=== nyan_spi_master ===
<file path="src/rtl/nyan_spi_master.sv">
// nyan_spi_master: SPI mode-0 master that moves one byte per request over
// MOSI/MISO.  Slave select stays low across a multi-byte transaction until a
// byte flagged 'last' completes; SCK is paced slowly enough for a slave that
// oversamples SCK through a 2-flop synchronizer.
//
// Ports:
//   clk, rst     system clock, synchronous active-high reset
//   start        request to send din (accepted only while busy = 0)
//   last         sampled with start; ends the transaction after this byte
//   din[7:0]     byte to transmit, MSB first
//   busy         byte in flight or SS setup/hold/idle timing running
//   done         one-cycle pulse; dout valid from this cycle on
//   dout[7:0]    received byte, held until the next done
//   ss           slave select, active-low
//   sck          SPI clock, idles low
//   mosi         master-out data
//   miso         master-in data (asynchronous, synchronized internally)
module nyan_spi_master #(
    parameter int unsigned CLK_DIV  = 8,
    parameter int unsigned SS_SETUP = 4,
    parameter int unsigned SS_HOLD  = 4,
    parameter int unsigned SS_IDLE  = 4
) (
    input  logic       clk,
    input  logic       rst,
    input  logic       start,
    input  logic       last,
    input  logic [7:0] din,
    output logic       busy,
    output logic       done,
    output logic [7:0] dout,
    output logic       ss,
    output logic       sck,
    output logic       mosi,
    input  logic       miso
);

    localparam int unsigned MAX_AB = (CLK_DIV > SS_SETUP) ? CLK_DIV : SS_SETUP;
    localparam int unsigned MAX_CD = (SS_HOLD > SS_IDLE) ? SS_HOLD : SS_IDLE;
    localparam int unsigned MAX_LD = (MAX_AB > MAX_CD) ? MAX_AB : MAX_CD;
    localparam int unsigned CW     = (MAX_LD > 1) ? $clog2(MAX_LD) : 1;

    localparam logic [CW-1:0] DIV_LD   = CW'(CLK_DIV - 1);
    localparam logic [CW-1:0] SETUP_LD = CW'(SS_SETUP - 1);
    localparam logic [CW-1:0] HOLD_LD  = CW'(SS_HOLD - 1);
    localparam logic [CW-1:0] IDLE_LD  = CW'(SS_IDLE - 1);

    typedef enum logic [2:0] {
        IDLE,
        SETUP,
        XFER,
        GAP,
        HOLD,
        SSIDLE
    } state_t;

    state_t      state;
    logic [CW-1:0] cnt;
    logic [2:0]  bit_cnt;
    logic [6:0]  tx_sr;      // bits still to be sent; the current bit sits in mosi
    logic [6:0]  rx_sr;      // first seven received bits; the eighth comes straight from miso_s
    logic        last_q;
    logic [1:0]  miso_sync;
    logic        miso_s;

    assign miso_s = miso_sync[1];

    always_ff @(posedge clk) begin
        if (rst) begin
            state     <= IDLE;
            cnt       <= '0;
            bit_cnt   <= '0;
            tx_sr     <= '0;
            rx_sr     <= '0;
            last_q    <= 1'b0;
            miso_sync <= '0;
            busy      <= 1'b0;
            done      <= 1'b0;
            dout      <= '0;
            ss        <= 1'b1;
            sck       <= 1'b0;
            mosi      <= 1'b0;
        end else begin
            miso_sync <= {miso_sync[0], miso};
            done      <= 1'b0;

            case (state)
                IDLE: begin
                    if (start) begin
                        state  <= SETUP;
                        ss     <= 1'b0;
                        busy   <= 1'b1;
                        mosi   <= din[7];
                        tx_sr  <= din[6:0];
                        last_q <= last;
                        cnt    <= SETUP_LD;
                    end
                end

                SETUP: begin
                    if (cnt == '0) begin
                        state   <= XFER;
                        cnt     <= DIV_LD;
                        bit_cnt <= '0;
                    end else begin
                        cnt <= cnt - 1'b1;
                    end
                end

                XFER: begin
                    if (cnt != '0) begin
                        cnt <= cnt - 1'b1;
                    end else if (!sck) begin
                        sck <= 1'b1;
                        cnt <= DIV_LD;
                    end else begin
                        // Falling edge: capture MISO, present the next MOSI bit.
                        sck     <= 1'b0;
                        cnt     <= DIV_LD;
                        rx_sr   <= {rx_sr[5:0], miso_s};
                        mosi    <= tx_sr[6];
                        tx_sr   <= {tx_sr[5:0], 1'b0};
                        bit_cnt <= bit_cnt + 1'b1;
                        if (bit_cnt == 3'd7) begin
                            dout <= {rx_sr, miso_s};
                            done <= 1'b1;
                            if (last_q) begin
                                state <= HOLD;
                                cnt   <= HOLD_LD;
                            end else begin
                                state <= GAP;
                                busy  <= 1'b0;
                            end
                        end
                    end
                end

                GAP: begin
                    // SS stays asserted; the next byte starts without a setup phase.
                    if (start) begin
                        state   <= XFER;
                        busy    <= 1'b1;
                        mosi    <= din[7];
                        tx_sr   <= din[6:0];
                        last_q  <= last;
                        cnt     <= DIV_LD;
                        bit_cnt <= '0;
                    end
                end

                HOLD: begin
                    if (cnt == '0) begin
                        state <= SSIDLE;
                        ss    <= 1'b1;
                        cnt   <= IDLE_LD;
                    end else begin
                        cnt <= cnt - 1'b1;
                    end
                end

                SSIDLE: begin
                    if (cnt == '0) begin
                        state <= IDLE;
                        busy  <= 1'b0;
                    end else begin
                        cnt <= cnt - 1'b1;
                    end
                end

                default: begin
                    state <= IDLE;
                    ss    <= 1'b1;
                    sck   <= 1'b0;
                    busy  <= 1'b0;
                end
            endcase
        end
    end

endmodule

</file>
<file path="config.mk">
export PLATFORM = sky130hd
export DESIGN_NAME = nyan_spi_master
export DESIGN_NICKNAME = d
export VERILOG_FILES = /design/src/rtl/nyan_spi_master.sv
export SDC_FILE = /design/constraint.sdc
export NUM_CORES = 1
export LEC_CHECK = 0
export CAP_MARGIN = 15
export CORE_MARGIN = 2
export CORE_UTILIZATION = 50
export CTS_CLUSTER_DIAMETER = 30
export DETAILED_ROUTE_END_ITERATION = 6
export GPL_ROUTABILITY_DRIVEN = 0
export PLACE_DENSITY = 0.73
export RECOVER_POWER = 100
export SETUP_SLACK_MARGIN = 0.5
export SKIP_LAST_GASP = 1
export SLEW_MARGIN = 20
export SYNTH_ARGS = -nofsm -noshare
export SYNTH_HDL_FRONTEND = slang
export SYNTH_SLANG_ARGS = --single-unit
</file>
<file path="constraint.sdc">
create_clock -name clk -period 2.3 [get_ports clk]
set_input_delay 0.46 -clock clk [delete_from_list [all_inputs] [get_ports clk]]
set_output_delay 0.46 -clock clk [all_outputs]
set_load 0.005 [all_outputs]
</file>
=== timer_device ===
<file path="src/rtl/timer_device.sv">
// Memory-mapped interval timer (TCNT/TLIM/TCTL/TSTAT) with prescaler, sticky ready/overrun and irq.
// Optional one-shot mode is compiled in when TIMER_ONESHOT_EN is defined.
module timer_device #(
    parameter int unsigned          DBITS     = 32,
    parameter int unsigned          PRESCALE  = 10000,
    parameter logic [DBITS-1:0]     BASE_ADDR = 32'hF0000020
) (
    input  logic             clk,
    input  logic             reset,
    input  logic             wrtEn,
    input  logic [DBITS-1:0] addr,
    input  logic [DBITS-1:0] dIn,
    output logic [DBITS-1:0] dOut,
    output logic             sel,
    output logic             irq
);
    localparam logic [DBITS-1:0] PRE_MAX = DBITS'(PRESCALE - 1);

    logic [DBITS-1:0] tcnt_q, tcnt_d, tlim_q, tlim_d, pre_q, pre_d;
    logic             en_q, en_d, ie_q, ie_d, ready_q, ready_d, ovr_q, ovr_d;
    logic             oneshot, tick, wrap, wr;
    logic [DBITS-3:0] offw;
    logic [1:0]       word;
    logic             unused_ok;

`ifdef TIMER_ONESHOT_EN
    logic os_q, os_d;
    assign oneshot = os_q;
`else
    assign oneshot = 1'b0;
`endif

    // Word-granular decode: byte lane bits are ignored, window is four words from BASE_ADDR.
    assign offw      = addr[DBITS-1:2] - BASE_ADDR[DBITS-1:2];
    assign sel       = (offw[DBITS-3:2] == '0);
    assign word      = offw[1:0];
    assign wr        = wrtEn & sel;
    assign irq       = ready_q & ie_q;
    assign unused_ok = &{1'b0, addr[1:0]};

    always_comb begin
        dOut = '0;
        if (sel) begin
            case (word)
                2'd0: dOut = tcnt_q;
                2'd1: dOut = tlim_q;
                2'd2: dOut = DBITS'({ie_q, oneshot, en_q});
                2'd3: dOut = DBITS'({ovr_q, ready_q});
                default: dOut = '0;
            endcase
        end
    end

    always_comb begin
        pre_d = '0;
        tick  = 1'b0;
        if (en_q) begin
            if (pre_q == PRE_MAX) tick = 1'b1;
            else                  pre_d = pre_q + 1'b1;
        end
        wrap    = tick && (tcnt_q == tlim_q);
        tcnt_d  = tcnt_q;
        tlim_d  = tlim_q;
        en_d    = en_q;
        ie_d    = ie_q;
`ifdef TIMER_ONESHOT_EN
        os_d    = os_q;
`endif
        if (tick) tcnt_d = wrap ? '0 : tcnt_q + 1'b1;
        if (wrap && oneshot) en_d = 1'b0;
        // Status set on wrap always wins over a same-cycle W1C.
        ready_d = ready_q | wrap;
        ovr_d   = ovr_q | (wrap & ready_q);
        if (wr) begin
            case (word)
                2'd0: tcnt_d = dIn;
                2'd1: tlim_d = dIn;
                2'd2: begin
                    en_d = dIn[0];
                    ie_d = dIn[2];
`ifdef TIMER_ONESHOT_EN
                    os_d = dIn[1];
`endif
                end
                2'd3: begin
                    ready_d = (ready_q & ~dIn[0]) | wrap;
                    ovr_d   = (ovr_q & ~dIn[1]) | (wrap & ready_q);
                end
                default: ;
            endcase
        end
    end

    always_ff @(posedge clk or negedge reset) begin
        if (!reset) begin
            tcnt_q  <= '0;
            tlim_q  <= '0;
            pre_q   <= '0;
            en_q    <= 1'b0;
            ie_q    <= 1'b0;
            ready_q <= 1'b0;
            ovr_q   <= 1'b0;
`ifdef TIMER_ONESHOT_EN
            os_q    <= 1'b0;
`endif
        end else begin
            tcnt_q  <= tcnt_d;
            tlim_q  <= tlim_d;
            pre_q   <= pre_d;
            en_q    <= en_d;
            ie_q    <= ie_d;
            ready_q <= ready_d;
            ovr_q   <= ovr_d;
`ifdef TIMER_ONESHOT_EN
            os_q    <= os_d;
`endif
        end
    end
endmodule

</file>
<file path="config.mk">
export PLATFORM = sky130hd
export DESIGN_NAME = timer_device
export DESIGN_NICKNAME = d
export VERILOG_FILES = /design/src/rtl/timer_device.sv
export SDC_FILE = /design/constraint.sdc
export NUM_CORES = 1
export LEC_CHECK = 0
export CAP_MARGIN = 20
export CELL_PAD_IN_SITES_DETAIL_PLACEMENT = 1
export CELL_PAD_IN_SITES_GLOBAL_PLACEMENT = 1
export CORE_ASPECT_RATIO = 1.5
export CORE_MARGIN = 3
export CORE_UTILIZATION = 47
export CTS_BUF_LIST = sky130_fd_sc_hd__clkbuf_8
export DETAILED_ROUTE_END_ITERATION = 7
export GPL_TIMING_DRIVEN = 0
export PLACE_DENSITY = 0.95
export SKIP_LAST_GASP = 1
export SYNTH_ARGS = -nofsm -noshare
export SYNTH_HDL_FRONTEND = slang
export SYNTH_SLANG_ARGS = --single-unit
</file>
<file path="constraint.sdc">
create_clock -name clk -period 6.65 [get_ports clk]
set_clock_uncertainty 0.1 [all_clocks]
set_input_delay 0.9975 -clock clk [delete_from_list [all_inputs] [get_ports clk]]
set_output_delay 0.9975 -clock clk [all_outputs]
set_load 0.03 [all_outputs]
</file>
=== btb_ctrl ===
$ cat config.mk
export PLATFORM = sky130hd
export DESIGN_NAME = btb_ctrl
export DESIGN_NICKNAME = d
export VERILOG_FILES = /design/src/rtl/btb_ctrl.sv
export SDC_FILE = /design/constraint.sdc
export NUM_CORES = 1
export LEC_CHECK = 0
export ABC_CLOCK_PERIOD_IN_PS = 5900
export CAP_MARGIN = 20
export CORE_MARGIN = 1.5
export CORE_UTILIZATION = 42
export CTS_BUF_LIST = sky130_fd_sc_hd__clkbuf_2
export CTS_CLUSTER_DIAMETER = 120
export CTS_CLUSTER_SIZE = 12
export DETAILED_ROUTE_END_ITERATION = 7
export GPL_ROUTABILITY_DRIVEN = 0
export SLEW_MARGIN = 0
export SYNTH_ARGS = -nofsm -noshare
export SYNTH_HDL_FRONTEND = slang
export SYNTH_SLANG_ARGS = --single-unit
$ cat constraint.sdc
create_clock -name clk -period 5.9 [get_ports clk]
set_clock_uncertainty 0.05 [all_clocks]
set_input_delay 1.18 -clock clk [delete_from_list [all_inputs] [get_ports clk]]
set_output_delay 1.18 -clock clk [all_outputs]
set_load 0.1 [all_outputs]
$ cat src/rtl/btb_ctrl.sv
// Fully associative branch target buffer controller: 8 tag/target lines,
// single-ported lookup/update arbitration, victim choice and LRU-block steering.
module btb_ctrl #(
  parameter int ADDR_WIDTH = 32,
  parameter int LINE_NUM   = 8,
  parameter int LINE_SIZE  = 3
) (
  input  logic                  clk,
  input  logic                  rst,
  input  logic                  lookup_valid,
  output logic                  lookup_ready,
  input  logic [ADDR_WIDTH-1:0] lookup_pc,
  output logic                  resp_valid,
  output logic                  resp_hit,
  output logic [ADDR_WIDTH-1:0] resp_target,
  input  logic                  upd_valid,
  output logic                  upd_ready,
  input  logic [ADDR_WIDTH-1:0] upd_pc,
  input  logic [ADDR_WIDTH-1:0] upd_target,
  input  logic                  upd_taken,
  input  logic                  flush,
  output logic                  busy,
  output logic                  lru_en,
  output logic                  lru_hit,
  output logic [LINE_SIZE-1:0]  lru_hit_line,
  input  logic [LINE_SIZE-1:0]  lru_line
);

  typedef enum logic {IDLE, FLUSH} state_t;

  state_t                state_q, state_d;
  logic [LINE_SIZE-1:0]  flush_idx_q, flush_idx_d;
  logic [LINE_NUM-1:0]   valid_q, valid_d;
  logic [ADDR_WIDTH-1:0] tag_q [LINE_NUM];
  logic [ADDR_WIDTH-1:0] tag_d [LINE_NUM];
  logic [ADDR_WIDTH-1:0] tgt_q [LINE_NUM];
  logic [ADDR_WIDTH-1:0] tgt_d [LINE_NUM];
  logic                  resp_valid_q, resp_valid_d;
  logic                  resp_hit_q, resp_hit_d;
  logic [ADDR_WIDTH-1:0] resp_target_q, resp_target_d;

  logic                  upd_fire, lkp_fire;
  logic [ADDR_WIDTH-1:0] cmp_pc;
  logic                  hit_any, free_any;
  logic [LINE_SIZE-1:0]  hit_idx, free_idx, victim;
  logic [ADDR_WIDTH-1:0] hit_tgt;

  assign upd_ready    = (state_q == IDLE) && !flush;
  assign lookup_ready = (state_q == IDLE) && !flush && !upd_valid;
  assign upd_fire     = upd_valid && upd_ready;
  assign lkp_fire     = lookup_valid && lookup_ready;

  assign busy        = (state_q == FLUSH);
  assign resp_valid  = resp_valid_q;
  assign resp_hit    = resp_hit_q;
  assign resp_target = resp_target_q;

  // One shared comparator bank: an update always takes priority over a lookup.
  always_comb begin
    cmp_pc   = upd_valid ? upd_pc : lookup_pc;
    hit_any  = 1'b0;
    hit_idx  = '0;
    hit_tgt  = '0;
    free_any = 1'b0;
    free_idx = '0;
    for (int unsigned i = 0; i < LINE_NUM; i++) begin
      if (valid_q[i] && (tag_q[i] == cmp_pc)) begin
        hit_any = 1'b1;
        hit_idx = LINE_SIZE'(i);
        hit_tgt = tgt_q[i];
      end
      if (!valid_q[i] && !free_any) begin
        free_any = 1'b1;
        free_idx = LINE_SIZE'(i);
      end
    end
    victim = free_any ? free_idx : lru_line;
  end

  always_comb begin
    state_d       = state_q;
    flush_idx_d   = flush_idx_q;
    valid_d       = valid_q;
    tag_d         = tag_q;
    tgt_d         = tgt_q;
    resp_valid_d  = 1'b0;
    resp_hit_d    = 1'b0;
    resp_target_d = '0;
    lru_en        = 1'b0;
    lru_hit       = 1'b0;
    lru_hit_line  = '0;
    case (state_q)
      IDLE: begin
        if (flush) begin
          state_d     = FLUSH;
          flush_idx_d = '0;
        end else if (upd_fire) begin
          if (hit_any) begin
            if (upd_taken) begin
              tgt_d[hit_idx] = upd_target;
              lru_en         = 1'b1;
              lru_hit        = 1'b1;
              lru_hit_line   = hit_idx;
            end else begin
              valid_d[hit_idx] = 1'b0;
            end
          end else if (upd_taken) begin
            tag_d[victim]   = upd_pc;
            tgt_d[victim]   = upd_target;
            valid_d[victim] = 1'b1;
            lru_en          = 1'b1;
            lru_hit         = 1'b1;
            lru_hit_line    = victim;
          end
        end else if (lkp_fire) begin
          resp_valid_d  = 1'b1;
          resp_hit_d    = hit_any;
          resp_target_d = hit_any ? hit_tgt : '0;
          if (hit_any) begin
            lru_en       = 1'b1;
            lru_hit      = 1'b1;
            lru_hit_line = hit_idx;
          end
        end
      end
      FLUSH: begin
        // Touching lines 0..7 in order leaves line 0 as least recently used.
        valid_d[flush_idx_q] = 1'b0;
        lru_en               = 1'b1;
        lru_hit              = 1'b1;
        lru_hit_line         = flush_idx_q;
        if (flush) begin
          flush_idx_d = '0;
        end else if (flush_idx_q == LINE_SIZE'(LINE_NUM - 1)) begin
          state_d     = IDLE;
          flush_idx_d = '0;
        end else begin
          flush_idx_d = flush_idx_q + LINE_SIZE'(1);
        end
      end
      default: state_d = IDLE;
    endcase
  end

  always_ff @(posedge clk or negedge rst) begin
    if (!rst) begin
      state_q       <= IDLE;
      flush_idx_q   <= '0;
      valid_q       <= '0;
      tag_q         <= '{default: '0};
      tgt_q         <= '{default: '0};
      resp_valid_q  <= 1'b0;
      resp_hit_q    <= 1'b0;
      resp_target_q <= '0;
    end else begin
      state_q       <= state_d;
      flush_idx_q   <= flush_idx_d;
      valid_q       <= valid_d;
      tag_q         <= tag_d;
      tgt_q         <= tgt_d;
      resp_valid_q  <= resp_valid_d;
      resp_hit_q    <= resp_hit_d;
      resp_target_q <= resp_target_d;
    end
  end

endmodule

=== axil_arbiter_rr_rd_flat ===
## src/rtl/axil_arbiter_rr_rd_pkg.sv

```systemverilog
// Shared types and helpers for the AXI-Lite round-robin read arbiter.
package axil_arb_pkg;

  localparam int MAX_MASTER = 32;

  typedef enum logic [1:0] {
    IDLE  = 2'd0,
    GRANT = 2'd1,
    ACKN  = 2'd2
  } arb_state_t;

  // Index width for n entries; never below 1 so n=1 counters still have a bit.
  function automatic int idx_width(input int n);
    return (n > 1) ? $clog2(n) : 1;
  endfunction

  function automatic logic [MAX_MASTER-1:0] onehot(input int unsigned idx);
    return MAX_MASTER'(1) << idx;
  endfunction

endpackage

```

## src/rtl/axil_arbiter_rr_rd_if.sv

```systemverilog
// Request/grant and R-channel handshake bundle between masters and the read arbiter.
interface axil_arbiter_rr_rd_if #(
  parameter int NUMBER_MASTER = 2
);
  import axil_arb_pkg::*;
  localparam int IDX_W = idx_width(NUMBER_MASTER);

  logic [NUMBER_MASTER-1:0] request_rd;
  logic [NUMBER_MASTER-1:0] grant_rd;
  logic [IDX_W-1:0]         grant_idx;
  logic                     busy;
  logic                     s_axil_rvalid;
  logic [NUMBER_MASTER-1:0] m_axil_rready;
  logic                     timeout_err;

  modport slave (
    input  request_rd, s_axil_rvalid, m_axil_rready,
    output grant_rd, grant_idx, busy, timeout_err
  );

  modport master (
    output request_rd, s_axil_rvalid, m_axil_rready,
    input  grant_rd, grant_idx, busy, timeout_err
  );
endinterface

```

## src/rtl/axil_rr_pick.sv

```systemverilog
// Combinational round-robin pick: first set request after 'last', wrapping.
module axil_rr_pick
  import axil_arb_pkg::*;
#(
  parameter int NUMBER_MASTER = 2,
  localparam int IDX_W = idx_width(NUMBER_MASTER)
) (
  input  logic [NUMBER_MASTER-1:0] req,
  input  logic [IDX_W-1:0]         last,
  output logic                     hit,
  output logic [IDX_W-1:0]         idx
);
  localparam int N = NUMBER_MASTER;

  logic [N-1:0]     rot;
  logic [IDX_W-1:0] src;
  logic [IDX_W-1:0] off;

  // rot[0] is the master right after 'last', so the lowest set bit wins.
  always_comb begin
    rot = '0;
    src = '0;
    for (int j = 0; j < N; j++) begin
      src    = IDX_W'((int'(last) + 1 + j) % N);
      rot[j] = req[src];
    end
  end

  always_comb begin
    off = '0;
    for (int j = N - 1; j >= 0; j--) begin
      if (rot[j]) off = IDX_W'(j);
    end
    hit = |rot;
    idx = IDX_W'((int'(last) + 1 + int'(off)) % N);
  end

endmodule

```

## src/rtl/axil_arbiter_rr_rd.sv

```systemverilog
// Round-robin arbiter sharing one AXI-Lite slave read channel among NUMBER_MASTER masters.
// Define AXIL_ARB_TIMEOUT_EN to add the ACKN watchdog and timeout_err pulse.
module axil_arbiter_rr_rd
  import axil_arb_pkg::*;
#(
  parameter int NUMBER_MASTER  = 2,
  parameter int TIMEOUT_CYCLES = 256
) (
  input  logic                 aclk,
  input  logic                 aresetn,
  axil_arbiter_rr_rd_if.slave  arb
);
  localparam int N     = NUMBER_MASTER;
  localparam int IDX_W = idx_width(N);

  arb_state_t       state_q, state_d;
  logic [N-1:0]     grant_q, grant_d;
  logic [IDX_W-1:0] idx_q, idx_d;
  logic [IDX_W-1:0] last_q, last_d;
  logic             pick_hit;
  logic [IDX_W-1:0] pick_idx;
  logic             rel;

  axil_rr_pick #(.NUMBER_MASTER(N)) u_pick (
    .req  (arb.request_rd),
    .last (last_q),
    .hit  (pick_hit),
    .idx  (pick_idx)
  );

  // Only the granted master's ready can complete the transaction.
  assign rel = arb.s_axil_rvalid && arb.m_axil_rready[idx_q];

`ifdef AXIL_ARB_TIMEOUT_EN
  localparam int CNT_W = idx_width(TIMEOUT_CYCLES);
  logic [CNT_W-1:0] cnt_q, cnt_d;
  logic             tmo_q, tmo_d;
  logic             expire;
  assign expire = (cnt_q == CNT_W'(TIMEOUT_CYCLES - 1));
`endif

  always_comb begin
    state_d = state_q;
    grant_d = grant_q;
    idx_d   = idx_q;
    last_d  = last_q;
`ifdef AXIL_ARB_TIMEOUT_EN
    cnt_d   = cnt_q;
    tmo_d   = 1'b0;
`endif
    case (state_q)
      IDLE: if (|arb.request_rd) state_d = GRANT;
      GRANT: begin
        if (pick_hit) begin
          state_d = ACKN;
          grant_d = N'(onehot(32'(pick_idx)));
          idx_d   = pick_idx;
          last_d  = pick_idx;
`ifdef AXIL_ARB_TIMEOUT_EN
          cnt_d   = '0;
`endif
        end else begin
          state_d = IDLE;
        end
      end
      ACKN: begin
        if (rel) begin
          grant_d = '0;
          state_d = IDLE;
        end
`ifdef AXIL_ARB_TIMEOUT_EN
        // last_q keeps the stalled master so it drops to lowest priority.
        else if (expire) begin
          grant_d = '0;
          state_d = IDLE;
          tmo_d   = 1'b1;
        end else begin
          cnt_d = cnt_q + CNT_W'(1);
        end
`endif
      end
      default: state_d = IDLE;
    endcase
  end

  always_ff @(posedge aclk or negedge aresetn) begin
    if (!aresetn) begin
      state_q <= IDLE;
      grant_q <= '0;
      idx_q   <= '0;
      last_q  <= IDX_W'(N - 1);
`ifdef AXIL_ARB_TIMEOUT_EN
      cnt_q   <= '0;
      tmo_q   <= 1'b0;
`endif
    end else begin
      state_q <= state_d;
      grant_q <= grant_d;
      idx_q   <= idx_d;
      last_q  <= last_d;
`ifdef AXIL_ARB_TIMEOUT_EN
      cnt_q   <= cnt_d;
      tmo_q   <= tmo_d;
`endif
    end
  end

  assign arb.grant_rd  = grant_q;
  assign arb.grant_idx = idx_q;
  assign arb.busy      = (state_q != IDLE);

`ifdef AXIL_ARB_TIMEOUT_EN
  assign arb.timeout_err = tmo_q;
`else
  logic unused_tmo;
  assign unused_tmo      = (TIMEOUT_CYCLES > 1);
  assign arb.timeout_err = 1'b0;
`endif

endmodule

```

## src/flat_wrapper.sv

```systemverilog
// flat-port wrapper written by rule: the top's interface ports become plain ports
module axil_arbiter_rr_rd_flat import axil_arb_pkg::*;
#(
  parameter int NUMBER_MASTER  = 2,
  parameter int TIMEOUT_CYCLES = 256
)
  (aclk, aresetn, arb_request_rd, arb_s_axil_rvalid, arb_m_axil_rready, arb_grant_rd, arb_grant_idx, arb_busy, arb_timeout_err);
  axil_arbiter_rr_rd_if #(.NUMBER_MASTER(NUMBER_MASTER)) arb_i ();
  input  logic aclk;
  input  logic aresetn;
  input wire logic [$bits(arb_i.request_rd)-1:0] arb_request_rd;
  input wire logic [$bits(arb_i.s_axil_rvalid)-1:0] arb_s_axil_rvalid;
  input wire logic [$bits(arb_i.m_axil_rready)-1:0] arb_m_axil_rready;
  output wire logic [$bits(arb_i.grant_rd)-1:0] arb_grant_rd;
  output wire logic [$bits(arb_i.grant_idx)-1:0] arb_grant_idx;
  output wire logic [$bits(arb_i.busy)-1:0] arb_busy;
  output wire logic [$bits(arb_i.timeout_err)-1:0] arb_timeout_err;
  assign arb_i.request_rd = arb_request_rd;
  assign arb_i.s_axil_rvalid = arb_s_axil_rvalid;
  assign arb_i.m_axil_rready = arb_m_axil_rready;
  assign arb_grant_rd = arb_i.grant_rd;
  assign arb_grant_idx = arb_i.grant_idx;
  assign arb_busy = arb_i.busy;
  assign arb_timeout_err = arb_i.timeout_err;
  axil_arbiter_rr_rd #(.NUMBER_MASTER(NUMBER_MASTER), .TIMEOUT_CYCLES(TIMEOUT_CYCLES)) u_core (.aclk(aclk), .aresetn(aresetn), .arb(arb_i));
endmodule
```

## config.mk

```make
export PLATFORM = sky130hd
export DESIGN_NAME = axil_arbiter_rr_rd_flat
export DESIGN_NICKNAME = d
export VERILOG_FILES = /design/src/rtl/axil_arbiter_rr_rd_pkg.sv /design/src/rtl/axil_arbiter_rr_rd_if.sv /design/src/rtl/axil_rr_pick.sv /design/src/rtl/axil_arbiter_rr_rd.sv /design/src/flat_wrapper.sv
export SDC_FILE = /design/constraint.sdc
export NUM_CORES = 1
export LEC_CHECK = 0
export ABC_AREA = 1
export CORE_AREA = 2 2 39 41
export DETAILED_ROUTE_END_ITERATION = 10
export DIE_AREA = 0 0 41 43
export PLACE_DENSITY_LB_ADDON = 0.05
export REMOVE_ABC_BUFFERS = 1
export SYNTH_ARGS = -nofsm -noshare
export SYNTH_HDL_FRONTEND = slang
export SYNTH_SLANG_ARGS = --single-unit
```

## constraint.sdc

```tcl
create_clock -name aclk -period 1.64 [get_ports aclk]
set_input_delay 0.328 -clock aclk [delete_from_list [all_inputs] [get_ports aclk]]
set_output_delay 0.328 -clock aclk [all_outputs]
set_load 0.01 [all_outputs]
```

**btb_ctrl: metal 3**

(2 px per µm)
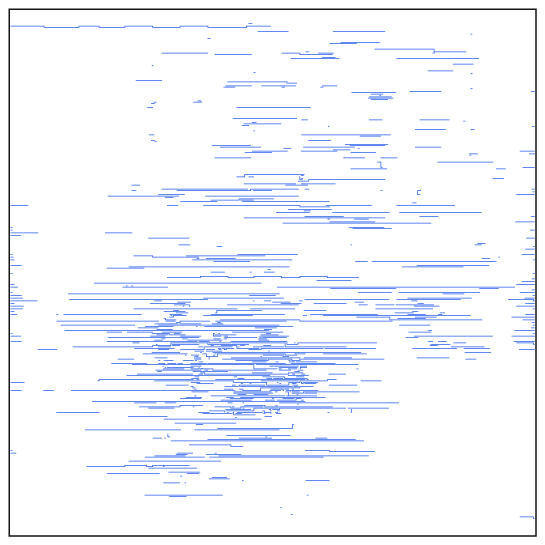
- wire length on this layer: 9050 µm
- nets with wire on the layer: 370
- main direction: horizontal
- longest straight run: 119 µm
- share of all routed wire: 9.9%

==> deck_impl_summary.md, btb_ctrl <==
Physical Implementation Snapshot

Worst hold path
  • Tightest Hold Check Type: primary input to async pin

Outcome
  • Result of the run: complete, no violations

Route
  • Vias post-DR: 20690
  • Number of design rule violations left after detail routing: 0

Run
  • Count of warning messages emitted by the tools: 32

GRT
  • Number of global-route vias before repair: 20920
  • Total global-route track usage: 26.38%

Cells and area
  • Fill cell instance count of the final layout: 6029
  • Multi-input combinational cell count: 1589
  • Top cells excl fill/tap: dfrtp_1 (558), mux2_2 (364), xnor2_1 (243)

Worst setup path
  • Cell breakdown of the critical path: clkdlybuf4s50_1 -> mux2i_2 -> buf_4 -> xnor2_1 -> a2111oi_0 -> nand4_1 -> a211oi_1 -> o311ai_4 -> nand2_1 -> o21ai_0 -> o311ai_2 -> buf_12
  • Worst path buffer plus inverter count: 3
  • Reg2Reg Depth: 9
  • CP Data Required Time: 4.67 ns

Placement
  • Final HPWL from detailed placement: 61.67 mm
  • Cell count after placement: 3358

STA
  • Setup TNS: 0 ns
  • Upper clock frequency limit: 0.1712 GHz
  • Final Hold Fails: 0

Die
  • Core area: 66920 µm²
  • Width of the die: 262.7 µm

Logic synthesis
  • Registers, synthesis: 558
  • Number of warning messages in the yosys log: 0
  • Adders+Majority by Area: 0.08836%
  • Post-synthesis cell count from yosys: 2348

CTS
  • TritonCTS Buffers: 52
  • Quantity of gates resized following cts: 0
==> btb_ctrl: report_power, final <==
part / total (W) / leakage, nW / switching, W / internal (W)
sequential: 0.00391 / 7.76 / 0.0000436 / 0.00387
clock: 0.00151 / 0.229 / 0.00126 / 0.000241
combinational: 0.000829 / 6.27 / 0.000518 / 0.000311
==> btb_ctrl: cells by family after synthesis <==
kind of cell,count (synthesis)
compound gates,262
xor+xnor,256
fa+ha+maj,2
buf+inv,201
flops,558
mux,527
simple gates,542
==> btb_ctrl: worst max-delay path by stage <==
stage / from / to / slack, ns / depth (start not counted)
finish: upd_pc[27] / lru_hit_line[0] / 0.06 / 12
floorplan: upd_valid / lru_hit_line[0] / 0.04 / 10
detailed placement: upd_valid / tgt_q[81] / 0.19 / 13
CTS: upd_pc[27] / lru_hit_line[0] / 0.20 / 12
global placement: upd_valid / lru_hit_line[1] / 0.18 / 12
global route: upd_valid / lru_hit_line[1] / 0.01 / 13
==> btb_ctrl: metal layers <==
layer,share of wire [%],global-route usage (%),up-vias
met1,43,37.41,10570
met2,43,39.09,989
met5,0.034,0,-
met3,9.9,6.409,245
met4,3.9,9.742,4
li1,-,-,8889
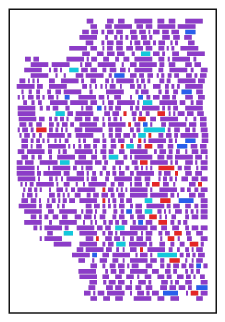
**Above:** timer_device (sizing map).
(2 px per µm)
- _3 and _4 cells: blue (cells 16; share 2.0%)
- _0 and _1 cells: purple (cells 744; share 93%)
- _2 cells: red (cells 26; share 3.2%)
- _6 and larger: cyan (cells 15; share 1.9%)

**timer_device: routing congestion**

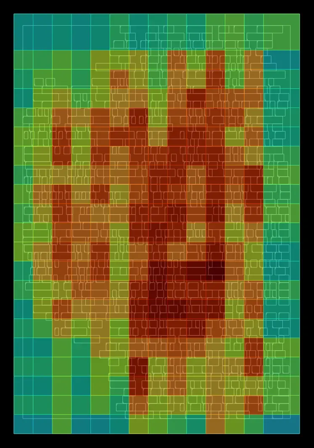
GR met1 Demand/Resource: 30.44%
WL/cell: 22.65 µm
met2 demand-to-capacity share in global routing: 53.88%

==> deck_impl_summary.md, timer_device <==
Physical Implementation Snapshot

Outcome
  • Result of the run: complete, no violations

Power and ir drop
  • Combinational cell power: 0.000105 W
  • Largest voltage drop on the vdd net: 0.0001121 V

STA
  • Slew at the pin with the worst max-slew slack: 1.049 ns
  • Number of pins exceeding their max-slew limit in the final report: 0

Run
  • Number of max-cap violations: 0

Logic synthesis
  • Netlist cell types: 58
  • Area share of the largest cell type after synthesis: 37.95%
  • Yosys chip area: 6594 µm²
  • Post-synthesis share of cell area spent on xor and xnor gates: 9.829%
  • Post-synthesis cell count from yosys: 690

Cells and area
  • Storage cell area: 2502 µm²
  • Fraction of standard cell area that is sequential: 31.42%
  • Share of the core filled with cells in the final layout: 58.58%
  • Fraction of final layout cells with drive strength greater than 1: 7.116%
  • Design Area, Final: 7965 µm²
  • Antenna Diode Count: 0
  • Top cells excl fill/tap: dfrtp_1 (100), clkdlybuf4s50_1 (95), mux2i_1 (56)

CTS
  • Count of buffers added by post-CTS timing repair for setup: 0
  • Latency at later pin: 0.39 ns
  • TritonCTS Buffers: 9
  • CTS Root Cell: clkbuf_8
  • Number of H-tree levels: 3

Worst setup path
  • CP Data Required Time: 5.55 ns
  • Worst setup path startpoint: addr[5]
  • Slack of the worst reg-to-reg path: 2.88 ns
  • Setup CP Type: primary input to primary output

Die
  • Width of the die: 102.7 µm
  • Number of tap instances: 162
  • Floorplan die height: 151.1 µm
  • Number of placed I/O pins: 101
  • FP Rows: 52

Placement
  • Cell Area, Placed: 7782 µm²
  • Final HPWL from detailed placement: 16.56 mm

GRT
  • Most crowded layer after global routing: met2
  • First-pass GRT wire length: 34.43 mm

Route
  • Vias post-DR: 6044
  • Number of design rule violations left after detail routing: 0
==> timer_device: per-layer routing <==
metal,vias up,routed length (µm)
met3,78,1104
met5,-,0
li1,2694,-
met4,0,994
met1,3036,7757
met2,236,11960
==> timer_device: registers in the layout, indices dropped and copies added, names as in the netlist <==
register,count
tlim_q,32
ready_q,1
ie_q,1
ovr_q,1
pre_q,32
tcnt_q,32
en_q,1
==> timer_device: kinds of logic after synthesis <==
family,after synthesis
AOI/OAI and AO/OA,63
xor gates and xnor gates,74
adders and majority gates,3
buffers and inverters,73
DFF,100
muxes,100
and+or+nand+nor,277
==> timer_device: worst max-delay path, stage by stage <==
cell	delay, ns
clkdlybuf4s50_1	0.51
inv_1	0.08
ha_1	0.27
nor2b_1	0.18
nand4_1	0.12
mux2_2	0.36
nor4_1	0.33
o211ai_1	0.34
buf_2	0.32
nor3_1	0.33
clkdlybuf4s50_1	0.74
==> timer_device: per-stage QoR <==
step                      instances  hold slack [ns]
final                           963           0.4009
after global routing            963           0.4363
after CTS                       962           0.4006
after detailed placement        949           0.3879
after global placement          948           0.3684
after floorplan                 690           0.3476
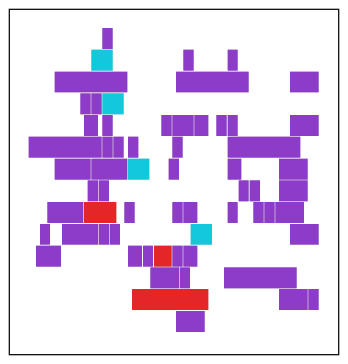
**Above:** axil_arbiter_rr_rd_flat (sizing map).
(8 px per µm)
- _2 cells: red (cells 3; share 4.8%)
- _3 and _4 cells: cyan (cells 4; share 6.3%)
- _0 and _1 cells: purple (cells 56; share 89%)

**axil_arbiter_rr_rd_flat: metal 3**

(12 px per µm)
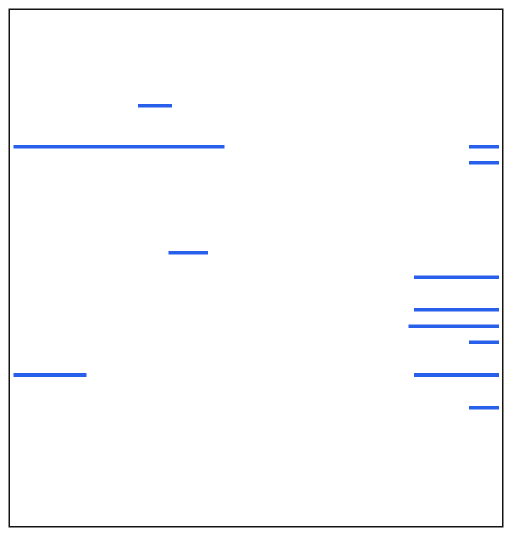
- main direction: horizontal
- nets with wire on the layer: 11
- share of all routed wire: 8.4%
- longest straight run: 17.2 µm

==> deck_impl_summary.md, axil_arbiter_rr_rd_flat <==
Physical Implementation Snapshot

Cells and area
  • Fraction of final layout cells with drive strength greater than 1: 11.11%
  • Area overhead of the layout relative to synthesis: 38.93%
  • Fraction of area in clock buffers and inverters: 5.072%

Worst setup path
  • CP endpoint: arb_busy
  • Kind of launch point of the worst setup path: flip-flop
  • Cell breakdown of the critical path: inv_1 -> ha_1 -> inv_1 -> dlygate4sd2_1

Route
  • Met2 wirelength from detailed routing: 341 µm
  • WL/cell: 9.747 µm

Logic synthesis
  • Async S/R FF share, synth: 100.0%
  • Library cell occupying the most area in the post-synthesis netlist: dfrtp_1
  • Main area contributors: dfrtp_1 (34%), nand2_1 (19%), ha_1 (13%)
  • Post-synthesis sequential area ratio: 40.60%

CTS
  • Number of buffers between clock root and the deepest sink: 2
  • Clk pin slew, worst setup/hold paths: 0.05 ns
  • TritonCTS Buffers: 3

Power and ir drop
  • Logic pwr share: 52.0%
  • Power Total: 0.0008952 W
  • Power density normalized to cell area: 1728 nW/µm²

STA
  • Final period utilization: 94.40%

Placement
  • Count of buffers from port buffering: 10

Die
  • Number of placed I/O pins: 12

Outcome
  • Result of the run: complete, no violations

GRT
  • GR met1 Demand/Resource: 13.59%
==> axil_arbiter_rr_rd_flat: cells in the final DEF, fill, tap and decap left out, drive strengths merged, types with 2 or more instances in the layout <==
cell type,instances
nor2,2
inv,8
dfrtp,5
ha,4
clkbuf,4
o21ai,3
clkdlybuf4s50,9
nand2,19
nand3,3
==> axil_arbiter_rr_rd_flat: logic make-up after synthesis <==
logic type               after synthesis  synth area share [%]
flip-flops                             6                 40.61
AND-OR/OR-AND                          4                 7.046
buffers and inverters                  9                 10.07
AND/OR/NAND/NOR                       25                 27.85
other                                  1                 1.006
adder cells (fa/ha/maj)                4                 13.42
==> axil_arbiter_rr_rd_flat: state kept, by name (all words and copies together) (netlist names) <==
signal and cells:
u_core.state_q 2, u_core.arb.grant_idx 1, u_core.last_q 1, u_core.arb.grant_rd 2
==> axil_arbiter_rr_rd_flat: stage by stage <==
step	utilization (%)	area [µm²]	setup WS, ns	hold WS (ns)
6_report	37.43	518.0	0.09180	0.3333
5_1_grt	37.43	518.0	0.002941	0.3533
4_1_cts	37.43	518.0	0.06857	0.3318
3_5_place_dp	35.08	485.5	0.06693	0.4649
3_3_place_gp	35.08	485.5	0.07201	0.4624
2_1_floorplan	-	365.4	0.5165	0.03241
**nyan_spi_master: metal 3**

(8 px per µm)
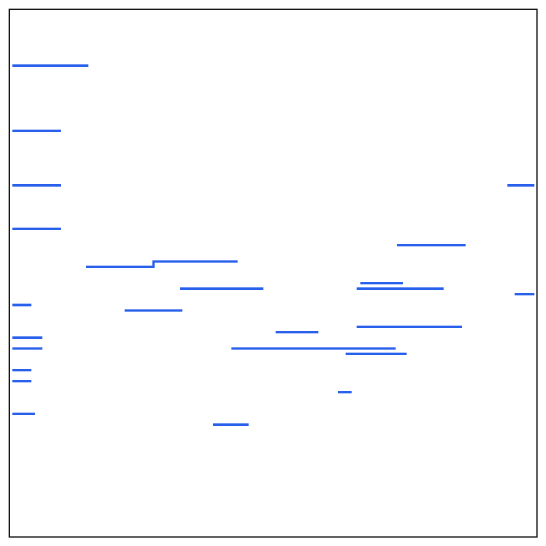
- share of all routed wire: 4.2%
- longest straight run: 20.2 µm
- wire length on this layer: 159 µm
- main direction: horizontal

==> deck_impl_summary.md, nyan_spi_master <==
Physical Implementation Snapshot

CTS
  • Number of buffers between clock root and the deepest sink: 2
  • Quantity of gates resized following cts: 4

Route
  • Vias post-DR: 1636
  • DR vias/cell: 5.508
  • Detailed-routing wirelength on met1: 1.819 mm
  • WL/cell: 12.59 µm
  • Uppermost layer routed: met4
  • DRT antenna net count: 0

Power and ir drop
  • Power density normalized to cell area: 1049 nW/µm²
  • Combinational cell power: 0.00103 W
  • Part of the power in the clock network: 18.1%
  • Top power group: combinational cells
  • Clk power: 0.000440 W
  • Net Sw Frac: 37.41%

Logic synthesis
  • Netlist Area Pre-Place: 1908 µm²
  • Netlist cell types: 44
  • Library cell occupying the most area in the post-synthesis netlist: dfxtp_1
  • Async S/R FF share, synth: 0%
  • Library cell with the highest instance count after synthesis: dfxtp_1
  • Post-synthesis sequential area ratio: 40.92%

Cells and area
  • Top cells excl fill/tap: dfxtp_1 (37), nor2_1 (28), a21oi_1 (23)

Outcome
  • Result of the run: complete, no violations

Worst hold path
  • Worst hold path depth: 1
  • Hold EP: miso_sync[1]

Worst setup path
  • CP Data Required Time: 2.45 ns
  • Capture point of the worst reg-to-reg path: dout[1]
  • Setup CP Type: flip-flop to flip-flop
  • Stage delay of the slowest cell on the critical path: 0.44 ns

GRT
  • Met2 demand-to-capacity share in global routing: 28.28%
  • First-pass GRT wire length: 6.368 mm
  • Number of global-route vias before repair: 1384

Die
  • Pre-placement core utilization: 52.12%

STA
  • Setup TNS: 0 ns
## nyan_spi_master: logic make-up after synthesis
kind of cell / count (synthesis) / synth area share (%)
xor+xnor: 1 / 0.4591
compound gates: 54 / 19.48
mux: 17 / 9.049
fa+ha+maj: 4 / 2.623
simple gates: 85 / 22.43
flops: 39 / 40.92
buf+inv: 19 / 5.049
## nyan_spi_master: through the flow
| stage | cells | total power [W] | hold WS [ns] |
|---|---|---|---|
| after global routing | 297 | 0.002614 | 0.4698 |
| after CTS | 296 | 0.002456 | 0.4557 |
| after floorplan | 219 | 0.001760 | 0.4138 |
| final | 297 | 0.002427 | 0.4451 |
| after detailed placement | 286 | 0.001995 | 0.4363 |
| after global placement | 286 | 0.001986 | 0.4262 |
## nyan_spi_master: cell type report
cell class / count / area, µm² / share of cell area, %
tap: 48 / 60.06 / 2.596
sequential: 39 / 783.3 / 33.86
timing repair buffer: 38 / 356.6 / 15.41
multi-input combinational: 161 / 1017 / 43.97
inverter: 3 / 11.26 / 0.4867
clock buffer: 6 / 72.57 / 3.137
clock inverter: 2 / 12.51 / 0.5408

=== lane_order_arbiter_flat ===
**lane_order_arbiter_flat: cell classes on the final placement**

(8 px per µm) Fill, decap, tap and diode cells in gray.
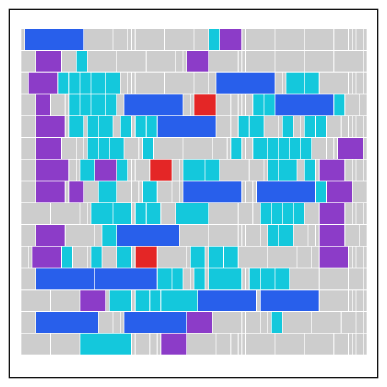

--- config.mk ---
export PLATFORM = sky130hd
export DESIGN_NAME = lane_order_arbiter_flat
export DESIGN_NICKNAME = d
export VERILOG_FILES = /design/src/rtl/lane_order_arbiter_if.sv /design/src/rtl/lane_order_arbiter.sv /design/src/flat_wrapper.sv
export SDC_FILE = /design/constraint.sdc
export NUM_CORES = 1
export LEC_CHECK = 0
export ABC_AREA = 1
export CAP_MARGIN = 20
export CORE_UTILIZATION = 35
export CTS_CLUSTER_SIZE = 25
export DETAILED_ROUTE_END_ITERATION = 7
export GPL_TIMING_DRIVEN = 0
export HOLD_SLACK_MARGIN = 0.05
export MAX_ROUTING_LAYER = met4
export PLACE_DENSITY = 0.75
export SLEW_MARGIN = 0
export SYNTH_ARGS = -nofsm -noshare
export SYNTH_HDL_FRONTEND = slang
export SYNTH_SLANG_ARGS = --single-unit
--- constraint.sdc ---
create_clock -name clk -period 1.2 [get_ports clk]
set_input_delay 0.12 -clock clk [delete_from_list [all_inputs] [get_ports clk]]
set_output_delay 0.12 -clock clk [all_outputs]
set_load 0.02 [all_outputs]
--- src/rtl/lane_order_arbiter_if.sv ---
`default_nettype none
// ============================================================================
// Module   : lane_order_arbiter_if
// Purpose  : Bundle of the two lane handshakes and the ordered-pair output
//            handshake of lane_order_arbiter.
// Signals  : data1_valid/data1/data1_ready  lane-1 serial bit handshake
//            data2_valid/data2/data2_ready  lane-2 serial bit handshake
//            out/out_valid/out_ready        ordered pair to the consumer
//            order                          lane order for current/next pair
//            partial                        pair closed by timeout
//            pair_count                     pairs handed off (wraps)
// Modports : slave  - the arbiter side
//            master - the sources/consumer side
// Revision : 1.0 - initial release
// ============================================================================
interface lane_order_arbiter_if #(
    parameter int COUNT_W = 8
);
    logic               data1_valid;
    logic               data1;
    logic               data1_ready;
    logic               data2_valid;
    logic               data2;
    logic               data2_ready;
    logic [1:0]         out;
    logic               out_valid;
    logic               out_ready;
    logic               order;
    logic               partial;
    logic [COUNT_W-1:0] pair_count;

    modport slave (
        input  data1_valid, data1, data2_valid, data2, out_ready,
        output data1_ready, data2_ready, out, out_valid, order, partial, pair_count
    );

    modport master (
        output data1_valid, data1, data2_valid, data2, out_ready,
        input  data1_ready, data2_ready, out, out_valid, order, partial, pair_count
    );
endinterface
`default_nettype wire

--- src/rtl/lane_order_arbiter.sv ---
`default_nettype none
// ============================================================================
// Module   : lane_order_arbiter
// Purpose  : Pairs one bit from lane 1 with one bit from lane 2 into a 2-bit
//            ordered register, alternating the lane order after every
//            handoff, and presents the pair under a valid/ready handshake.
// Ports    : clk    - rising-edge clock
//            reset  - synchronous active-low reset
//            bus    - lane_order_arbiter_if.slave (lane inputs, pair output)
// Params   : TIMEOUT (1..255) - wait cycles before a partial pair is closed
//            COUNT_W          - width of pair_count
// Options  : LANE_TIMEOUT_EN - when defined, a lone captured lane waits at
//            most TIMEOUT cycles for its partner, then the pair is closed
//            with the missing bit forced to 0 and partial set.
// Revision : 1.0 - initial release
// ============================================================================
module lane_order_arbiter #(
    parameter int TIMEOUT = 8,
    parameter int COUNT_W = 8
) (
    input  logic               clk,
    input  logic               reset,
    lane_order_arbiter_if.slave bus
);

    typedef enum logic [1:0] {
        S_IDLE  = 2'd0,
        S_HAVE1 = 2'd1,
        S_HAVE2 = 2'd2,
        S_FULL  = 2'd3
    } state_t;

    generate
        if (TIMEOUT < 1 || TIMEOUT > 255) begin : g_bad_timeout
            $error("lane_order_arbiter: TIMEOUT must be in 1..255");
        end
    endgenerate

    state_t             state_q, state_d;
    logic [1:0]         out_q, out_d;
    logic               out_valid_q, out_valid_d;
    logic               order_q, order_d;
    logic [COUNT_W-1:0] cnt_q, cnt_d;

    logic               w_rdy1, w_rdy2;
    logic               w_cap1, w_cap2;

`ifdef LANE_TIMEOUT_EN
    localparam logic [7:0] C_TO_LAST = 8'(TIMEOUT - 1);
    logic               partial_q, partial_d;
    logic [7:0]         wait_q, wait_d;
`endif

    // Readies are a decode of the state, forced low while reset is held so
    // no bit is taken during the reset cycle.
    assign w_rdy1 = reset && (state_q == S_IDLE || state_q == S_HAVE2);
    assign w_rdy2 = reset && (state_q == S_IDLE || state_q == S_HAVE1);
    assign w_cap1 = w_rdy1 && bus.data1_valid;
    assign w_cap2 = w_rdy2 && bus.data2_valid;

    always_comb begin
        state_d     = state_q;
        out_d       = out_q;
        order_d     = order_q;
        cnt_d       = cnt_q;
`ifdef LANE_TIMEOUT_EN
        partial_d   = partial_q;
        wait_d      = 8'd0;
`endif

        // Each lane bit lands at the edge it is captured. order=0 puts lane 1
        // in the high bit, order=1 puts it in the low bit.
        if (w_cap1) begin
            if (order_q) out_d[0] = bus.data1;
            else         out_d[1] = bus.data1;
        end
        if (w_cap2) begin
            if (order_q) out_d[1] = bus.data2;
            else         out_d[0] = bus.data2;
        end

        case (state_q)
            S_IDLE: begin
                if (w_cap1 && w_cap2) state_d = S_FULL;
                else if (w_cap1)      state_d = S_HAVE1;
                else if (w_cap2)      state_d = S_HAVE2;
            end
            S_HAVE1: begin
                if (w_cap2) begin
                    state_d = S_FULL;
                end
`ifdef LANE_TIMEOUT_EN
                else if (wait_q == C_TO_LAST) begin
                    // Close the pair with lane 2's slot zeroed.
                    if (order_q) out_d[1] = 1'b0;
                    else         out_d[0] = 1'b0;
                    partial_d = 1'b1;
                    state_d   = S_FULL;
                end else begin
                    wait_d = wait_q + 8'd1;
                end
`endif
            end
            S_HAVE2: begin
                if (w_cap1) begin
                    state_d = S_FULL;
                end
`ifdef LANE_TIMEOUT_EN
                else if (wait_q == C_TO_LAST) begin
                    if (order_q) out_d[0] = 1'b0;
                    else         out_d[1] = 1'b0;
                    partial_d = 1'b1;
                    state_d   = S_FULL;
                end else begin
                    wait_d = wait_q + 8'd1;
                end
`endif
            end
            S_FULL: begin
                if (bus.out_ready) begin
                    state_d = S_IDLE;
                    order_d = ~order_q;
                    cnt_d   = cnt_q + COUNT_W'(1);
`ifdef LANE_TIMEOUT_EN
                    partial_d = 1'b0;
`endif
                end
            end
            default: state_d = S_IDLE;
        endcase

        out_valid_d = (state_d == S_FULL);
    end

    always_ff @(posedge clk) begin
        if (!reset) begin
            state_q     <= S_IDLE;
            out_q       <= 2'b00;
            out_valid_q <= 1'b0;
            order_q     <= 1'b0;
            cnt_q       <= '0;
`ifdef LANE_TIMEOUT_EN
            partial_q   <= 1'b0;
            wait_q      <= 8'd0;
`endif
        end else begin
            state_q     <= state_d;
            out_q       <= out_d;
            out_valid_q <= out_valid_d;
            order_q     <= order_d;
            cnt_q       <= cnt_d;
`ifdef LANE_TIMEOUT_EN
            partial_q   <= partial_d;
            wait_q      <= wait_d;
`endif
        end
    end

    assign bus.data1_ready = w_rdy1;
    assign bus.data2_ready = w_rdy2;
    assign bus.out         = out_q;
    assign bus.out_valid   = out_valid_q;
    assign bus.order       = order_q;
    assign bus.pair_count  = cnt_q;
`ifdef LANE_TIMEOUT_EN
    assign bus.partial     = partial_q;
`else
    assign bus.partial     = 1'b0;
`endif

endmodule
`default_nettype wire

--- src/flat_wrapper.sv ---
// flat-port wrapper written by rule: the top's interface ports become plain ports
module lane_order_arbiter_flat 
#(
    parameter int TIMEOUT = 8,
    parameter int COUNT_W = 8
)
  (clk, reset, bus_data1_valid, bus_data1, bus_data2_valid, bus_data2, bus_out_ready, bus_data1_ready, bus_data2_ready, bus_out, bus_out_valid, bus_order, bus_partial, bus_pair_count);
  lane_order_arbiter_if #(.COUNT_W(COUNT_W)) bus_i ();
  input  logic clk;
  input  logic reset;
  input wire logic [$bits(bus_i.data1_valid)-1:0] bus_data1_valid;
  input wire logic [$bits(bus_i.data1)-1:0] bus_data1;
  input wire logic [$bits(bus_i.data2_valid)-1:0] bus_data2_valid;
  input wire logic [$bits(bus_i.data2)-1:0] bus_data2;
  input wire logic [$bits(bus_i.out_ready)-1:0] bus_out_ready;
  output wire logic [$bits(bus_i.data1_ready)-1:0] bus_data1_ready;
  output wire logic [$bits(bus_i.data2_ready)-1:0] bus_data2_ready;
  output wire logic [$bits(bus_i.out)-1:0] bus_out;
  output wire logic [$bits(bus_i.out_valid)-1:0] bus_out_valid;
  output wire logic [$bits(bus_i.order)-1:0] bus_order;
  output wire logic [$bits(bus_i.partial)-1:0] bus_partial;
  output wire logic [$bits(bus_i.pair_count)-1:0] bus_pair_count;
  assign bus_i.data1_valid = bus_data1_valid;
  assign bus_i.data1 = bus_data1;
  assign bus_i.data2_valid = bus_data2_valid;
  assign bus_i.data2 = bus_data2;
  assign bus_i.out_ready = bus_out_ready;
  assign bus_data1_ready = bus_i.data1_ready;
  assign bus_data2_ready = bus_i.data2_ready;
  assign bus_out = bus_i.out;
  assign bus_out_valid = bus_i.out_valid;
  assign bus_order = bus_i.order;
  assign bus_partial = bus_i.partial;
  assign bus_pair_count = bus_i.pair_count;
  lane_order_arbiter #(.TIMEOUT(TIMEOUT), .COUNT_W(COUNT_W)) u_core (.clk(clk), .reset(reset), .bus(bus_i));
endmodule
=== pipe_skid_reg ===
$ cat src/rtl/cpu_types_pkg.sv
// Shared CPU datapath types: the machine word and the pipeline skid-register states.
package cpu_types_pkg;

    localparam int WORD_W = 32;

    typedef logic [WORD_W-1:0] word_t;

    typedef enum logic [1:0] {
        EMPTY = 2'd0,
        ONE   = 2'd1,
        FULL  = 2'd2
    } skid_state_t;

endpackage

$ cat src/rtl/pipe_skid_reg.sv
// Two-entry pipeline skid register (main + skid) with flush, sticky halt and
// a saturating downstream-stall counter. All outputs are registered.
//
//   state | meaning
//   EMPTY | nothing held, out_valid=0, in_ready=1 unless halted
//   ONE   | head in main, skid free, in_ready=1
//   FULL  | head in main, next entry parked in skid, in_ready=0
module pipe_skid_reg
    import cpu_types_pkg::*;
#(
    parameter int WIDTH = $bits(word_t),
    parameter int CNT_W = 32
) (
    input  logic             CLK,
    input  logic             RST,
    input  logic             in_valid,
    input  logic [WIDTH-1:0] in_data,
    input  logic             in_halt,
    output logic             in_ready,
    output logic             out_valid,
    output logic [WIDTH-1:0] out_data,
    output logic             out_halt,
    input  logic             out_ready,
    input  logic             flush,
    output logic             halted,
    output logic [1:0]       occupancy,
    output logic [CNT_W-1:0] stall_cnt
);

    skid_state_t      state;
    logic [WIDTH-1:0] skid_data;
    logic             skid_halt;
    logic             accept;
    logic             pop;

    assign accept = in_valid && in_ready;
    assign pop    = out_valid && out_ready;

    always_ff @(posedge CLK) begin
        if (RST) begin
            state     <= EMPTY;
            in_ready  <= 1'b1;
            out_valid <= 1'b0;
            out_data  <= '0;
            out_halt  <= 1'b0;
            skid_data <= '0;
            skid_halt <= 1'b0;
            halted    <= 1'b0;
            occupancy <= 2'd0;
            stall_cnt <= '0;
        end else begin
            if (out_valid && !out_ready && (stall_cnt != '1)) begin
                stall_cnt <= stall_cnt + CNT_W'(1);
            end

            if (flush) begin
                state     <= EMPTY;
                out_valid <= 1'b0;
                occupancy <= 2'd0;
                in_ready  <= !halted;
            end else if (pop && out_halt) begin
                // A retiring halt stops the stage: anything behind it, and any
                // entry offered this cycle, is dropped and the block closes.
                halted    <= 1'b1;
                state     <= EMPTY;
                out_valid <= 1'b0;
                occupancy <= 2'd0;
                in_ready  <= 1'b0;
            end else begin
                case (state)
                    EMPTY: begin
                        if (accept) begin
                            state     <= ONE;
                            out_valid <= 1'b1;
                            out_data  <= in_data;
                            out_halt  <= in_halt;
                            occupancy <= 2'd1;
                            in_ready  <= 1'b1;
                        end
                    end
                    ONE: begin
                        if (accept && pop) begin
                            out_data <= in_data;
                            out_halt <= in_halt;
                        end else if (accept) begin
                            state     <= FULL;
                            skid_data <= in_data;
                            skid_halt <= in_halt;
                            occupancy <= 2'd2;
                            in_ready  <= 1'b0;
                        end else if (pop) begin
                            state     <= EMPTY;
                            out_valid <= 1'b0;
                            occupancy <= 2'd0;
                            in_ready  <= 1'b1;
                        end
                    end
                    FULL: begin
                        if (pop) begin
                            state     <= ONE;
                            out_data  <= skid_data;
                            out_halt  <= skid_halt;
                            occupancy <= 2'd1;
                            in_ready  <= 1'b1;
                        end
                    end
                    default: begin
                        state     <= EMPTY;
                        out_valid <= 1'b0;
                        occupancy <= 2'd0;
                        in_ready  <= !halted;
                    end
                endcase
            end
        end
    end

endmodule
$ cat config.mk
export PLATFORM = sky130hd
export DESIGN_NAME = pipe_skid_reg
export DESIGN_NICKNAME = d
export VERILOG_FILES = /design/src/rtl/cpu_types_pkg.sv /design/src/rtl/pipe_skid_reg.sv
export SDC_FILE = /design/constraint.sdc
export NUM_CORES = 1
export LEC_CHECK = 0
export ABC_AREA = 1
export CAP_MARGIN = 25
export CORE_MARGIN = 1.5
export CORE_UTILIZATION = 51
export DETAILED_ROUTE_END_ITERATION = 12
export GPL_ROUTABILITY_DRIVEN = 0
export GPL_TIMING_DRIVEN = 0
export PLACE_DENSITY = 0.88
export SETUP_SLACK_MARGIN = 0.5
export SKIP_LAST_GASP = 1
export SLEW_MARGIN = 10
export SYNTH_ARGS = -nofsm -noshare
export SYNTH_HDL_FRONTEND = slang
export SYNTH_SLANG_ARGS = --single-unit
$ cat constraint.sdc
create_clock -name CLK -period 2.1 [get_ports CLK]
set_clock_uncertainty 0.1 [all_clocks]
set_input_delay 0.42 -clock CLK [delete_from_list [all_inputs] [get_ports CLK]]
set_output_delay 0.42 -clock CLK [all_outputs]
set_load 0.05 [all_outputs]
**pipe_skid_reg: metal 3**

(4 px per µm)
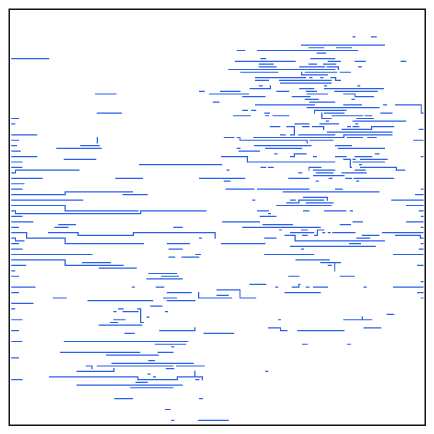
- longest straight run: 31.3 µm
- nets with wire on the layer: 222
- wire length on this layer: 1930 µm

**pipe_skid_reg: sizing map**

(4 px per µm)
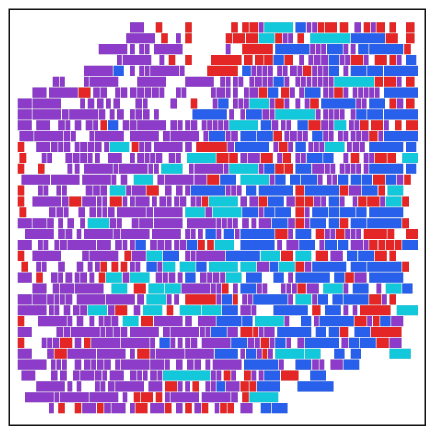
- _3 and _4 cells: blue (cells 141; share 15%)
- _2 cells: red (cells 168; share 17%)
- _0 and _1 cells: purple (cells 599; share 62%)
- _6 and larger: cyan (cells 54; share 5.6%)

==> deck_impl_summary.md, pipe_skid_reg <==
Physical Implementation Snapshot

STA
  • Number of pins exceeding their max-slew limit in the final report: 0
  • Time the worst path needs with I/O delays and setup: 1.814 ns
  • Post-route worst setup slack: 0.2857 ns
  • Slew headroom: 45.45%

Power and ir drop
  • Top power group: registers
  • Power attributed to sequential cells: 0.00204 W
  • Static Leakage: 3.328 nW
  • Part of the power in the clock network: 29.8%
  • Design internal power: 0.002782 W
  • Clk power: 0.00122 W

Route
  • DRT antenna net count: 0
  • Initial DRC Count: 608
  • Number of design rule violations left after detail routing: 0
  • Met2 wirelength from detailed routing: 9.815 mm
  • Detailed-routing wirelength on met1: 7.185 mm

Cells and area
  • Multi-input combinational cell count: 559
  • Share of the core filled with cells in the final layout: 78.86%
  • Largest area class, layout: multi-input combinational cells
  • Number of flip-flops and latches: 103
  • Fraction of area in multi-input gates: 39.99%
  • Fraction of final layout cells with drive strength greater than 1: 37.73%
  • Design Area, Final: 7744 µm²
  • Area overhead of the layout relative to synthesis: 49.96%
  • Non-filler instance count after layout: 1095
  • Combinational cell area excluding buffers and inverters: 3097 µm²

Worst setup path
  • Slack of the worst reg-to-reg path: 0.29 ns
  • CP Data Required Time: 2.25 ns

Placement
  • Count of buffers from port buffering: 106
  • Setup Slack @ Placement: -0.2257 ns

Die
  • Floorplan die height: 103.6 µm

Logic synthesis
  • Post-synthesis sequential area ratio: 39.93%
  • Netlist Area Pre-Place: 5164 µm²
  • Synth mux share: 0%
  • Registers, synthesis: 103
  • Post-Syn Area per Cell: 6.715 µm²

CTS
  • Quantity of gates resized following cts: 459
  • CTS Root Cell: clkbuf_8

Worst hold path
  • Tightest Hold Check Type: primary input to flip-flop

Outcome
  • Result of the run: complete, no violations
pipe_skid_reg: synthesized netlist by cell type:
cell / number / area share (%)
inv_2: 3 / 0.22
buf_1: 1 / 0.073
a21oi_1: 42 / 4.1
nand2_4: 3 / 0.65
buf_2: 5 / 0.48
a211oi_1: 2 / 0.29
nor2_4: 3 / 0.65
inv_1: 69 / 5.0
o21ai_1: 3 / 0.29
o21ai_0: 102 / 9.9
nand3_1: 21 / 2.0
buf_12: 3 / 1.2
ha_1: 1 / 0.24
a21oi_2: 20 / 3.4
nand2_2: 14 / 1.7
nor2_2: 2 / 0.24
nand2_1: 193 / 14
clkbuf_1: 21 / 1.5
nor2_1: 131 / 9.5
xnor2_1: 6 / 1.0
o211ai_1: 1 / 0.15
buf_6: 5 / 1.1
dfxtp_1: 103 / 40
nand3_2: 1 / 0.19
nand4_1: 4 / 0.48
xor2_1: 8 / 1.4
dlygate4sd1_1: 1 / 0.17
o22ai_1: 1 / 0.12
pipe_skid_reg: path summary, 6_finish.rpt:
path,from,to,depth (start not counted)
max,stall_cnt[1],stall_cnt[25],10
min,RST,stall_cnt[11],2
max reg2reg,stall_cnt[1],stall_cnt[25],10
min reg2reg,skid_data[3],skid_data[3],2
**lane_order_arbiter_flat: selected gate families**

(8 px per µm)
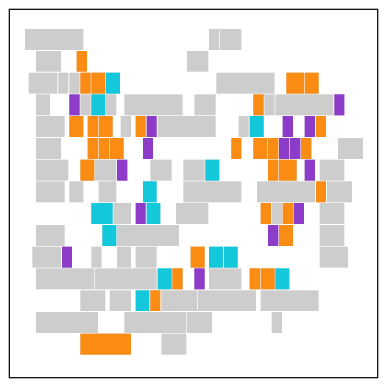
- NAND gates: orange (cells 31)
- inverting AOI/OAI gates: cyan (cells 13)
- inverters: purple (cells 15)

Notes on 'cell classes on the final placement' of lane_order_arbiter_flat above:
- flops: blue (cells 14; share of their area 32%)
- clock drivers: red (cells 3; share of their area 2.6%)
- other buffers and delay cells: purple (cells 22; share of their area 22%)
- combinational and other logic: cyan (cells 78; share of their area 43%)

==> deck_impl_summary.md, lane_order_arbiter_flat <==
Physical Implementation Snapshot

Outcome
  • Result of the run: complete, no violations

Worst setup path
  • CP Data Required Time: 1.08 ns
  • Cell breakdown of the critical path: dlygate4sd2_1

Logic synthesis
  • Library cell with the highest instance count after synthesis: nand2_1
  • Synthesized net count: 102
  • Post-synthesis cell count from yosys: 94
  • Adders+Majority by Area: 1.859%

Placement
  • Global placement routability congestion: 0.7047
  • Final HPWL from detailed placement: 1.067 mm

GRT
  • First-pass GRT wire length: 2.311 mm
  • Total global-route track usage: 15.64%
  • Maximum number of pins on one net before global-route repair: 11

CTS
  • Number of H-tree levels: 1
  • Clk pin slew, worst setup/hold paths: 0.08 ns
  • Number of buffers between clock root and the deepest sink: 2

STA
  • Setup clock skew after layout: 0.001393 ns
  • Final period utilization: 95.17%
  • RSZ-0062 raised after global routing: false

Cells and area
  • Non-clock buffer instance count of the final layout: 22
  • Top cells excl fill/tap: nand2_1 (18), inv_1 (14)

Power and ir drop
  • Power density normalized to cell area: 949.8 nW/µm²
  • Sequential share of power: 56.7%

Route
  • Count of TritonRoute iterations in the first routing pass: 3
lane_order_arbiter_flat: through the flow:
stage	std cells	cell area (µm²)	TNS [ns]	power, W
3_5_place_dp	138	894.6	-0.6452	0.0006210
6_report	142	910.9	0	0.0008652
5_1_grt	142	910.9	0	0.0009103
2_1_floorplan	94	673.1	0	0.0005654
4_1_cts	142	908.4	0	0.0008751
3_3_place_gp	138	894.6	-0.3667	0.0006191
lane_order_arbiter_flat: registers in the layout (all words and copies together) (netlist names):
register               flops
u_core.state_q             2
u_core.bus.out             2
u_core.bus.pair_count      8
u_core.bus.out_valid       1
u_core.bus.order           1
lane_order_arbiter_flat: per-layer routing:
| layer | track usage (%) | part of all wire [%] | vias to the layer above | wire [µm] |
|---|---|---|---|---|
| li1 | - | - | 346 | - |
| met1 | 17.18 | 48 | 274 | 659 |
| met2 | 26.48 | 47 | 18 | 645 |
| met3 | 4.762 | 4.5 | 0 | 61 |
| met4 | 5.294 | 0 | 0 | 0 |
| met5 | - | 0 | - | 0 |
lane_order_arbiter_flat: what timing repair did:
| item | in CTS | in global routing |
|---|---|---|
| endpoints found under the setup margin | 14 | 4 |
| pin swaps | 1 | 0 |
| buffers inserted | 1 | 0 |
| gates resized | 20 | 7 |

=== stats_frame_tx ===
**stats_frame_tx: routing congestion**

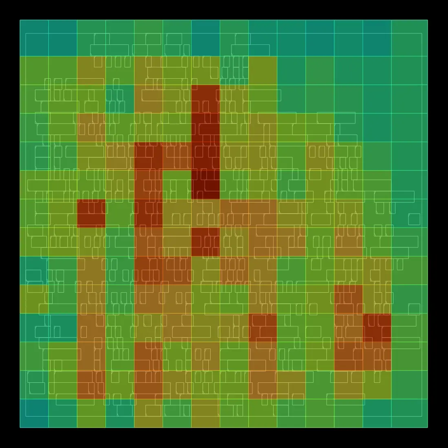

File: config.mk
export PLATFORM = sky130hd
export DESIGN_NAME = stats_frame_tx
export DESIGN_NICKNAME = d
export VERILOG_FILES = /design/src/rtl/stats_frame_tx_pkg.sv /design/src/rtl/stats_frame_tx_uart_tx_byte.sv /design/src/rtl/stats_frame_tx.sv
export SDC_FILE = /design/constraint.sdc
export NUM_CORES = 1
export LEC_CHECK = 0
export ABC_AREA = 1
export ABC_CLOCK_PERIOD_IN_PS = 2800
export CAP_MARGIN = 15
export CELL_PAD_IN_SITES_DETAIL_PLACEMENT = 1
export CELL_PAD_IN_SITES_GLOBAL_PLACEMENT = 1
export CORE_MARGIN = 1
export CORE_UTILIZATION = 35
export DETAILED_ROUTE_END_ITERATION = 12
export PLACE_DENSITY = 0.8
export SETUP_SLACK_MARGIN = 0.15
export SKIP_LAST_GASP = 1
export SLEW_MARGIN = 20
export SYNTH_ARGS = -nofsm -noshare
export SYNTH_HDL_FRONTEND = slang
export SYNTH_SLANG_ARGS = --single-unit
File: constraint.sdc
create_clock -name clk -period 2.8 [get_ports clk]
set_clock_uncertainty 0.15 [all_clocks]
set_input_delay 0.7 -clock clk [delete_from_list [all_inputs] [get_ports clk]]
set_output_delay 0.7 -clock clk [all_outputs]
set_load 0.1 [all_outputs]
File: src/rtl/stats_frame_tx_pkg.sv
// Shared definitions for the stats frame transmitter: frame constants,
// serialiser state encoding, stats snapshot layout and the CRC-8 step.
package stats_frame_tx_pkg;

  localparam logic [7:0] FRAME_HDR = 8'hA5;
  localparam int         FRAME_LEN = 8;
  localparam logic [7:0] CRC8_POLY = 8'h07;

  typedef enum logic [1:0] {IDLE, START, DATA, STOP} state_t;

  typedef struct packed {
    logic [4:0] hunger;
    logic [4:0] happiness;
    logic [4:0] hygiene;
    logic [4:0] energy;
    logic [4:0] social;
    logic       is_sleeping;
  } stats_t;

  // One byte of CRC-8, MSB first, no reflection.
  function automatic logic [7:0] crc8_update(input logic [7:0] crc, input logic [7:0] data);
    logic [7:0] c;
    c = crc ^ data;
    for (int i = 0; i < 8; i++) begin
      c = c[7] ? ((c << 1) ^ CRC8_POLY) : (c << 1);
    end
    return c;
  endfunction

endpackage

File: src/rtl/stats_frame_tx_uart_tx_byte.sv
// UART 8N1 byte serialiser. Owns the bit timer and bit index.
// A start strobe seen in IDLE, or on the last cycle of a stop bit, loads
// data_i and begins a start bit on the next edge, so bytes chain with no gap.
//
// state | meaning
// IDLE  | line high, waiting for start_i
// START | start bit (0) for CLKS_PER_BIT cycles
// DATA  | eight data bits, LSB first
// STOP  | stop bit (1); byte_done_o high on its last cycle
module stats_frame_tx_uart_tx_byte
  import stats_frame_tx_pkg::*;
#(
  parameter int CLKS_PER_BIT = 87
) (
  input  logic       clk,
  input  logic       reset,
  input  logic       start_i,
  input  logic [7:0] data_i,
  output logic       tx_o,
  output logic       byte_done_o
);

  localparam int            TW        = $clog2(CLKS_PER_BIT);
  localparam logic [TW-1:0] TIMER_MAX = TW'(CLKS_PER_BIT - 1);

  state_t        state_q, state_d;
  logic [TW-1:0] timer_q, timer_d;
  logic [2:0]    bit_idx_q, bit_idx_d;
  logic [7:0]    shift_q, shift_d;
  logic          tx_q, tx_d;
  logic          tc;

  assign tc          = (timer_q == TIMER_MAX);
  assign byte_done_o = (state_q == STOP) && tc;
  assign tx_o        = tx_q;

  // State register; the line is forced high the moment reset rises.
  always_ff @(posedge clk or posedge reset) begin
    if (reset) begin
      state_q   <= IDLE;
      timer_q   <= '0;
      bit_idx_q <= '0;
      shift_q   <= '0;
      tx_q      <= 1'b1;
    end else begin
      state_q   <= state_d;
      timer_q   <= timer_d;
      bit_idx_q <= bit_idx_d;
      shift_q   <= shift_d;
      tx_q      <= tx_d;
    end
  end

  // Next-state logic; tx_d is the line level for the coming bit so tx stays registered.
  always_comb begin
    state_d   = state_q;
    timer_d   = timer_q;
    bit_idx_d = bit_idx_q;
    shift_d   = shift_q;
    tx_d      = tx_q;
    case (state_q)
      IDLE: begin
        tx_d = 1'b1;
        if (start_i) begin
          state_d   = START;
          timer_d   = '0;
          bit_idx_d = '0;
          shift_d   = data_i;
          tx_d      = 1'b0;
        end
      end
      START: begin
        if (tc) begin
          state_d   = DATA;
          timer_d   = '0;
          bit_idx_d = '0;
          tx_d      = shift_q[0];
          shift_d   = shift_q >> 1;
        end else begin
          timer_d = timer_q + 1'b1;
        end
      end
      DATA: begin
        if (tc) begin
          timer_d = '0;
          if (bit_idx_q == 3'd7) begin
            state_d = STOP;
            tx_d    = 1'b1;
          end else begin
            bit_idx_d = bit_idx_q + 3'd1;
            tx_d      = shift_q[0];
            shift_d   = shift_q >> 1;
          end
        end else begin
          timer_d = timer_q + 1'b1;
        end
      end
      STOP: begin
        if (tc) begin
          timer_d = '0;
          if (start_i) begin
            state_d   = START;
            bit_idx_d = '0;
            shift_d   = data_i;
            tx_d      = 1'b0;
          end else begin
            state_d = IDLE;
          end
        end else begin
          timer_d = timer_q + 1'b1;
        end
      end
      default: begin
        state_d = IDLE;
        tx_d    = 1'b1;
      end
    endcase
  end

endmodule

File: src/rtl/stats_frame_tx.sv
// Stats frame transmitter: snapshots the pet stats on an accepted send and
// sends header, five stats, sleep flag and a check byte over UART 8N1.
// Build option STATS_TX_CRC8_EN: check byte is CRC-8 (poly 0x07) over
// bytes 1..6 instead of their XOR. Frame length and timing are unchanged.
module stats_frame_tx
  import stats_frame_tx_pkg::*;
#(
  parameter int CLKS_PER_BIT = 87
) (
  input  logic       clk,
  input  logic       reset,
  input  logic       send,
  input  logic [4:0] hunger,
  input  logic [4:0] happiness,
  input  logic [4:0] hygiene,
  input  logic [4:0] energy,
  input  logic [4:0] social,
  input  logic       is_sleeping,
  output logic       uart_tx,
  output logic       busy,
  output logic       done
);

  localparam logic [2:0] LAST_IDX = 3'(FRAME_LEN - 1);

  stats_t     snap_q, snap_d;
  logic       busy_q, busy_d;
  logic       done_q, done_d;
  logic       start_q, start_d;
  logic [2:0] byte_idx_q, byte_idx_d;
  logic [2:0] load_idx;
  logic [7:0] pay [6];
  logic [7:0] chk;
  logic [7:0] load_byte;
  logic       accept;
  logic       byte_done;
  logic       byte_start;

  assign accept = send && !busy_q;

  // start_q launches byte 0 one edge after acceptance; later bytes chain off byte_done.
  assign load_idx   = start_q ? 3'd0 : byte_idx_q + 3'd1;
  assign byte_start = start_q || (byte_done && (byte_idx_q != LAST_IDX));

  assign pay[0] = {3'b000, snap_q.hunger};
  assign pay[1] = {3'b000, snap_q.happiness};
  assign pay[2] = {3'b000, snap_q.hygiene};
  assign pay[3] = {3'b000, snap_q.energy};
  assign pay[4] = {3'b000, snap_q.social};
  assign pay[5] = {7'b0000000, snap_q.is_sleeping};

  // Check byte over the snapshot payload; settles long before the last byte loads.
  always_comb begin
    chk = 8'h00;
    for (int i = 0; i < 6; i++) begin
`ifdef STATS_TX_CRC8_EN
      chk = crc8_update(chk, pay[i]);
`else
      chk = chk ^ pay[i];
`endif
    end
  end

  // Byte to hand the serialiser when it next takes a start strobe.
  always_comb begin
    load_byte = FRAME_HDR;
    case (load_idx)
      3'd0:    load_byte = FRAME_HDR;
      3'd7:    load_byte = chk;
      default: load_byte = pay[load_idx - 3'd1];
    endcase
  end

  // Frame-level registers.
  always_ff @(posedge clk or posedge reset) begin
    if (reset) begin
      snap_q     <= '0;
      busy_q     <= 1'b0;
      done_q     <= 1'b0;
      start_q    <= 1'b0;
      byte_idx_q <= '0;
    end else begin
      snap_q     <= snap_d;
      busy_q     <= busy_d;
      done_q     <= done_d;
      start_q    <= start_d;
      byte_idx_q <= byte_idx_d;
    end
  end

  // Accept/snapshot and byte sequencing; send while busy is dropped.
  always_comb begin
    snap_d     = snap_q;
    busy_d     = busy_q;
    done_d     = 1'b0;
    start_d    = 1'b0;
    byte_idx_d = byte_idx_q;
    if (accept) begin
      snap_d     = '{hunger, happiness, hygiene, energy, social, is_sleeping};
      busy_d     = 1'b1;
      start_d    = 1'b1;
      byte_idx_d = '0;
    end else if (byte_done) begin
      if (byte_idx_q == LAST_IDX) begin
        busy_d = 1'b0;
        done_d = 1'b1;
      end else begin
        byte_idx_d = byte_idx_q + 3'd1;
      end
    end
  end

  stats_frame_tx_uart_tx_byte #(
    .CLKS_PER_BIT(CLKS_PER_BIT)
  ) u_byte (
    .clk        (clk),
    .reset      (reset),
    .start_i    (byte_start),
    .data_i     (load_byte),
    .tx_o       (uart_tx),
    .byte_done_o(byte_done)
  );

  assign busy = busy_q;
  assign done = done_q;

endmodule

=== mem_addr_seq ===
$ cat src/rtl/mem_addr_seq.sv
// Memory address sequencer. It loads mem_addr from one of NSRC sources, or it fetches
// an exception vector byte through a small IDLE/WAIT/DONE handshake.
module mem_addr_seq #(
  parameter int unsigned WIDTH    = 32,
  parameter int unsigned NSRC     = 6,
  parameter int unsigned MEM_LAT  = 1,
  parameter int unsigned VEC_NOOP = 253,
  parameter int unsigned VEC_OVF  = 254,
  parameter int unsigned VEC_DIV0 = 255
) (
  input  logic                     clk,
  input  logic                     reset,
  input  logic [$clog2(NSRC)-1:0]  sel,
  input  logic [NSRC*WIDTH-1:0]    src_flat,
  input  logic                     addr_load,
  input  logic [1:0]               exc_code,
  input  logic [7:0]               mem_rdata,
  output logic [WIDTH-1:0]         mem_addr,
  output logic                     exc_busy,
  output logic                     exc_done,
  output logic [WIDTH-1:0]         exc_target,
  output logic                     sel_err
);

  localparam int unsigned SelW = $clog2(NSRC);
  localparam int unsigned CntW = $clog2(MEM_LAT) + 1;
  // One extra bit lets NSRC be compared against sel when NSRC is a power of two.
  localparam logic [SelW:0] NsrcW = (SelW + 1)'(NSRC);

  typedef enum logic [1:0] {StIdle, StWait, StDone} state_e;

  state_e            state_q, state_d;
  logic [WIDTH-1:0]  addr_q, addr_d;
  logic [WIDTH-1:0]  tgt_q, tgt_d;
  logic [CntW-1:0]   cnt_q, cnt_d;
  logic              err_q, err_d;

  logic              sel_ok;
  logic [WIDTH-1:0]  sel_src;
  logic [WIDTH-1:0]  vec_addr;

  assign sel_ok = ({1'b0, sel} < NsrcW);

  always_comb begin
    sel_src = '0;
    for (int i = 0; i < NSRC; i++) begin
      if (sel == SelW'(i)) sel_src = src_flat[i*WIDTH +: WIDTH];
    end
  end

  always_comb begin
    vec_addr = '0;
    unique case (exc_code)
      2'b01:   vec_addr = WIDTH'(VEC_NOOP);
      2'b10:   vec_addr = WIDTH'(VEC_OVF);
      2'b11:   vec_addr = WIDTH'(VEC_DIV0);
      default: vec_addr = '0;
    endcase
  end

  always_comb begin
    state_d = state_q;
    addr_d  = addr_q;
    tgt_d   = tgt_q;
    cnt_d   = cnt_q;
    err_d   = 1'b0;
    unique case (state_q)
      StIdle: begin
        // An exception takes priority. Any load in the same cycle is dropped silently.
        if (exc_code != 2'b00) begin
          addr_d  = vec_addr;
          cnt_d   = CntW'(MEM_LAT - 1);
          state_d = StWait;
        end else if (addr_load) begin
          if (sel_ok) addr_d = sel_src;
          else        err_d  = 1'b1;
        end
      end
      StWait: begin
        if (cnt_q != '0) begin
          cnt_d = cnt_q - CntW'(1);
        end else begin
          tgt_d   = {{(WIDTH-8){1'b0}}, mem_rdata};
          state_d = StDone;
        end
      end
      StDone: begin
        state_d = StIdle;
      end
      default: begin
        state_d = StIdle;
      end
    endcase
  end

  always_ff @(posedge clk or posedge reset) begin
    if (reset) begin
      state_q <= StIdle;
      addr_q  <= '0;
      tgt_q   <= '0;
      cnt_q   <= '0;
      err_q   <= 1'b0;
    end else begin
      state_q <= state_d;
      addr_q  <= addr_d;
      tgt_q   <= tgt_d;
      cnt_q   <= cnt_d;
      err_q   <= err_d;
    end
  end

  assign mem_addr   = addr_q;
  assign exc_target = tgt_q;
  assign sel_err    = err_q;
  assign exc_busy   = (state_q != StIdle);
  assign exc_done   = (state_q == StDone);

endmodule
$ cat config.mk
export PLATFORM = sky130hd
export DESIGN_NAME = mem_addr_seq
export DESIGN_NICKNAME = d
export VERILOG_FILES = /design/src/rtl/mem_addr_seq.sv
export SDC_FILE = /design/constraint.sdc
export NUM_CORES = 1
export LEC_CHECK = 0
export CAP_MARGIN = 20
export CORE_MARGIN = 5
export CORE_UTILIZATION = 35
export CTS_BUF_LIST = sky130_fd_sc_hd__clkbuf_2 sky130_fd_sc_hd__clkbuf_4 sky130_fd_sc_hd__clkbuf_8
export DETAILED_ROUTE_END_ITERATION = 7
export DONT_BUFFER_PORTS = 1
export PLACE_DENSITY_LB_ADDON = 0.2
export SLEW_MARGIN = 20
export SYNTH_ARGS = -nofsm -noshare
export SYNTH_HDL_FRONTEND = slang
export SYNTH_SLANG_ARGS = --single-unit
$ cat constraint.sdc
create_clock -name clk -period 1.7 [get_ports clk]
set_input_delay 0.34 -clock clk [delete_from_list [all_inputs] [get_ports clk]]
set_output_delay 0.34 -clock clk [all_outputs]
set_load 0.05 [all_outputs]
=== pipe_ctrl_flat ===
**src/rtl/pipe_ctrl_pkg.sv**
```systemverilog
// pipe_ctrl_pkg: shared constants for pipe_ctrl (stop flags, stall levels, FSM states, stall masks)
package pipe_ctrl_pkg;
  localparam logic Stop   = 1'b1;
  localparam logic NoStop = 1'b0;
  typedef enum logic [2:0] {STALL_NONE, STALL_IF, STALL_ID, STALL_EX, STALL_MEM} stall_lvl_e;
  typedef enum logic [1:0] {PC_RUN, PC_PEND, PC_DROP} pc_state_e;
  localparam logic [5:0] STALL_MASK_NONE = {6{NoStop}};
  localparam logic [5:0] STALL_MASK_IF   = {{4{NoStop}}, {2{Stop}}};
  localparam logic [5:0] STALL_MASK_ID   = {{3{NoStop}}, {3{Stop}}};
  localparam logic [5:0] STALL_MASK_EX   = {{2{NoStop}}, {4{Stop}}};
  localparam logic [5:0] STALL_MASK_MEM  = {NoStop, {5{Stop}}};
  function automatic logic [5:0] stall_mask(stall_lvl_e l);
    return l == STALL_MEM ? STALL_MASK_MEM :
           l == STALL_EX  ? STALL_MASK_EX  :
           l == STALL_ID  ? STALL_MASK_ID  :
           l == STALL_IF  ? STALL_MASK_IF  : STALL_MASK_NONE;
  endfunction
endpackage

```
**src/rtl/pipe_ctrl_if.sv**
```systemverilog
// pipe_ctrl_if: pipeline <-> sequencing controller bundle
// master: pipeline side (drives stall requests and EX branch resolution)
// slave : pipe_ctrl (drives stall vector, redirect, flushes, fetch drop)
interface pipe_ctrl_if #(parameter int ADDR_W = 32);
  logic              stallreq_if;
  logic              stallreq_id;
  logic              stallreq_ex;
  logic              stallreq_mem;
  logic              ex_branch_i;
  logic [ADDR_W-1:0] ex_target_i;
  logic [5:0]        stall;
  logic              redirect_o;
  logic [ADDR_W-1:0] redirect_pc_o;
  logic              if_idflush_o;
  logic              id_exflush_o;
  logic              if_drop_o;
  modport master (
    output stallreq_if, stallreq_id, stallreq_ex, stallreq_mem, ex_branch_i, ex_target_i,
    input  stall, redirect_o, redirect_pc_o, if_idflush_o, id_exflush_o, if_drop_o
  );
  modport slave (
    input  stallreq_if, stallreq_id, stallreq_ex, stallreq_mem, ex_branch_i, ex_target_i,
    output stall, redirect_o, redirect_pc_o, if_idflush_o, id_exflush_o, if_drop_o
  );
endinterface

```
**src/rtl/pipe_perf_cnt.sv**
```systemverilog
// pipe_perf_cnt: wrapping 32-bit counters of winning stall level per cycle and of redirects
// in : clk, rst, lvl (winning stall level), redirect
// out: perf_stall_if/id/ex/mem, perf_flush
module pipe_perf_cnt
  import pipe_ctrl_pkg::*;
(
  input  logic        clk,
  input  logic        rst,
  input  stall_lvl_e  lvl,
  input  logic        redirect,
  output logic [31:0] perf_stall_if,
  output logic [31:0] perf_stall_id,
  output logic [31:0] perf_stall_ex,
  output logic [31:0] perf_stall_mem,
  output logic [31:0] perf_flush
);
  always_ff @(posedge clk) begin
    if (rst) begin
      perf_stall_if  <= '0;
      perf_stall_id  <= '0;
      perf_stall_ex  <= '0;
      perf_stall_mem <= '0;
      perf_flush     <= '0;
    end else begin
      perf_stall_if  <= perf_stall_if  + 32'(lvl == STALL_IF);
      perf_stall_id  <= perf_stall_id  + 32'(lvl == STALL_ID);
      perf_stall_ex  <= perf_stall_ex  + 32'(lvl == STALL_EX);
      perf_stall_mem <= perf_stall_mem + 32'(lvl == STALL_MEM);
      perf_flush     <= perf_flush     + 32'(redirect);
    end
  end
endmodule

```
**src/rtl/pipe_ctrl.sv**
```systemverilog
// pipe_ctrl: five-stage pipeline sequencer (stall merge, branch redirect/flush, deferred redirect, stale fetch drop)
// ports: clk, rst (sync, active-high), bus (pipe_ctrl_if.slave: stall requests, EX branch in;
//        stall vector, redirect, flushes, fetch drop out)
// PIPE_PERF_CNT_EN: adds perf_stall_if/id/ex/mem and perf_flush counter outputs
module pipe_ctrl
  import pipe_ctrl_pkg::*;
#(
  parameter int ADDR_W = 32
) (
  input  logic        clk,
  input  logic        rst,
  pipe_ctrl_if.slave  bus
`ifdef PIPE_PERF_CNT_EN
  ,
  output logic [31:0] perf_stall_if,
  output logic [31:0] perf_stall_id,
  output logic [31:0] perf_stall_ex,
  output logic [31:0] perf_stall_mem,
  output logic [31:0] perf_flush
`endif
);
  stall_lvl_e        lvl;
  pc_state_e         state, state_nx;
  logic [ADDR_W-1:0] pend_pc;
  logic [5:0]        mask;
  logic              fire, defer;
  always_comb
    lvl = bus.stallreq_mem ? STALL_MEM :
          bus.stallreq_ex  ? STALL_EX  :
          bus.stallreq_id  ? STALL_ID  :
          bus.stallreq_if  ? STALL_IF  : STALL_NONE;
  // PEND ignores ex_branch_i: a frozen EX cannot present a new branch
  assign fire  = (state == PC_PEND || bus.ex_branch_i) && lvl <= STALL_ID;
  assign defer = state != PC_PEND && bus.ex_branch_i && lvl >= STALL_EX;
  always_ff @(posedge clk)
    state <= rst ? PC_RUN : state_nx;
  always_ff @(posedge clk)
    if (rst) pend_pc <= '0;
    else if (defer) pend_pc <= bus.ex_target_i;
  // a fetch still in flight across a redirect (or in DROP) must be discarded when it returns
  always_comb
    state_nx = defer                      ? PC_PEND :
               fire || state == PC_DROP   ? (bus.stallreq_if ? PC_DROP : PC_RUN) : state;
  always_comb begin
    mask              = stall_mask(lvl);
    bus.stall         = {NoStop, mask[4:3], fire ? {3{NoStop}} : mask[2:0]};
    bus.redirect_o    = fire;
    bus.redirect_pc_o = fire ? (state == PC_PEND ? pend_pc : bus.ex_target_i) : '0;
    bus.if_idflush_o  = fire;
    bus.id_exflush_o  = fire;
    bus.if_drop_o     = state == PC_DROP;
  end
`ifdef PIPE_PERF_CNT_EN
  pipe_perf_cnt u_perf (
    .clk            (clk),
    .rst            (rst),
    .lvl            (lvl),
    .redirect       (fire),
    .perf_stall_if  (perf_stall_if),
    .perf_stall_id  (perf_stall_id),
    .perf_stall_ex  (perf_stall_ex),
    .perf_stall_mem (perf_stall_mem),
    .perf_flush     (perf_flush)
  );
`endif
endmodule

```
**src/flat_wrapper.sv**
```systemverilog
// flat-port wrapper written by rule: the top's interface ports become plain ports
module pipe_ctrl_flat import pipe_ctrl_pkg::*;
#(
  parameter int ADDR_W = 32
)
  (clk, rst, bus_stallreq_if, bus_stallreq_id, bus_stallreq_ex, bus_stallreq_mem, bus_ex_branch_i, bus_ex_target_i, bus_stall, bus_redirect_o, bus_redirect_pc_o, bus_if_idflush_o, bus_id_exflush_o, bus_if_drop_o);
  pipe_ctrl_if #(.ADDR_W(ADDR_W)) bus_i ();
  input  logic clk;
  input  logic rst;
  input wire logic [$bits(bus_i.stallreq_if)-1:0] bus_stallreq_if;
  input wire logic [$bits(bus_i.stallreq_id)-1:0] bus_stallreq_id;
  input wire logic [$bits(bus_i.stallreq_ex)-1:0] bus_stallreq_ex;
  input wire logic [$bits(bus_i.stallreq_mem)-1:0] bus_stallreq_mem;
  input wire logic [$bits(bus_i.ex_branch_i)-1:0] bus_ex_branch_i;
  input wire logic [$bits(bus_i.ex_target_i)-1:0] bus_ex_target_i;
  output wire logic [$bits(bus_i.stall)-1:0] bus_stall;
  output wire logic [$bits(bus_i.redirect_o)-1:0] bus_redirect_o;
  output wire logic [$bits(bus_i.redirect_pc_o)-1:0] bus_redirect_pc_o;
  output wire logic [$bits(bus_i.if_idflush_o)-1:0] bus_if_idflush_o;
  output wire logic [$bits(bus_i.id_exflush_o)-1:0] bus_id_exflush_o;
  output wire logic [$bits(bus_i.if_drop_o)-1:0] bus_if_drop_o;
  assign bus_i.stallreq_if = bus_stallreq_if;
  assign bus_i.stallreq_id = bus_stallreq_id;
  assign bus_i.stallreq_ex = bus_stallreq_ex;
  assign bus_i.stallreq_mem = bus_stallreq_mem;
  assign bus_i.ex_branch_i = bus_ex_branch_i;
  assign bus_i.ex_target_i = bus_ex_target_i;
  assign bus_stall = bus_i.stall;
  assign bus_redirect_o = bus_i.redirect_o;
  assign bus_redirect_pc_o = bus_i.redirect_pc_o;
  assign bus_if_idflush_o = bus_i.if_idflush_o;
  assign bus_id_exflush_o = bus_i.id_exflush_o;
  assign bus_if_drop_o = bus_i.if_drop_o;
  pipe_ctrl #(.ADDR_W(ADDR_W)) u_core (.clk(clk), .rst(rst), .bus(bus_i));
endmodule
```
**config.mk**
```make
export PLATFORM = sky130hd
export DESIGN_NAME = pipe_ctrl_flat
export DESIGN_NICKNAME = d
export VERILOG_FILES = /design/src/rtl/pipe_ctrl_pkg.sv /design/src/rtl/pipe_ctrl_if.sv /design/src/rtl/pipe_perf_cnt.sv /design/src/rtl/pipe_ctrl.sv /design/src/flat_wrapper.sv
export SDC_FILE = /design/constraint.sdc
export NUM_CORES = 1
export LEC_CHECK = 0
export CORE_MARGIN = 2
export CORE_UTILIZATION = 35
export DETAILED_ROUTE_END_ITERATION = 12
export PLACE_DENSITY_LB_ADDON = 0.12
export SLEW_MARGIN = 20
export SYNTH_ARGS = -nofsm -noshare
export SYNTH_HDL_FRONTEND = slang
export SYNTH_SLANG_ARGS = --single-unit
export TNS_END_PERCENT = 50
```
**constraint.sdc**
```tcl
create_clock -name clk -period 2.2 [get_ports clk]
set_input_delay 0.66 -clock clk [delete_from_list [all_inputs] [get_ports clk]]
set_output_delay 0.66 -clock clk [all_outputs]
set_load 0.1 [all_outputs]
```
=== dut_debounce_mc ===
$ cat config.mk
export PLATFORM = sky130hd
export DESIGN_NAME = dut_debounce_mc
export DESIGN_NICKNAME = d
export VERILOG_FILES = /design/src/rtl/dut_debounce_pkg.sv /design/src/rtl/dut_debounce_ch.sv /design/src/rtl/dut_debounce_mc.sv
export SDC_FILE = /design/constraint.sdc
export NUM_CORES = 1
export LEC_CHECK = 0
export CORE_UTILIZATION = 54
export DETAILED_ROUTE_END_ITERATION = 10
export GPL_ROUTABILITY_DRIVEN = 0
export GPL_TIMING_DRIVEN = 1
export PLACE_DENSITY = 0.76
export SYNTH_ARGS = -nofsm -noshare
export SYNTH_HDL_FRONTEND = slang
export SYNTH_SLANG_ARGS = --single-unit
$ cat constraint.sdc
create_clock -name I_clk -period 1.95 [get_ports I_clk]
set_input_delay 0.39 -clock I_clk [delete_from_list [all_inputs] [get_ports I_clk]]
set_output_delay 0.39 -clock I_clk [all_outputs]
set_load 0.02 [all_outputs]
$ cat src/rtl/dut_debounce_pkg.sv
// Shared defaults and helpers for the multi-channel debounce block.
package dut_debounce_pkg;

    localparam int CH_NUM_DEF   = 4;
    localparam int CNT_W_DEF    = 16;
    localparam int SYNC_STG_DEF = 2;

    typedef logic [CNT_W_DEF-1:0] cnt_t;

    // Rise/fall pulse pair for a committed change to the given new level.
    function automatic logic [1:0] edge_dir(input logic new_lvl);
        return {new_lvl, ~new_lvl};
    endfunction

endpackage

$ cat src/rtl/dut_debounce_ch.sv
// One debounce channel: synchroniser chain, stability counter, debounced
// level register and registered rise/fall/glitch pulses.
module dut_debounce_ch
    import dut_debounce_pkg::*;
#(
    parameter int   CNT_W    = CNT_W_DEF,
    parameter int   SYNC_STG = SYNC_STG_DEF,
    parameter logic RST_VAL  = 1'b0
) (
    input  logic             I_clk,
    input  logic             I_rst,
    input  logic             I_data_in,
    input  logic [CNT_W-1:0] I_stable_cnt,
    input  logic             I_bypass,
    output logic             O_data_out,
    output logic             O_rise,
    output logic             O_fall,
    output logic             O_glitch
);

    logic [SYNC_STG-1:0] sync_q;
    logic [SYNC_STG-1:0] sync_d;
    logic                sync_lvl;
    logic                data_q;
    logic                data_d;
    logic [CNT_W-1:0]    cnt_q;
    logic [CNT_W-1:0]    cnt_d;
    logic                rise_q;
    logic                rise_d;
    logic                fall_q;
    logic                fall_d;
    logic                glitch_q;
    logic                glitch_d;

    assign sync_lvl = sync_q[SYNC_STG-1];

    // Shift the raw input into the synchroniser chain.
    always_comb begin
        sync_d = {sync_q[SYNC_STG-2:0], I_data_in};
    end

    // Decide the next debounced level, counter value and pulses.
    always_comb begin
        data_d   = data_q;
        cnt_d    = cnt_q;
        rise_d   = 1'b0;
        fall_d   = 1'b0;
        glitch_d = 1'b0;
        if (I_bypass) begin
            // Output follows the synchronised input; nothing pending.
            data_d = sync_lvl;
            cnt_d  = {CNT_W{1'b0}};
            if (sync_lvl != data_q) begin
                {rise_d, fall_d} = edge_dir(sync_lvl);
            end else begin
                {rise_d, fall_d} = 2'b00;
            end
        end else if (sync_lvl == data_q) begin
            // Input is back at the current level: any pending change aborted.
            cnt_d    = {CNT_W{1'b0}};
            glitch_d = (cnt_q != {CNT_W{1'b0}});
        end else if (cnt_q >= I_stable_cnt) begin
            // Held long enough; >= also covers a threshold lowered mid-count.
            data_d           = sync_lvl;
            cnt_d            = {CNT_W{1'b0}};
            {rise_d, fall_d} = edge_dir(sync_lvl);
        end else begin
            // Cannot wrap: the counter clears once it reaches the threshold.
            cnt_d = cnt_q + {{(CNT_W-1){1'b0}}, 1'b1};
        end
    end

    // State registers with synchronous active-low reset.
    always_ff @(posedge I_clk) begin
        if (!I_rst) begin
            sync_q   <= {SYNC_STG{RST_VAL}};
            data_q   <= RST_VAL;
            cnt_q    <= {CNT_W{1'b0}};
            rise_q   <= 1'b0;
            fall_q   <= 1'b0;
            glitch_q <= 1'b0;
        end else begin
            sync_q   <= sync_d;
            data_q   <= data_d;
            cnt_q    <= cnt_d;
            rise_q   <= rise_d;
            fall_q   <= fall_d;
            glitch_q <= glitch_d;
        end
    end

    assign O_data_out = data_q;
    assign O_rise     = rise_q;
    assign O_fall     = fall_q;
    assign O_glitch   = glitch_q;

endmodule

$ cat src/rtl/dut_debounce_mc.sv
// Multi-channel input conditioner: replicates one independent debounce
// channel per input bit, sharing the threshold and bypass controls.
module dut_debounce_mc
    import dut_debounce_pkg::*;
#(
    parameter int   CH_NUM   = CH_NUM_DEF,
    parameter int   CNT_W    = CNT_W_DEF,
    parameter int   SYNC_STG = SYNC_STG_DEF,
    parameter logic RST_VAL  = 1'b0
) (
    input  logic              I_clk,
    input  logic              I_rst,
    input  logic [CH_NUM-1:0] I_data_in,
    input  logic [CNT_W-1:0]  I_stable_cnt,
    input  logic              I_bypass,
    output logic [CH_NUM-1:0] O_data_out,
    output logic [CH_NUM-1:0] O_rise,
    output logic [CH_NUM-1:0] O_fall,
    output logic [CH_NUM-1:0] O_glitch
);

    for (genvar ch = 0; ch < CH_NUM; ch++) begin : g_ch
        dut_debounce_ch #(
            .CNT_W    (CNT_W),
            .SYNC_STG (SYNC_STG),
            .RST_VAL  (RST_VAL)
        ) u_ch (
            .I_clk        (I_clk),
            .I_rst        (I_rst),
            .I_data_in    (I_data_in[ch]),
            .I_stable_cnt (I_stable_cnt),
            .I_bypass     (I_bypass),
            .O_data_out   (O_data_out[ch]),
            .O_rise       (O_rise[ch]),
            .O_fall       (O_fall[ch]),
            .O_glitch     (O_glitch[ch])
        );
    end

endmodule

**stats_frame_tx: sizing map**

(4 px per µm)
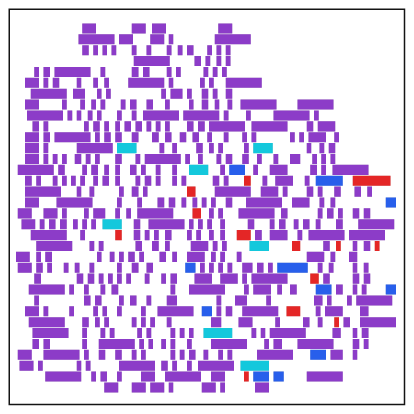
- _0 and _1 cells: purple (cells 465; share 94%)
- _3 and _4 cells: blue (cells 11; share 2.2%)
- _2 cells: red (cells 13; share 2.6%)
- _6 and larger: cyan (cells 7; share 1.4%)

**stats_frame_tx: selected gate families**

(4 px per µm)
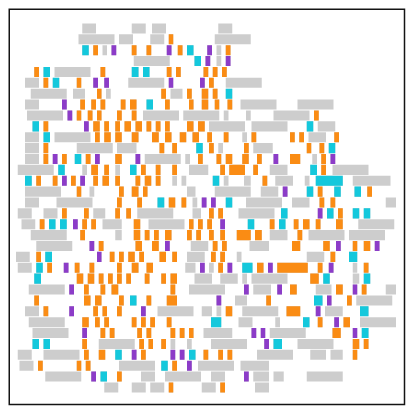
- NAND gates: orange (cells 240)
- inverting AOI/OAI gates: cyan (cells 54; where all over the die)
- inverters: purple (cells 56; where all over the die)

Notes on 'routing congestion' of stats_frame_tx above:
GR met1 Demand/Resource: 20.93%
share of the core filled with cells in the final layout: 42.82%
met3 Resource Use GR: 2.624%
most crowded layer after global routing: met2

==> deck_impl_summary.md, stats_frame_tx <==
Physical Implementation Snapshot

Cells and area
  • Non-clock buffer instance count of the final layout: 35
  • Fill cell instance count of the final layout: 1134
  • Combinational cell area excluding buffers and inverters: 1675 µm²
  • Largest area class, layout: multi-input combinational cells
  • Antenna Diode Count: 0
  • Most frequently placed logic cell in the final layout: nand2_1
  • Fraction of area in multi-input gates: 44.22%

CTS
  • CTS tree: done
  • Latency at later pin: 0.31 ns
  • Count of buffers added by post-CTS timing repair for setup: 0

Outcome
  • Result of the run: complete, no violations

Power and ir drop
  • Net Sw Frac: 44.74%
  • Power density normalized to cell area: 765.6 nW/µm²
  • Combinational cell power: 0.00135 W
  • Power attributed to sequential cells: 0.00111 W
  • Design internal power: 0.001603 W
  • Logic pwr share: 46.7%

Worst setup path
  • CP Data Required Time: 2.86 ns
  • Source of the worst register-to-register timing path: byte_idx_q[0]
  • Slack of the worst reg-to-reg path: 0.39 ns
  • Logic depth of the worst path, buffers included: 12

Placement
  • Final HPWL from detailed placement: 6.070 mm
  • Global placement routability congestion: 0.7963
  • Cell count after placement: 596

STA
  • Fin Hold WS: 0.3420 ns
  • Final period utilization: 86.15%
  • Setup-failing EPs final: 0

GRT
  • Remaining global-route overflow: 0
  • Number of global-route vias before repair: 3202
  • First-pass GRT wire length: 14.08 mm

Route
  • DRT antenna net count: 0
  • Detailed-routing wirelength on met1: 3.492 mm

Run
  • Number of max-cap violations: 0

Worst hold path
  • Hold EP: u_byte.tx_o

Die
  • Width of the die: 98.45 µm

Logic synthesis
  • Netlist cell types: 31
-- stats_frame_tx: through the flow --
stage               total power, W  setup WS [ns]
global placement          0.002405         0.5212
detailed placement        0.002490         0.4116
floorplan                 0.002152         0.6654
CTS                       0.002944         0.3819
finish                    0.002901         0.3878
global route              0.003168         0.1580
-- stats_frame_tx: worst register-to-register path: cells and delay by family, from the launching register on --
kind | cells | cell delay [ns]
adders and majority gates | 2 | 0.80
buffers and inverters | 3 | 0.32
DFF | 1 | 0.44
and+or+nand+nor | 7 | 0.59
-- stats_frame_tx: cells by family (layout without fill, tap and decap cells) --
group | count (synthesis) | in the layout | synth area share (%)
AND/OR/NAND/NOR | 271 | 271 | 35.47
XOR/XNOR | 5 | 5 | 1.345
adder cells (fa/ha/maj) | 14 | 14 | 5.381
buffers and inverters | 66 | 99 | 7.994
AND-OR/OR-AND | 54 | 54 | 9.031
flip-flops | 53 | 53 | 40.78
-- stats_frame_tx: state kept, by name (all words and copies together) (netlist names) --
signal	flops
byte_idx_q	3
u_byte.tx_o	1
u_byte.state_q	2
busy	1
done	1
u_byte.timer_q	7
u_byte.bit_idx_q	3
pay	26
u_byte.shift_q	8
start_q	1
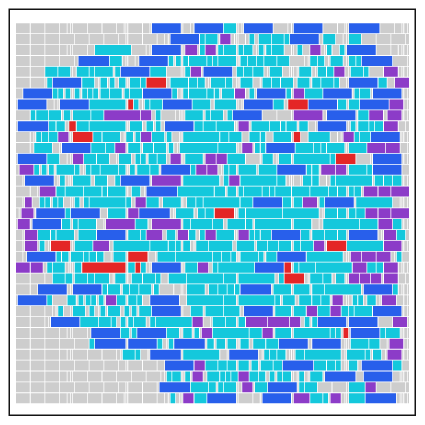
**Above:** dut_debounce_mc (cell classes on the final placement).
(4 px per µm) Fill, decap, tap and diode cells in gray.
- other buffers and delay cells: purple (cells 96; share of their area 13%)
- combinational and other logic: cyan (cells 508; share of their area 59%)
- flops: blue (cells 88; share of their area 26%)
- clock drivers and dummy loads: red (cells 16; share of their area 2.6%)

**dut_debounce_mc: sizing map**

(4 px per µm)
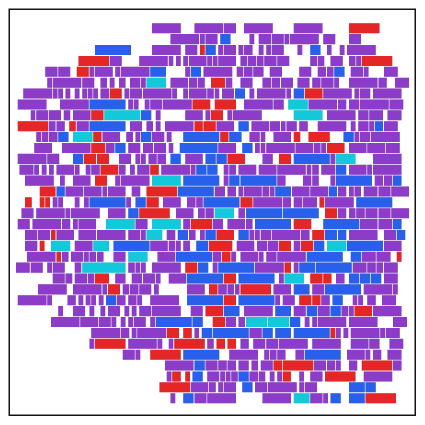
- _6 and larger: cyan (cells 20; share 2.8%)
- _2 cells: red (cells 83; share 12%)
- _3 and _4 cells: blue (cells 100; share 14%)
- _0 and _1 cells: purple (cells 505; share 71%)

==> deck_impl_summary.md, dut_debounce_mc <==
Physical Implementation Snapshot

Outcome
  • Result of the run: complete, but fails checks
  • Violations in the final reports: negative setup slack

Route
  • DRT antenna net count: 0
  • Detailed-routing wirelength on met1: 6.311 mm

Cells and area
  • Layout inverter count without the clock tree: 44
  • Max FFs per register: 64
  • Count of clock-net buffers in the final layout: 12
  • Antenna Diode Count: 0
  • Fraction of standard cell area that is sequential: 25.13%
  • Area overhead of the layout relative to synthesis: 33.53%
  • Largest registers ranked by flip-flop count: g_ch.u_ch.cnt_q x64, g_ch.u_ch.sync_q x8

Logic synthesis
  • Netlist Area Pre-Place: 5306 µm²
  • Synthesized net count: 724
  • Registers, synthesis: 88
  • Post-synthesis cell count from yosys: 621
  • Library cell occupying the most area in the post-synthesis netlist: dfxtp_1

GRT
  • GR met1 Demand/Resource: 34.62%
  • Maximum number of pins on one net before global-route repair: 19
  • First-pass GRT wire length: 23.63 mm
  • Number of antenna violations at the first check in global routing: 0
  • Most crowded layer after global routing: met2

Die
  • Floorplan die height: 101.1 µm
  • FP Rows: 35
  • Pre-placement core utilization: 56.62%

Worst hold path
  • Worst hold path depth: 1
  • Tightest Hold Check Type: flip-flop to flip-flop

STA
  • Post-route worst setup slack: -0.1424 ns
  • Setup-failing EPs final: 18
  • Fin Hold WS: 0.4175 ns

Worst setup path
  • Largest delay share family, worst path: AND-OR/OR-AND gates
  • CP endpoint: g_ch[3].u_ch.O_data_out

Power and ir drop
  • Part of the power in the clock network: 35.5%
  • Reported net switching power: 0.0008689 W
  • Power attributed to sequential cells: 0.00182 W

Placement
  • Cell Area, Placed: 6086 µm²
  • Count of buffers from port buffering: 38
dut_debounce_mc: cell families (layout without fill, tap and decap cells):
family / Yosys count / count (layout) / synth area share [%]
mux: 1 / 1 / 0.1886
buf+inv: 69 / 156 / 6.437
simple gates: 247 / 247 / 22.47
flops: 88 / 88 / 33.20
compound gates: 80 / 80 / 9.597
fa+ha+maj: 80 / 80 / 18.86
xor+xnor: 56 / 56 / 9.243
dut_debounce_mc: worst min path at each step:
stage / to / start / slack [ns]
5_1_grt: g_ch[0].u_ch.cnt_q[0] / g_ch[0].u_ch.cnt_q[0] / 0.44
4_1_cts: g_ch[0].u_ch.sync_q[1] / g_ch[0].u_ch.sync_q[0] / 0.45
3_3_place_gp: g_ch[1].u_ch.sync_q[1] / g_ch[1].u_ch.sync_q[0] / 0.42
3_5_place_dp: g_ch[1].u_ch.sync_q[1] / g_ch[1].u_ch.sync_q[0] / 0.42
6_report: g_ch[0].u_ch.cnt_q[0] / g_ch[0].u_ch.cnt_q[0] / 0.42
2_1_floorplan: g_ch[0].u_ch.sync_q[1] / g_ch[0].u_ch.sync_q[0] / 0.41
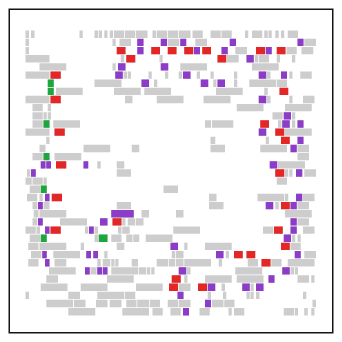
**Above:** mem_addr_seq (selected gate families).
(3 px per µm)
- AND and OR gates: green (cells 7)
- inverting AOI/OAI gates: purple (cells 64; where all over the die)
- AND-OR and OR-AND gates: red (cells 30; where all over the die)

**mem_addr_seq: sizing map**

(3 px per µm)
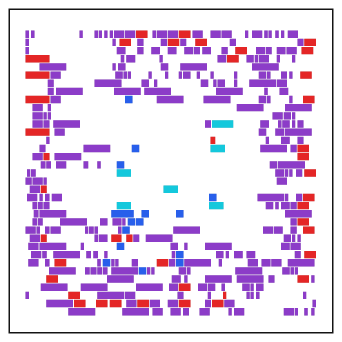
- _3 and _4 cells: blue (cells 15; share 4.3%)
- _0 and _1 cells: purple (cells 282; share 82%)
- _6 and larger: cyan (cells 6; share 1.7%)
- _2 cells: red (cells 42; share 12%)

==> deck_impl_summary.md, mem_addr_seq <==
Physical Implementation Snapshot

Logic synthesis
  • Largest family of logic cells by area: multiplexers
  • Top cells by count, synth: dfrtp_1 (43), mux2i_1 (39), nor2_1 (35)
  • Post-synthesis share of cell area spent on xor and xnor gates: 0%
  • Number of warning messages in the yosys log: 0
  • Cells after Synth: 353
  • Adders+Majority by Area: 0%

Worst hold path
  • Hold EP: state_q[0]

Power and ir drop
  • Power Total: 0.004139 W

CTS
  • # clock sinks: 43
  • Number of H-tree levels: 2
  • Quantity of gates resized following cts: 0

Worst setup path
  • Capture point of the worst reg-to-reg path: mem_addr[6]
  • Slowest stage cell on the critical path: dfrtp_1
  • Data arrival time of the critical path: 1.69 ns

STA
  • Fin Hold WS: 0.1680 ns
  • Time the worst path needs with I/O delays and setup: 1.516 ns
  • Number of pins exceeding their max-slew limit in the final report: 0

Outcome
  • Result of the run: complete, no violations

Cells and area
  • Fraction of standard cell area that is sequential: 31.24%

Route
  • DRT antenna net count: 0
  • Initial DRC Count: 116

GRT
  • Maximum number of pins on one net before global-route repair: 71
  • Number of antenna violations at the first check in global routing: 0

Die
  • Core area: 9240 µm²
mem_addr_seq: worst reg2reg max path, stage by stage (launching register included):
cell     delay, ns
dfrtp_1       0.41
nor2_2        0.13
inv_1         0.06
nor3_2        0.13
nand2_1       0.09
buf_4         0.22
o32a_1        0.36
mem_addr_seq: worst max-delay path by stage:
stage          cells past startpoint     endpoint        from  slack [ns]
2_1_floorplan                      6  mem_addr[5]  state_q[0]       -0.02
6_report                           6  mem_addr[6]  state_q[0]        0.18
3_3_place_gp                       6  mem_addr[6]  state_q[0]        0.18
5_1_grt                            6  mem_addr[5]  state_q[0]        0.07
3_5_place_dp                       6  mem_addr[6]  state_q[0]        0.13
4_1_cts                            6  mem_addr[6]  state_q[0]        0.11
mem_addr_seq: flip-flops by register name, summed over array words and instances (netlist names):
signal      flops
sel_err         1
state_q         2
mem_addr       32
exc_target      8
mem_addr_seq: routing by layer:
metal | GRT usage [%] | share of wire (%) | vias up
met5 | 0 | 0 | -
met4 | 3.877 | 1.4 | 0
met3 | 5.939 | 11 | 10
met2 | 31.55 | 52 | 162
met1 | 18.02 | 36 | 1292
li1 | - | - | 1232
**pipe_ctrl_flat: cell classes on the final placement**

(4 px per µm) Fill, decap, tap and diode cells in gray.
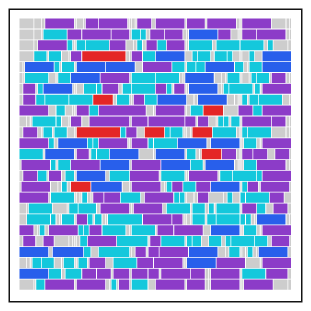
- combinational and other logic: cyan (cells 150; share of their area 34%)
- other buffers and delay cells: purple (cells 120; share of their area 44%)
- clock drivers and dummy loads: red (cells 8; share of their area 3.7%)
- flops: blue (cells 34; share of their area 18%)

**pipe_ctrl_flat: sizing map**

(4 px per µm)
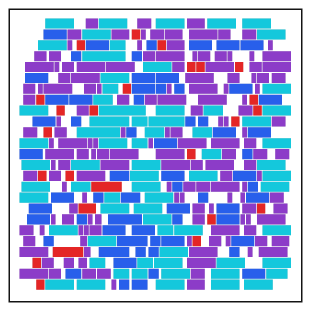
- _2 cells: red (cells 25; share 8.0%)
- _3 and _4 cells: blue (cells 64; share 21%)
- _0 and _1 cells: purple (cells 153; share 49%)
- _6 and larger: cyan (cells 70; share 22%)

==> deck_impl_summary.md, pipe_ctrl_flat <==
Physical Implementation Snapshot

CTS
  • Number of H-tree levels: 2

Logic synthesis
  • Post-synthesis compound-gate area fraction: 28.90%
  • Ys flop type: dfxtp_1
  • Registers, synthesis: 34
  • Top cells by count, synth: nand2_1 (64), dfxtp_1 (34), a21oi_1 (33)

Run
  • Count of warning messages emitted by the tools: 29

STA
  • Setup TNS: -2.532 ns
  • Setup-failing EPs final: 35
  • Number of pins exceeding their max-slew limit in the final report: 0
  • Post-route worst setup slack: -0.1426 ns

Worst hold path
  • Hold EP: u_core.pend_pc[21]

Die
  • Pre-placement core utilization: 35.73%
  • FP Rows: 25

Outcome
  • Result of the run: complete, but fails checks
  • Violations in the final reports: negative setup slack

Worst setup path
  • Stage delay of the slowest cell on the critical path: 0.51 ns

Route
  • DRT antenna net count: 0

GRT
  • Met3 Resource Use GR: 5.387%
pipe_ctrl_flat: area by class of cell:
cell class / instances / area, µm² / area share (%)
repair buffers: 120 / 1700 / 43.60
multi-input cells: 147 / 1291 / 33.11
flip-flops and latches: 34 / 683.2 / 17.52
clock buffers: 6 / 82.58 / 2.117
well taps: 54 / 67.56 / 1.732
clock inverters: 2 / 60.06 / 1.540
inverters: 3 / 15.01 / 0.3850
pipe_ctrl_flat: through the flow:
step	cells	hold slack, ns	power, W	instance area [µm²]
after global routing	366	0.4975	0.002251	3900
after global placement	344	0.4551	0.001388	3423
after floorplan	206	0.4420	0.001129	2103
after CTS	362	0.4791	0.002159	3794
final	366	0.4783	0.002178	3900
after detailed placement	344	0.4561	0.001397	3423
pipe_ctrl_flat: power breakdown:
part / total (W) / internal (W) / leakage (nW) / switching [W]
clock: 0.000718 / 0.000484 / 0.0714 / 0.000234
sequential: 0.000676 / 0.000654 / 0.279 / 0.0000224
combinational: 0.000784 / 0.000327 / 1.20 / 0.000457
total: 0.00218 / 0.00146 / 1.55 / 0.000714
pipe_ctrl_flat: state kept, by name (all words and copies together), names as in the netlist:
register / flops
u_core.pend_pc: 32
u_core.state: 2

==> gallery <==
Metal 3.
Plate I
(6 px per µm)
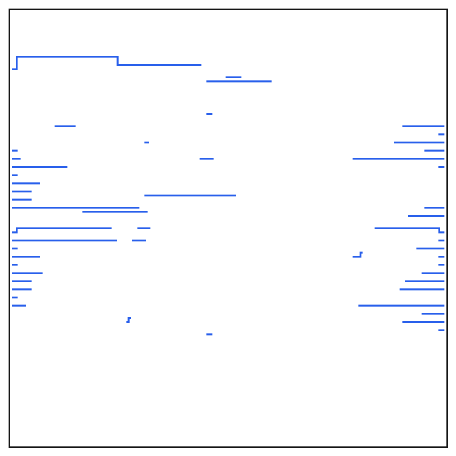
Plate II
(4 px per µm)
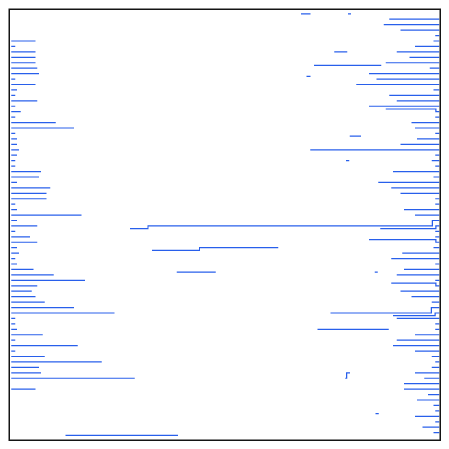
Plate III
(4 px per µm)
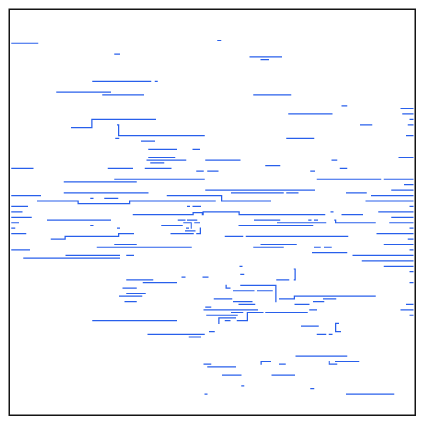
Plate IV
(4 px per µm)
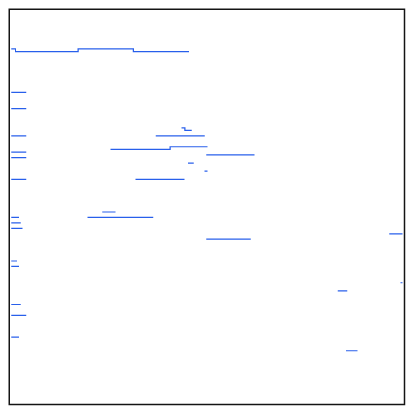
stats_frame_tx is Plate IV.
pipe_ctrl_flat is Plate I.
mem_addr_seq is Plate II.
dut_debounce_mc is Plate III.


=== sd_sector_buffer ===
**sd_sector_buffer: cell classes on the final placement**

(1 px per µm) Fill, decap, tap and diode cells in gray.
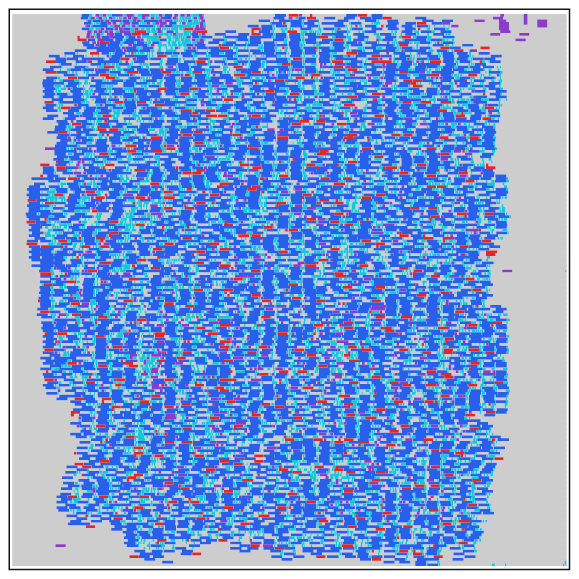
**sd_sector_buffer: routing congestion**

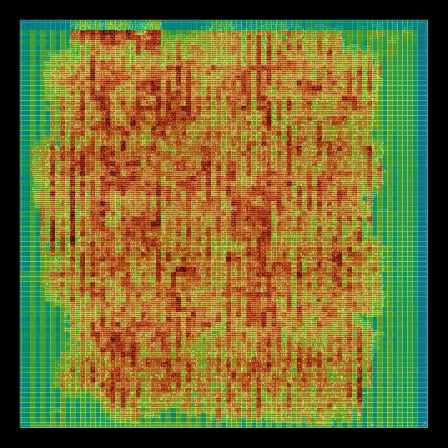
[src/rtl/sd_sector_buffer_pkg.sv]
// ----------------------------------------------------------------------------
// sd_pkg
// Shared definitions for the SD sector buffer:
//   - controller control-register codes (CTRL_*)
//   - controller status code meaning "read complete" (STAT_READ_DONE)
//   - error-code and FSM state enumerations
// ----------------------------------------------------------------------------
package sd_pkg;

    localparam logic [7:0] CTRL_NOP   = 8'd0;
    localparam logic [7:0] CTRL_READ  = 8'd1;
    localparam logic [7:0] CTRL_WRITE = 8'd2;

    localparam logic [7:0] STAT_READ_DONE = 8'h01;

    typedef enum logic [1:0] {
        ERR_NONE    = 2'd0,
        ERR_STATUS  = 2'd1,
        ERR_SHORT   = 2'd2,
        ERR_TIMEOUT = 2'd3
    } err_code_e;

    typedef enum logic [2:0] {
        ST_IDLE      = 3'd0,
        ST_ISSUE     = 3'd1,
        ST_WAIT_DATA = 3'd2,
        ST_DONE      = 3'd3,
        ST_ERR       = 3'd4
    } state_e;

endpackage

[src/rtl/sd_sector_buffer_ram.sv]
// ----------------------------------------------------------------------------
// sd_sector_ram
// Simple dual-port sector RAM, SECTOR_BYTES x 8.
//   clk      : clock
//   rst      : synchronous active-high reset (read register and valid only;
//              the array contents are never cleared)
//   wr_en    : write enable
//   wr_addr  : write address
//   wr_data  : write data
//   rd_en    : read enable
//   rd_addr  : read address
//   rd_data  : registered read data, one cycle after rd_en
//   rd_valid : high one cycle after rd_en
// A read and a write to the same address in the same cycle return the
// previous contents.
// ----------------------------------------------------------------------------
module sd_sector_ram #(
    parameter int SECTOR_BYTES = 512,
    parameter int ADDR_W       = 9
) (
    input  logic              clk,
    input  logic              rst,
    input  logic              wr_en,
    input  logic [ADDR_W-1:0] wr_addr,
    input  logic [7:0]        wr_data,
    input  logic              rd_en,
    input  logic [ADDR_W-1:0] rd_addr,
    output logic [7:0]        rd_data,
    output logic              rd_valid
);

    logic [7:0] mem [SECTOR_BYTES];

    always_ff @(posedge clk) begin
        if (wr_en) begin
            mem[wr_addr] <= wr_data;
        end
    end

    // Read register stage: separate process so a same-address write in the
    // same cycle is not forwarded.
    always_ff @(posedge clk) begin
        if (rst) begin
            rd_data  <= 8'h00;
            rd_valid <= 1'b0;
        end else begin
            rd_valid <= rd_en;
            if (rd_en) begin
                rd_data <= mem[rd_addr];
            end
        end
    end

endmodule

[src/rtl/sd_sector_buffer.sv]
// ----------------------------------------------------------------------------
// sd_sector_buffer
// Issues a single-sector read to the SD controller, captures the controller's
// byte write strobes into a sector RAM, checks byte count and completion
// status, and serves the finished sector through a synchronous read port.
//
// Optional feature: define SD_SECTOR_BUF_TIMEOUT_EN to enable an idle-cycle
// watchdog (TIMEOUT_CYCLES) in ISSUE/WAIT_DATA that ends in ERR code 3.
//
// Ports:
//   i_clk, i_rst        clock, synchronous active-high reset
//   i_req_rd            host pulse starting a sector read
//   i_sector_addr       sector address, captured on request acceptance
//   o_busy              request accepted and not yet DONE/ERR
//   o_done, o_err       completion levels
//   o_err_code          0 none, 1 status, 2 short count, 3 timeout
//   o_controlreg        to controller: CTRL_READ while issuing, else CTRL_NOP
//   o_sd_addr           captured sector address to controller
//   i_data, i_addr      byte and byte index from controller
//   i_wr_nrd            controller write strobe (rising edge = one byte)
//   i_statusreg         controller status, STAT_READ_DONE on success
//   i_write_statusreg   status-valid strobe
//   i_rd_en, i_rd_addr  host RAM read request
//   o_rd_data           RAM read data, valid when o_rd_valid
//   o_rd_valid          high one cycle after i_rd_en
// ----------------------------------------------------------------------------
module sd_sector_buffer
    import sd_pkg::*;
#(
    parameter int SECTOR_BYTES   = 512,
    parameter int ADDR_W         = 9,
    parameter int TIMEOUT_CYCLES = 1000000
) (
    input  logic              i_clk,
    input  logic              i_rst,
    input  logic              i_req_rd,
    input  logic [31:0]       i_sector_addr,
    output logic              o_busy,
    output logic              o_done,
    output logic              o_err,
    output logic [1:0]        o_err_code,
    output logic [7:0]        o_controlreg,
    output logic [31:0]       o_sd_addr,
    input  logic [7:0]        i_data,
    input  logic [31:0]       i_addr,
    input  logic              i_wr_nrd,
    input  logic [7:0]        i_statusreg,
    input  logic              i_write_statusreg,
    input  logic              i_rd_en,
    input  logic [ADDR_W-1:0] i_rd_addr,
    output logic [7:0]        o_rd_data,
    output logic              o_rd_valid
);

    localparam int CNT_W = ADDR_W + 1;
    localparam logic [CNT_W-1:0] CNT_FULL = CNT_W'(SECTOR_BYTES);

    // Byte counter increment that sticks at a full sector.
    function automatic logic [CNT_W-1:0] sat_inc(input logic [CNT_W-1:0] v,
                                                 input logic            inc);
        if (inc && (v != CNT_FULL)) begin
            return v + CNT_W'(1);
        end
        return v;
    endfunction

    state_e           state, state_nx;
    err_code_e        err_code, err_code_nx;
    logic [CNT_W-1:0] byte_cnt;
    logic [CNT_W-1:0] cnt_eff;
    logic [31:0]      sd_addr;
    logic [7:0]       ctrl;
    logic             accept;
    logic             wr_prev;
    logic             wr_edge;
    logic             wr_keep;
    logic             busy;
    logic             tmo_hit;

    // Strobe detect: one byte per rising edge of i_wr_nrd, however long the
    // controller holds it high. Out-of-range indices (e.g. the trailing
    // index 512) are dropped.
    assign wr_edge = i_wr_nrd & ~wr_prev;
    assign wr_keep = wr_edge & (i_addr < 32'(SECTOR_BYTES));
    assign busy    = (state == ST_ISSUE) || (state == ST_WAIT_DATA);

    // Count including this cycle's byte, so a status strobe that coincides
    // with the last write edge sees the full sector.
    assign cnt_eff = sat_inc(byte_cnt, wr_keep & busy);

`ifdef SD_SECTOR_BUF_TIMEOUT_EN
    logic [31:0] tmo_cnt;

    always_ff @(posedge i_clk) begin
        if (i_rst) begin
            tmo_cnt <= 32'd0;
        end else if (!busy || wr_edge) begin
            tmo_cnt <= 32'd0;
        end else begin
            tmo_cnt <= tmo_cnt + 32'd1;
        end
    end

    assign tmo_hit = busy && !wr_edge && (tmo_cnt == 32'(TIMEOUT_CYCLES - 1));
`else
    // Watchdog compiled out: this expression is constant false.
    assign tmo_hit = (TIMEOUT_CYCLES < 0);
`endif

    // ---- state register / captured request ----
    always_ff @(posedge i_clk) begin
        if (i_rst) begin
            state    <= ST_IDLE;
            err_code <= ERR_NONE;
            byte_cnt <= '0;
            sd_addr  <= 32'd0;
            wr_prev  <= 1'b0;
        end else begin
            state    <= state_nx;
            err_code <= err_code_nx;
            wr_prev  <= i_wr_nrd;
            byte_cnt <= accept ? '0 : cnt_eff;
            if (accept) begin
                sd_addr <= i_sector_addr;
            end
        end
    end

    always_comb begin
        state_nx    = state;
        err_code_nx = err_code;
        ctrl        = CTRL_NOP;
        accept      = 1'b0;
        case (state)
            ST_IDLE, ST_DONE, ST_ERR: begin
                if (i_req_rd) begin
                    accept      = 1'b1;
                    err_code_nx = ERR_NONE;
                    state_nx    = ST_ISSUE;
                end
            end
            ST_ISSUE: begin
                // Hold the read command only until the controller shows
                // activity, so it does not re-trigger when it returns idle.
                ctrl = CTRL_READ;
                if (wr_edge || i_write_statusreg) begin
                    state_nx = ST_WAIT_DATA;
                end else if (tmo_hit) begin
                    state_nx    = ST_ERR;
                    err_code_nx = ERR_TIMEOUT;
                end
            end
            ST_WAIT_DATA: begin
                if (i_write_statusreg) begin
                    if (i_statusreg != STAT_READ_DONE) begin
                        state_nx    = ST_ERR;
                        err_code_nx = ERR_STATUS;
                    end else if (cnt_eff != CNT_FULL) begin
                        state_nx    = ST_ERR;
                        err_code_nx = ERR_SHORT;
                    end else begin
                        state_nx = ST_DONE;
                    end
                end else if (tmo_hit) begin
                    state_nx    = ST_ERR;
                    err_code_nx = ERR_TIMEOUT;
                end
            end
            default: begin
                state_nx = ST_IDLE;
            end
        endcase
    end

    assign o_busy       = busy;
    assign o_done       = (state == ST_DONE);
    assign o_err        = (state == ST_ERR);
    assign o_err_code   = err_code;
    assign o_controlreg = ctrl;
    assign o_sd_addr    = sd_addr;

    // ---- sector storage ----
    sd_sector_ram #(
        .SECTOR_BYTES (SECTOR_BYTES),
        .ADDR_W       (ADDR_W)
    ) u_ram (
        .clk      (i_clk),
        .rst      (i_rst),
        .wr_en    (wr_keep),
        .wr_addr  (i_addr[ADDR_W-1:0]),
        .wr_data  (i_data),
        .rd_en    (i_rd_en),
        .rd_addr  (i_rd_addr),
        .rd_data  (o_rd_data),
        .rd_valid (o_rd_valid)
    );

endmodule

[config.mk]
export PLATFORM = sky130hd
export DESIGN_NAME = sd_sector_buffer
export DESIGN_NICKNAME = d
export VERILOG_FILES = /design/src/rtl/sd_sector_buffer_pkg.sv /design/src/rtl/sd_sector_buffer_ram.sv /design/src/rtl/sd_sector_buffer.sv
export SDC_FILE = /design/constraint.sdc
export NUM_CORES = 2
export LEC_CHECK = 0
export ABC_AREA = 1
export CAP_MARGIN = 0
export CORE_MARGIN = 2
export CORE_UTILIZATION = 55
export DETAILED_ROUTE_END_ITERATION = 12
export DONT_BUFFER_PORTS = 1
export PLACE_DENSITY = 0.75
export SYNTH_ARGS = -nofsm -noshare
export SYNTH_HDL_FRONTEND = slang
export SYNTH_HIERARCHICAL = 1
export SYNTH_SLANG_ARGS = --single-unit
[constraint.sdc]
create_clock -name i_clk -period 3.48 [get_ports i_clk]
set_input_delay 0.348 -clock i_clk [delete_from_list [all_inputs] [get_ports i_clk]]
set_output_delay 0.348 -clock i_clk [all_outputs]
set_load 0.005 [all_outputs]
==> deck_impl_summary.md <==
Physical Implementation Snapshot

STA
  • Number of pins exceeding their max-slew limit in the final report: 1435
  • Final Hold Fails: 253
  • Post-route worst setup slack: -0.2537 ns
  • Fin Hold WS: -0.2920 ns
  • Setup-failing EPs final: 6

Power and ir drop
  • Static Leakage: 67.13 nW
  • Logic pwr share: 5.8%
  • Power density normalized to cell area: 539.6 nW/µm²

Placement
  • Setup Slack @ Placement: -2.047 ns
  • Cell count after placement: 18110

CTS
  • Latency at later pin: 0.94 ns

Logic synthesis
  • Synth mux share: 0%

Outcome
  • Result of the run: complete, but fails checks
  • Violations in the final reports: negative hold slack, max-slew violations, negative setup slack

Cells and area
  • Non-filler instance count after layout: 18970
  • Nets@finish: 14650
About 'cell classes on the final placement' of sd_sector_buffer:
- clock drivers and dummy loads: red (cells 706; share of their area 6.6%)
- other buffers and delay cells: purple (cells 855; share of their area 4.7%)
- combinational and other logic: cyan (cells 9146; share of their area 22%)
- flops: blue (cells 4153; share of their area 67%)

About 'routing congestion' of sd_sector_buffer:
total global-route track usage: 29.46%
met3 Resource Use GR: 6.550%

repair_timing:
action / CTS / global route
hold buffers: 117 / 11
cloned: 7 / 4
setup buffers: 0 / 0
endpoints found under the hold margin: 2545 / 1155
setup endpoints to repair: 8 / 192
gates resized: 0 / 18
state kept, by name, summed over array words and instances (netlist names):
register	flops
u_ram/mem	4096
o_sd_addr	32
byte_cnt	10
u_ram/rd_data	8
state	3
o_err_code	2
u_ram/rd_valid	1
wr_prev	1
layer usage:
layer | routed length [µm] | part of all wire [%] | vias up | track usage, %
met2 | 218900 | 46 | 8204 | 45.92
met1 | 169400 | 36 | 56630 | 39.55
met3 | 61080 | 13 | 1429 | 6.550
met4 | 25000 | 5.3 | 28 | 14.07
met5 | 206 | 0.043 | - | 0
li1 | - | - | 51220 | -
area by class of cell:
| class | count | area (µm²) |
|---|---|---|
| clock buffers | 477 | 10350 |
| multi-input cells | 9068 | 39600 |
| fillers | 22040 | 115900 |
| diodes | 13 | 32.53 |
| repair buffers | 855 | 8685 |
| clock inverters | 229 | 1928 |
| inverters | 78 | 346.6 |
| flip-flops and latches | 4153 | 124100 |
| well taps | 4100 | 5130 |


==> layout pictures side by side <==
Sizing map.
image #1
(6 px per µm)
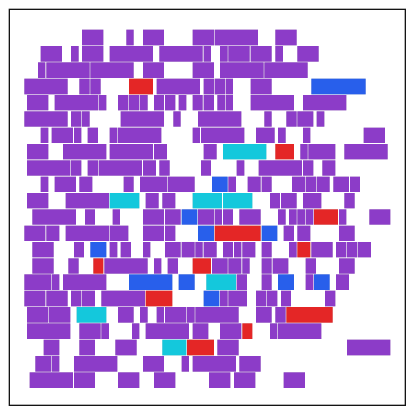
image #2
(8 px per µm)
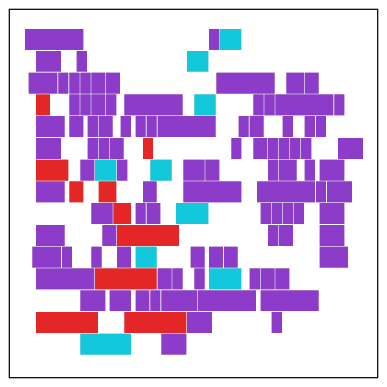
image #3
(1.5 px per µm)
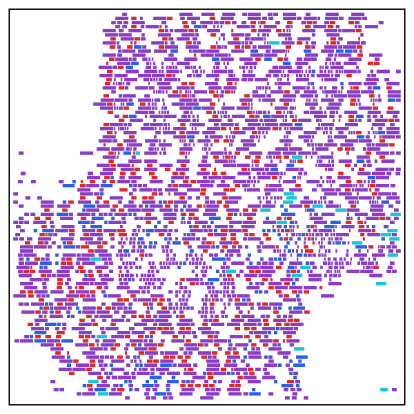
The one with the fewest cells is image #2.
The one with the smallest die is image #2.
| from | picture |
|---|---|
| btb_ctrl | image #3 |
| nyan_spi_master | image #1 |
| lane_order_arbiter_flat | image #2 |

Key to image #3:
- _3 and _4 cells: blue (cells 212; share 8.3%)
- _2 cells: red (cells 447; share 18%)
- _0 and _1 cells: purple (cells 1857; share 73%)
- _6 and larger: cyan (cells 26; share 1.0%)


## Gallery

Cell classes on the final placement.
picture 1
(1.5 px per µm) Fill, decap, tap and diode cells in gray.
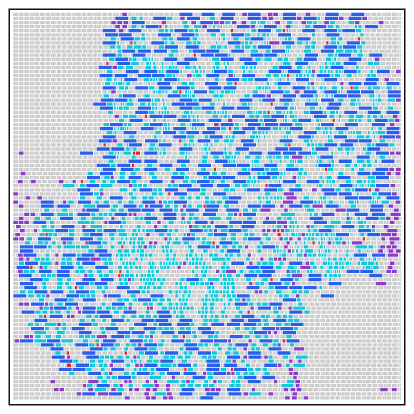
picture 2
(4 px per µm) Fill, decap, tap and diode cells in gray.
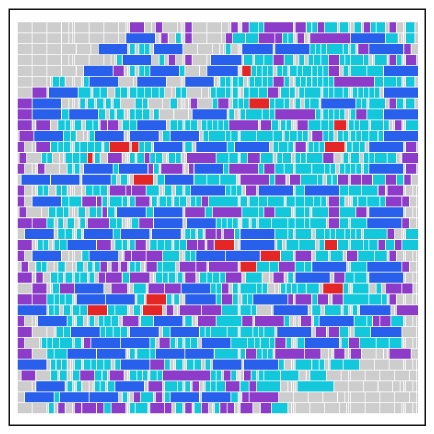
picture 3
(8 px per µm) Fill, decap, tap and diode cells in gray.
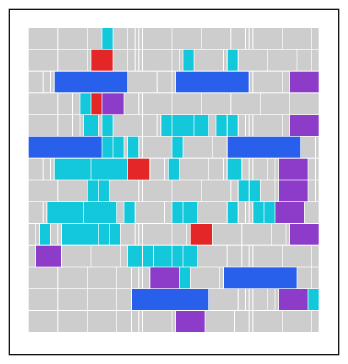
picture 4
(4 px per µm) Fill, decap, tap and diode cells in gray.
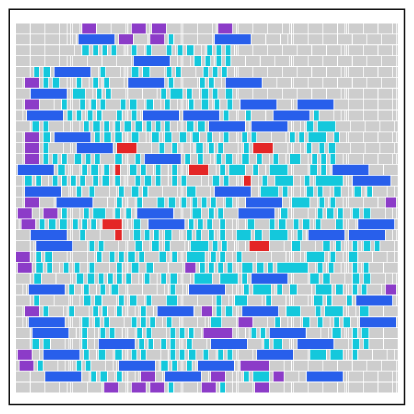
picture 5
(3 px per µm) Fill, decap, tap and diode cells in gray.
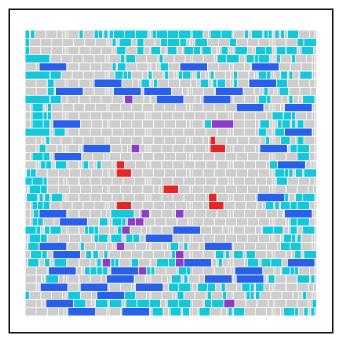
picture 6
(6 px per µm) Fill, decap, tap and diode cells in gray.
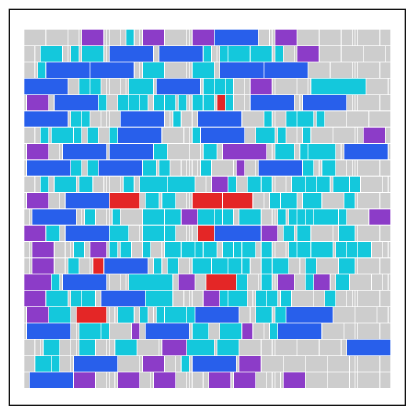
nyan_spi_master: picture 6
stats_frame_tx: picture 4
pipe_skid_reg: picture 2
axil_arbiter_rr_rd_flat: picture 3
btb_ctrl: picture 1
mem_addr_seq: picture 5

Power and IR drop assume default switching activity.
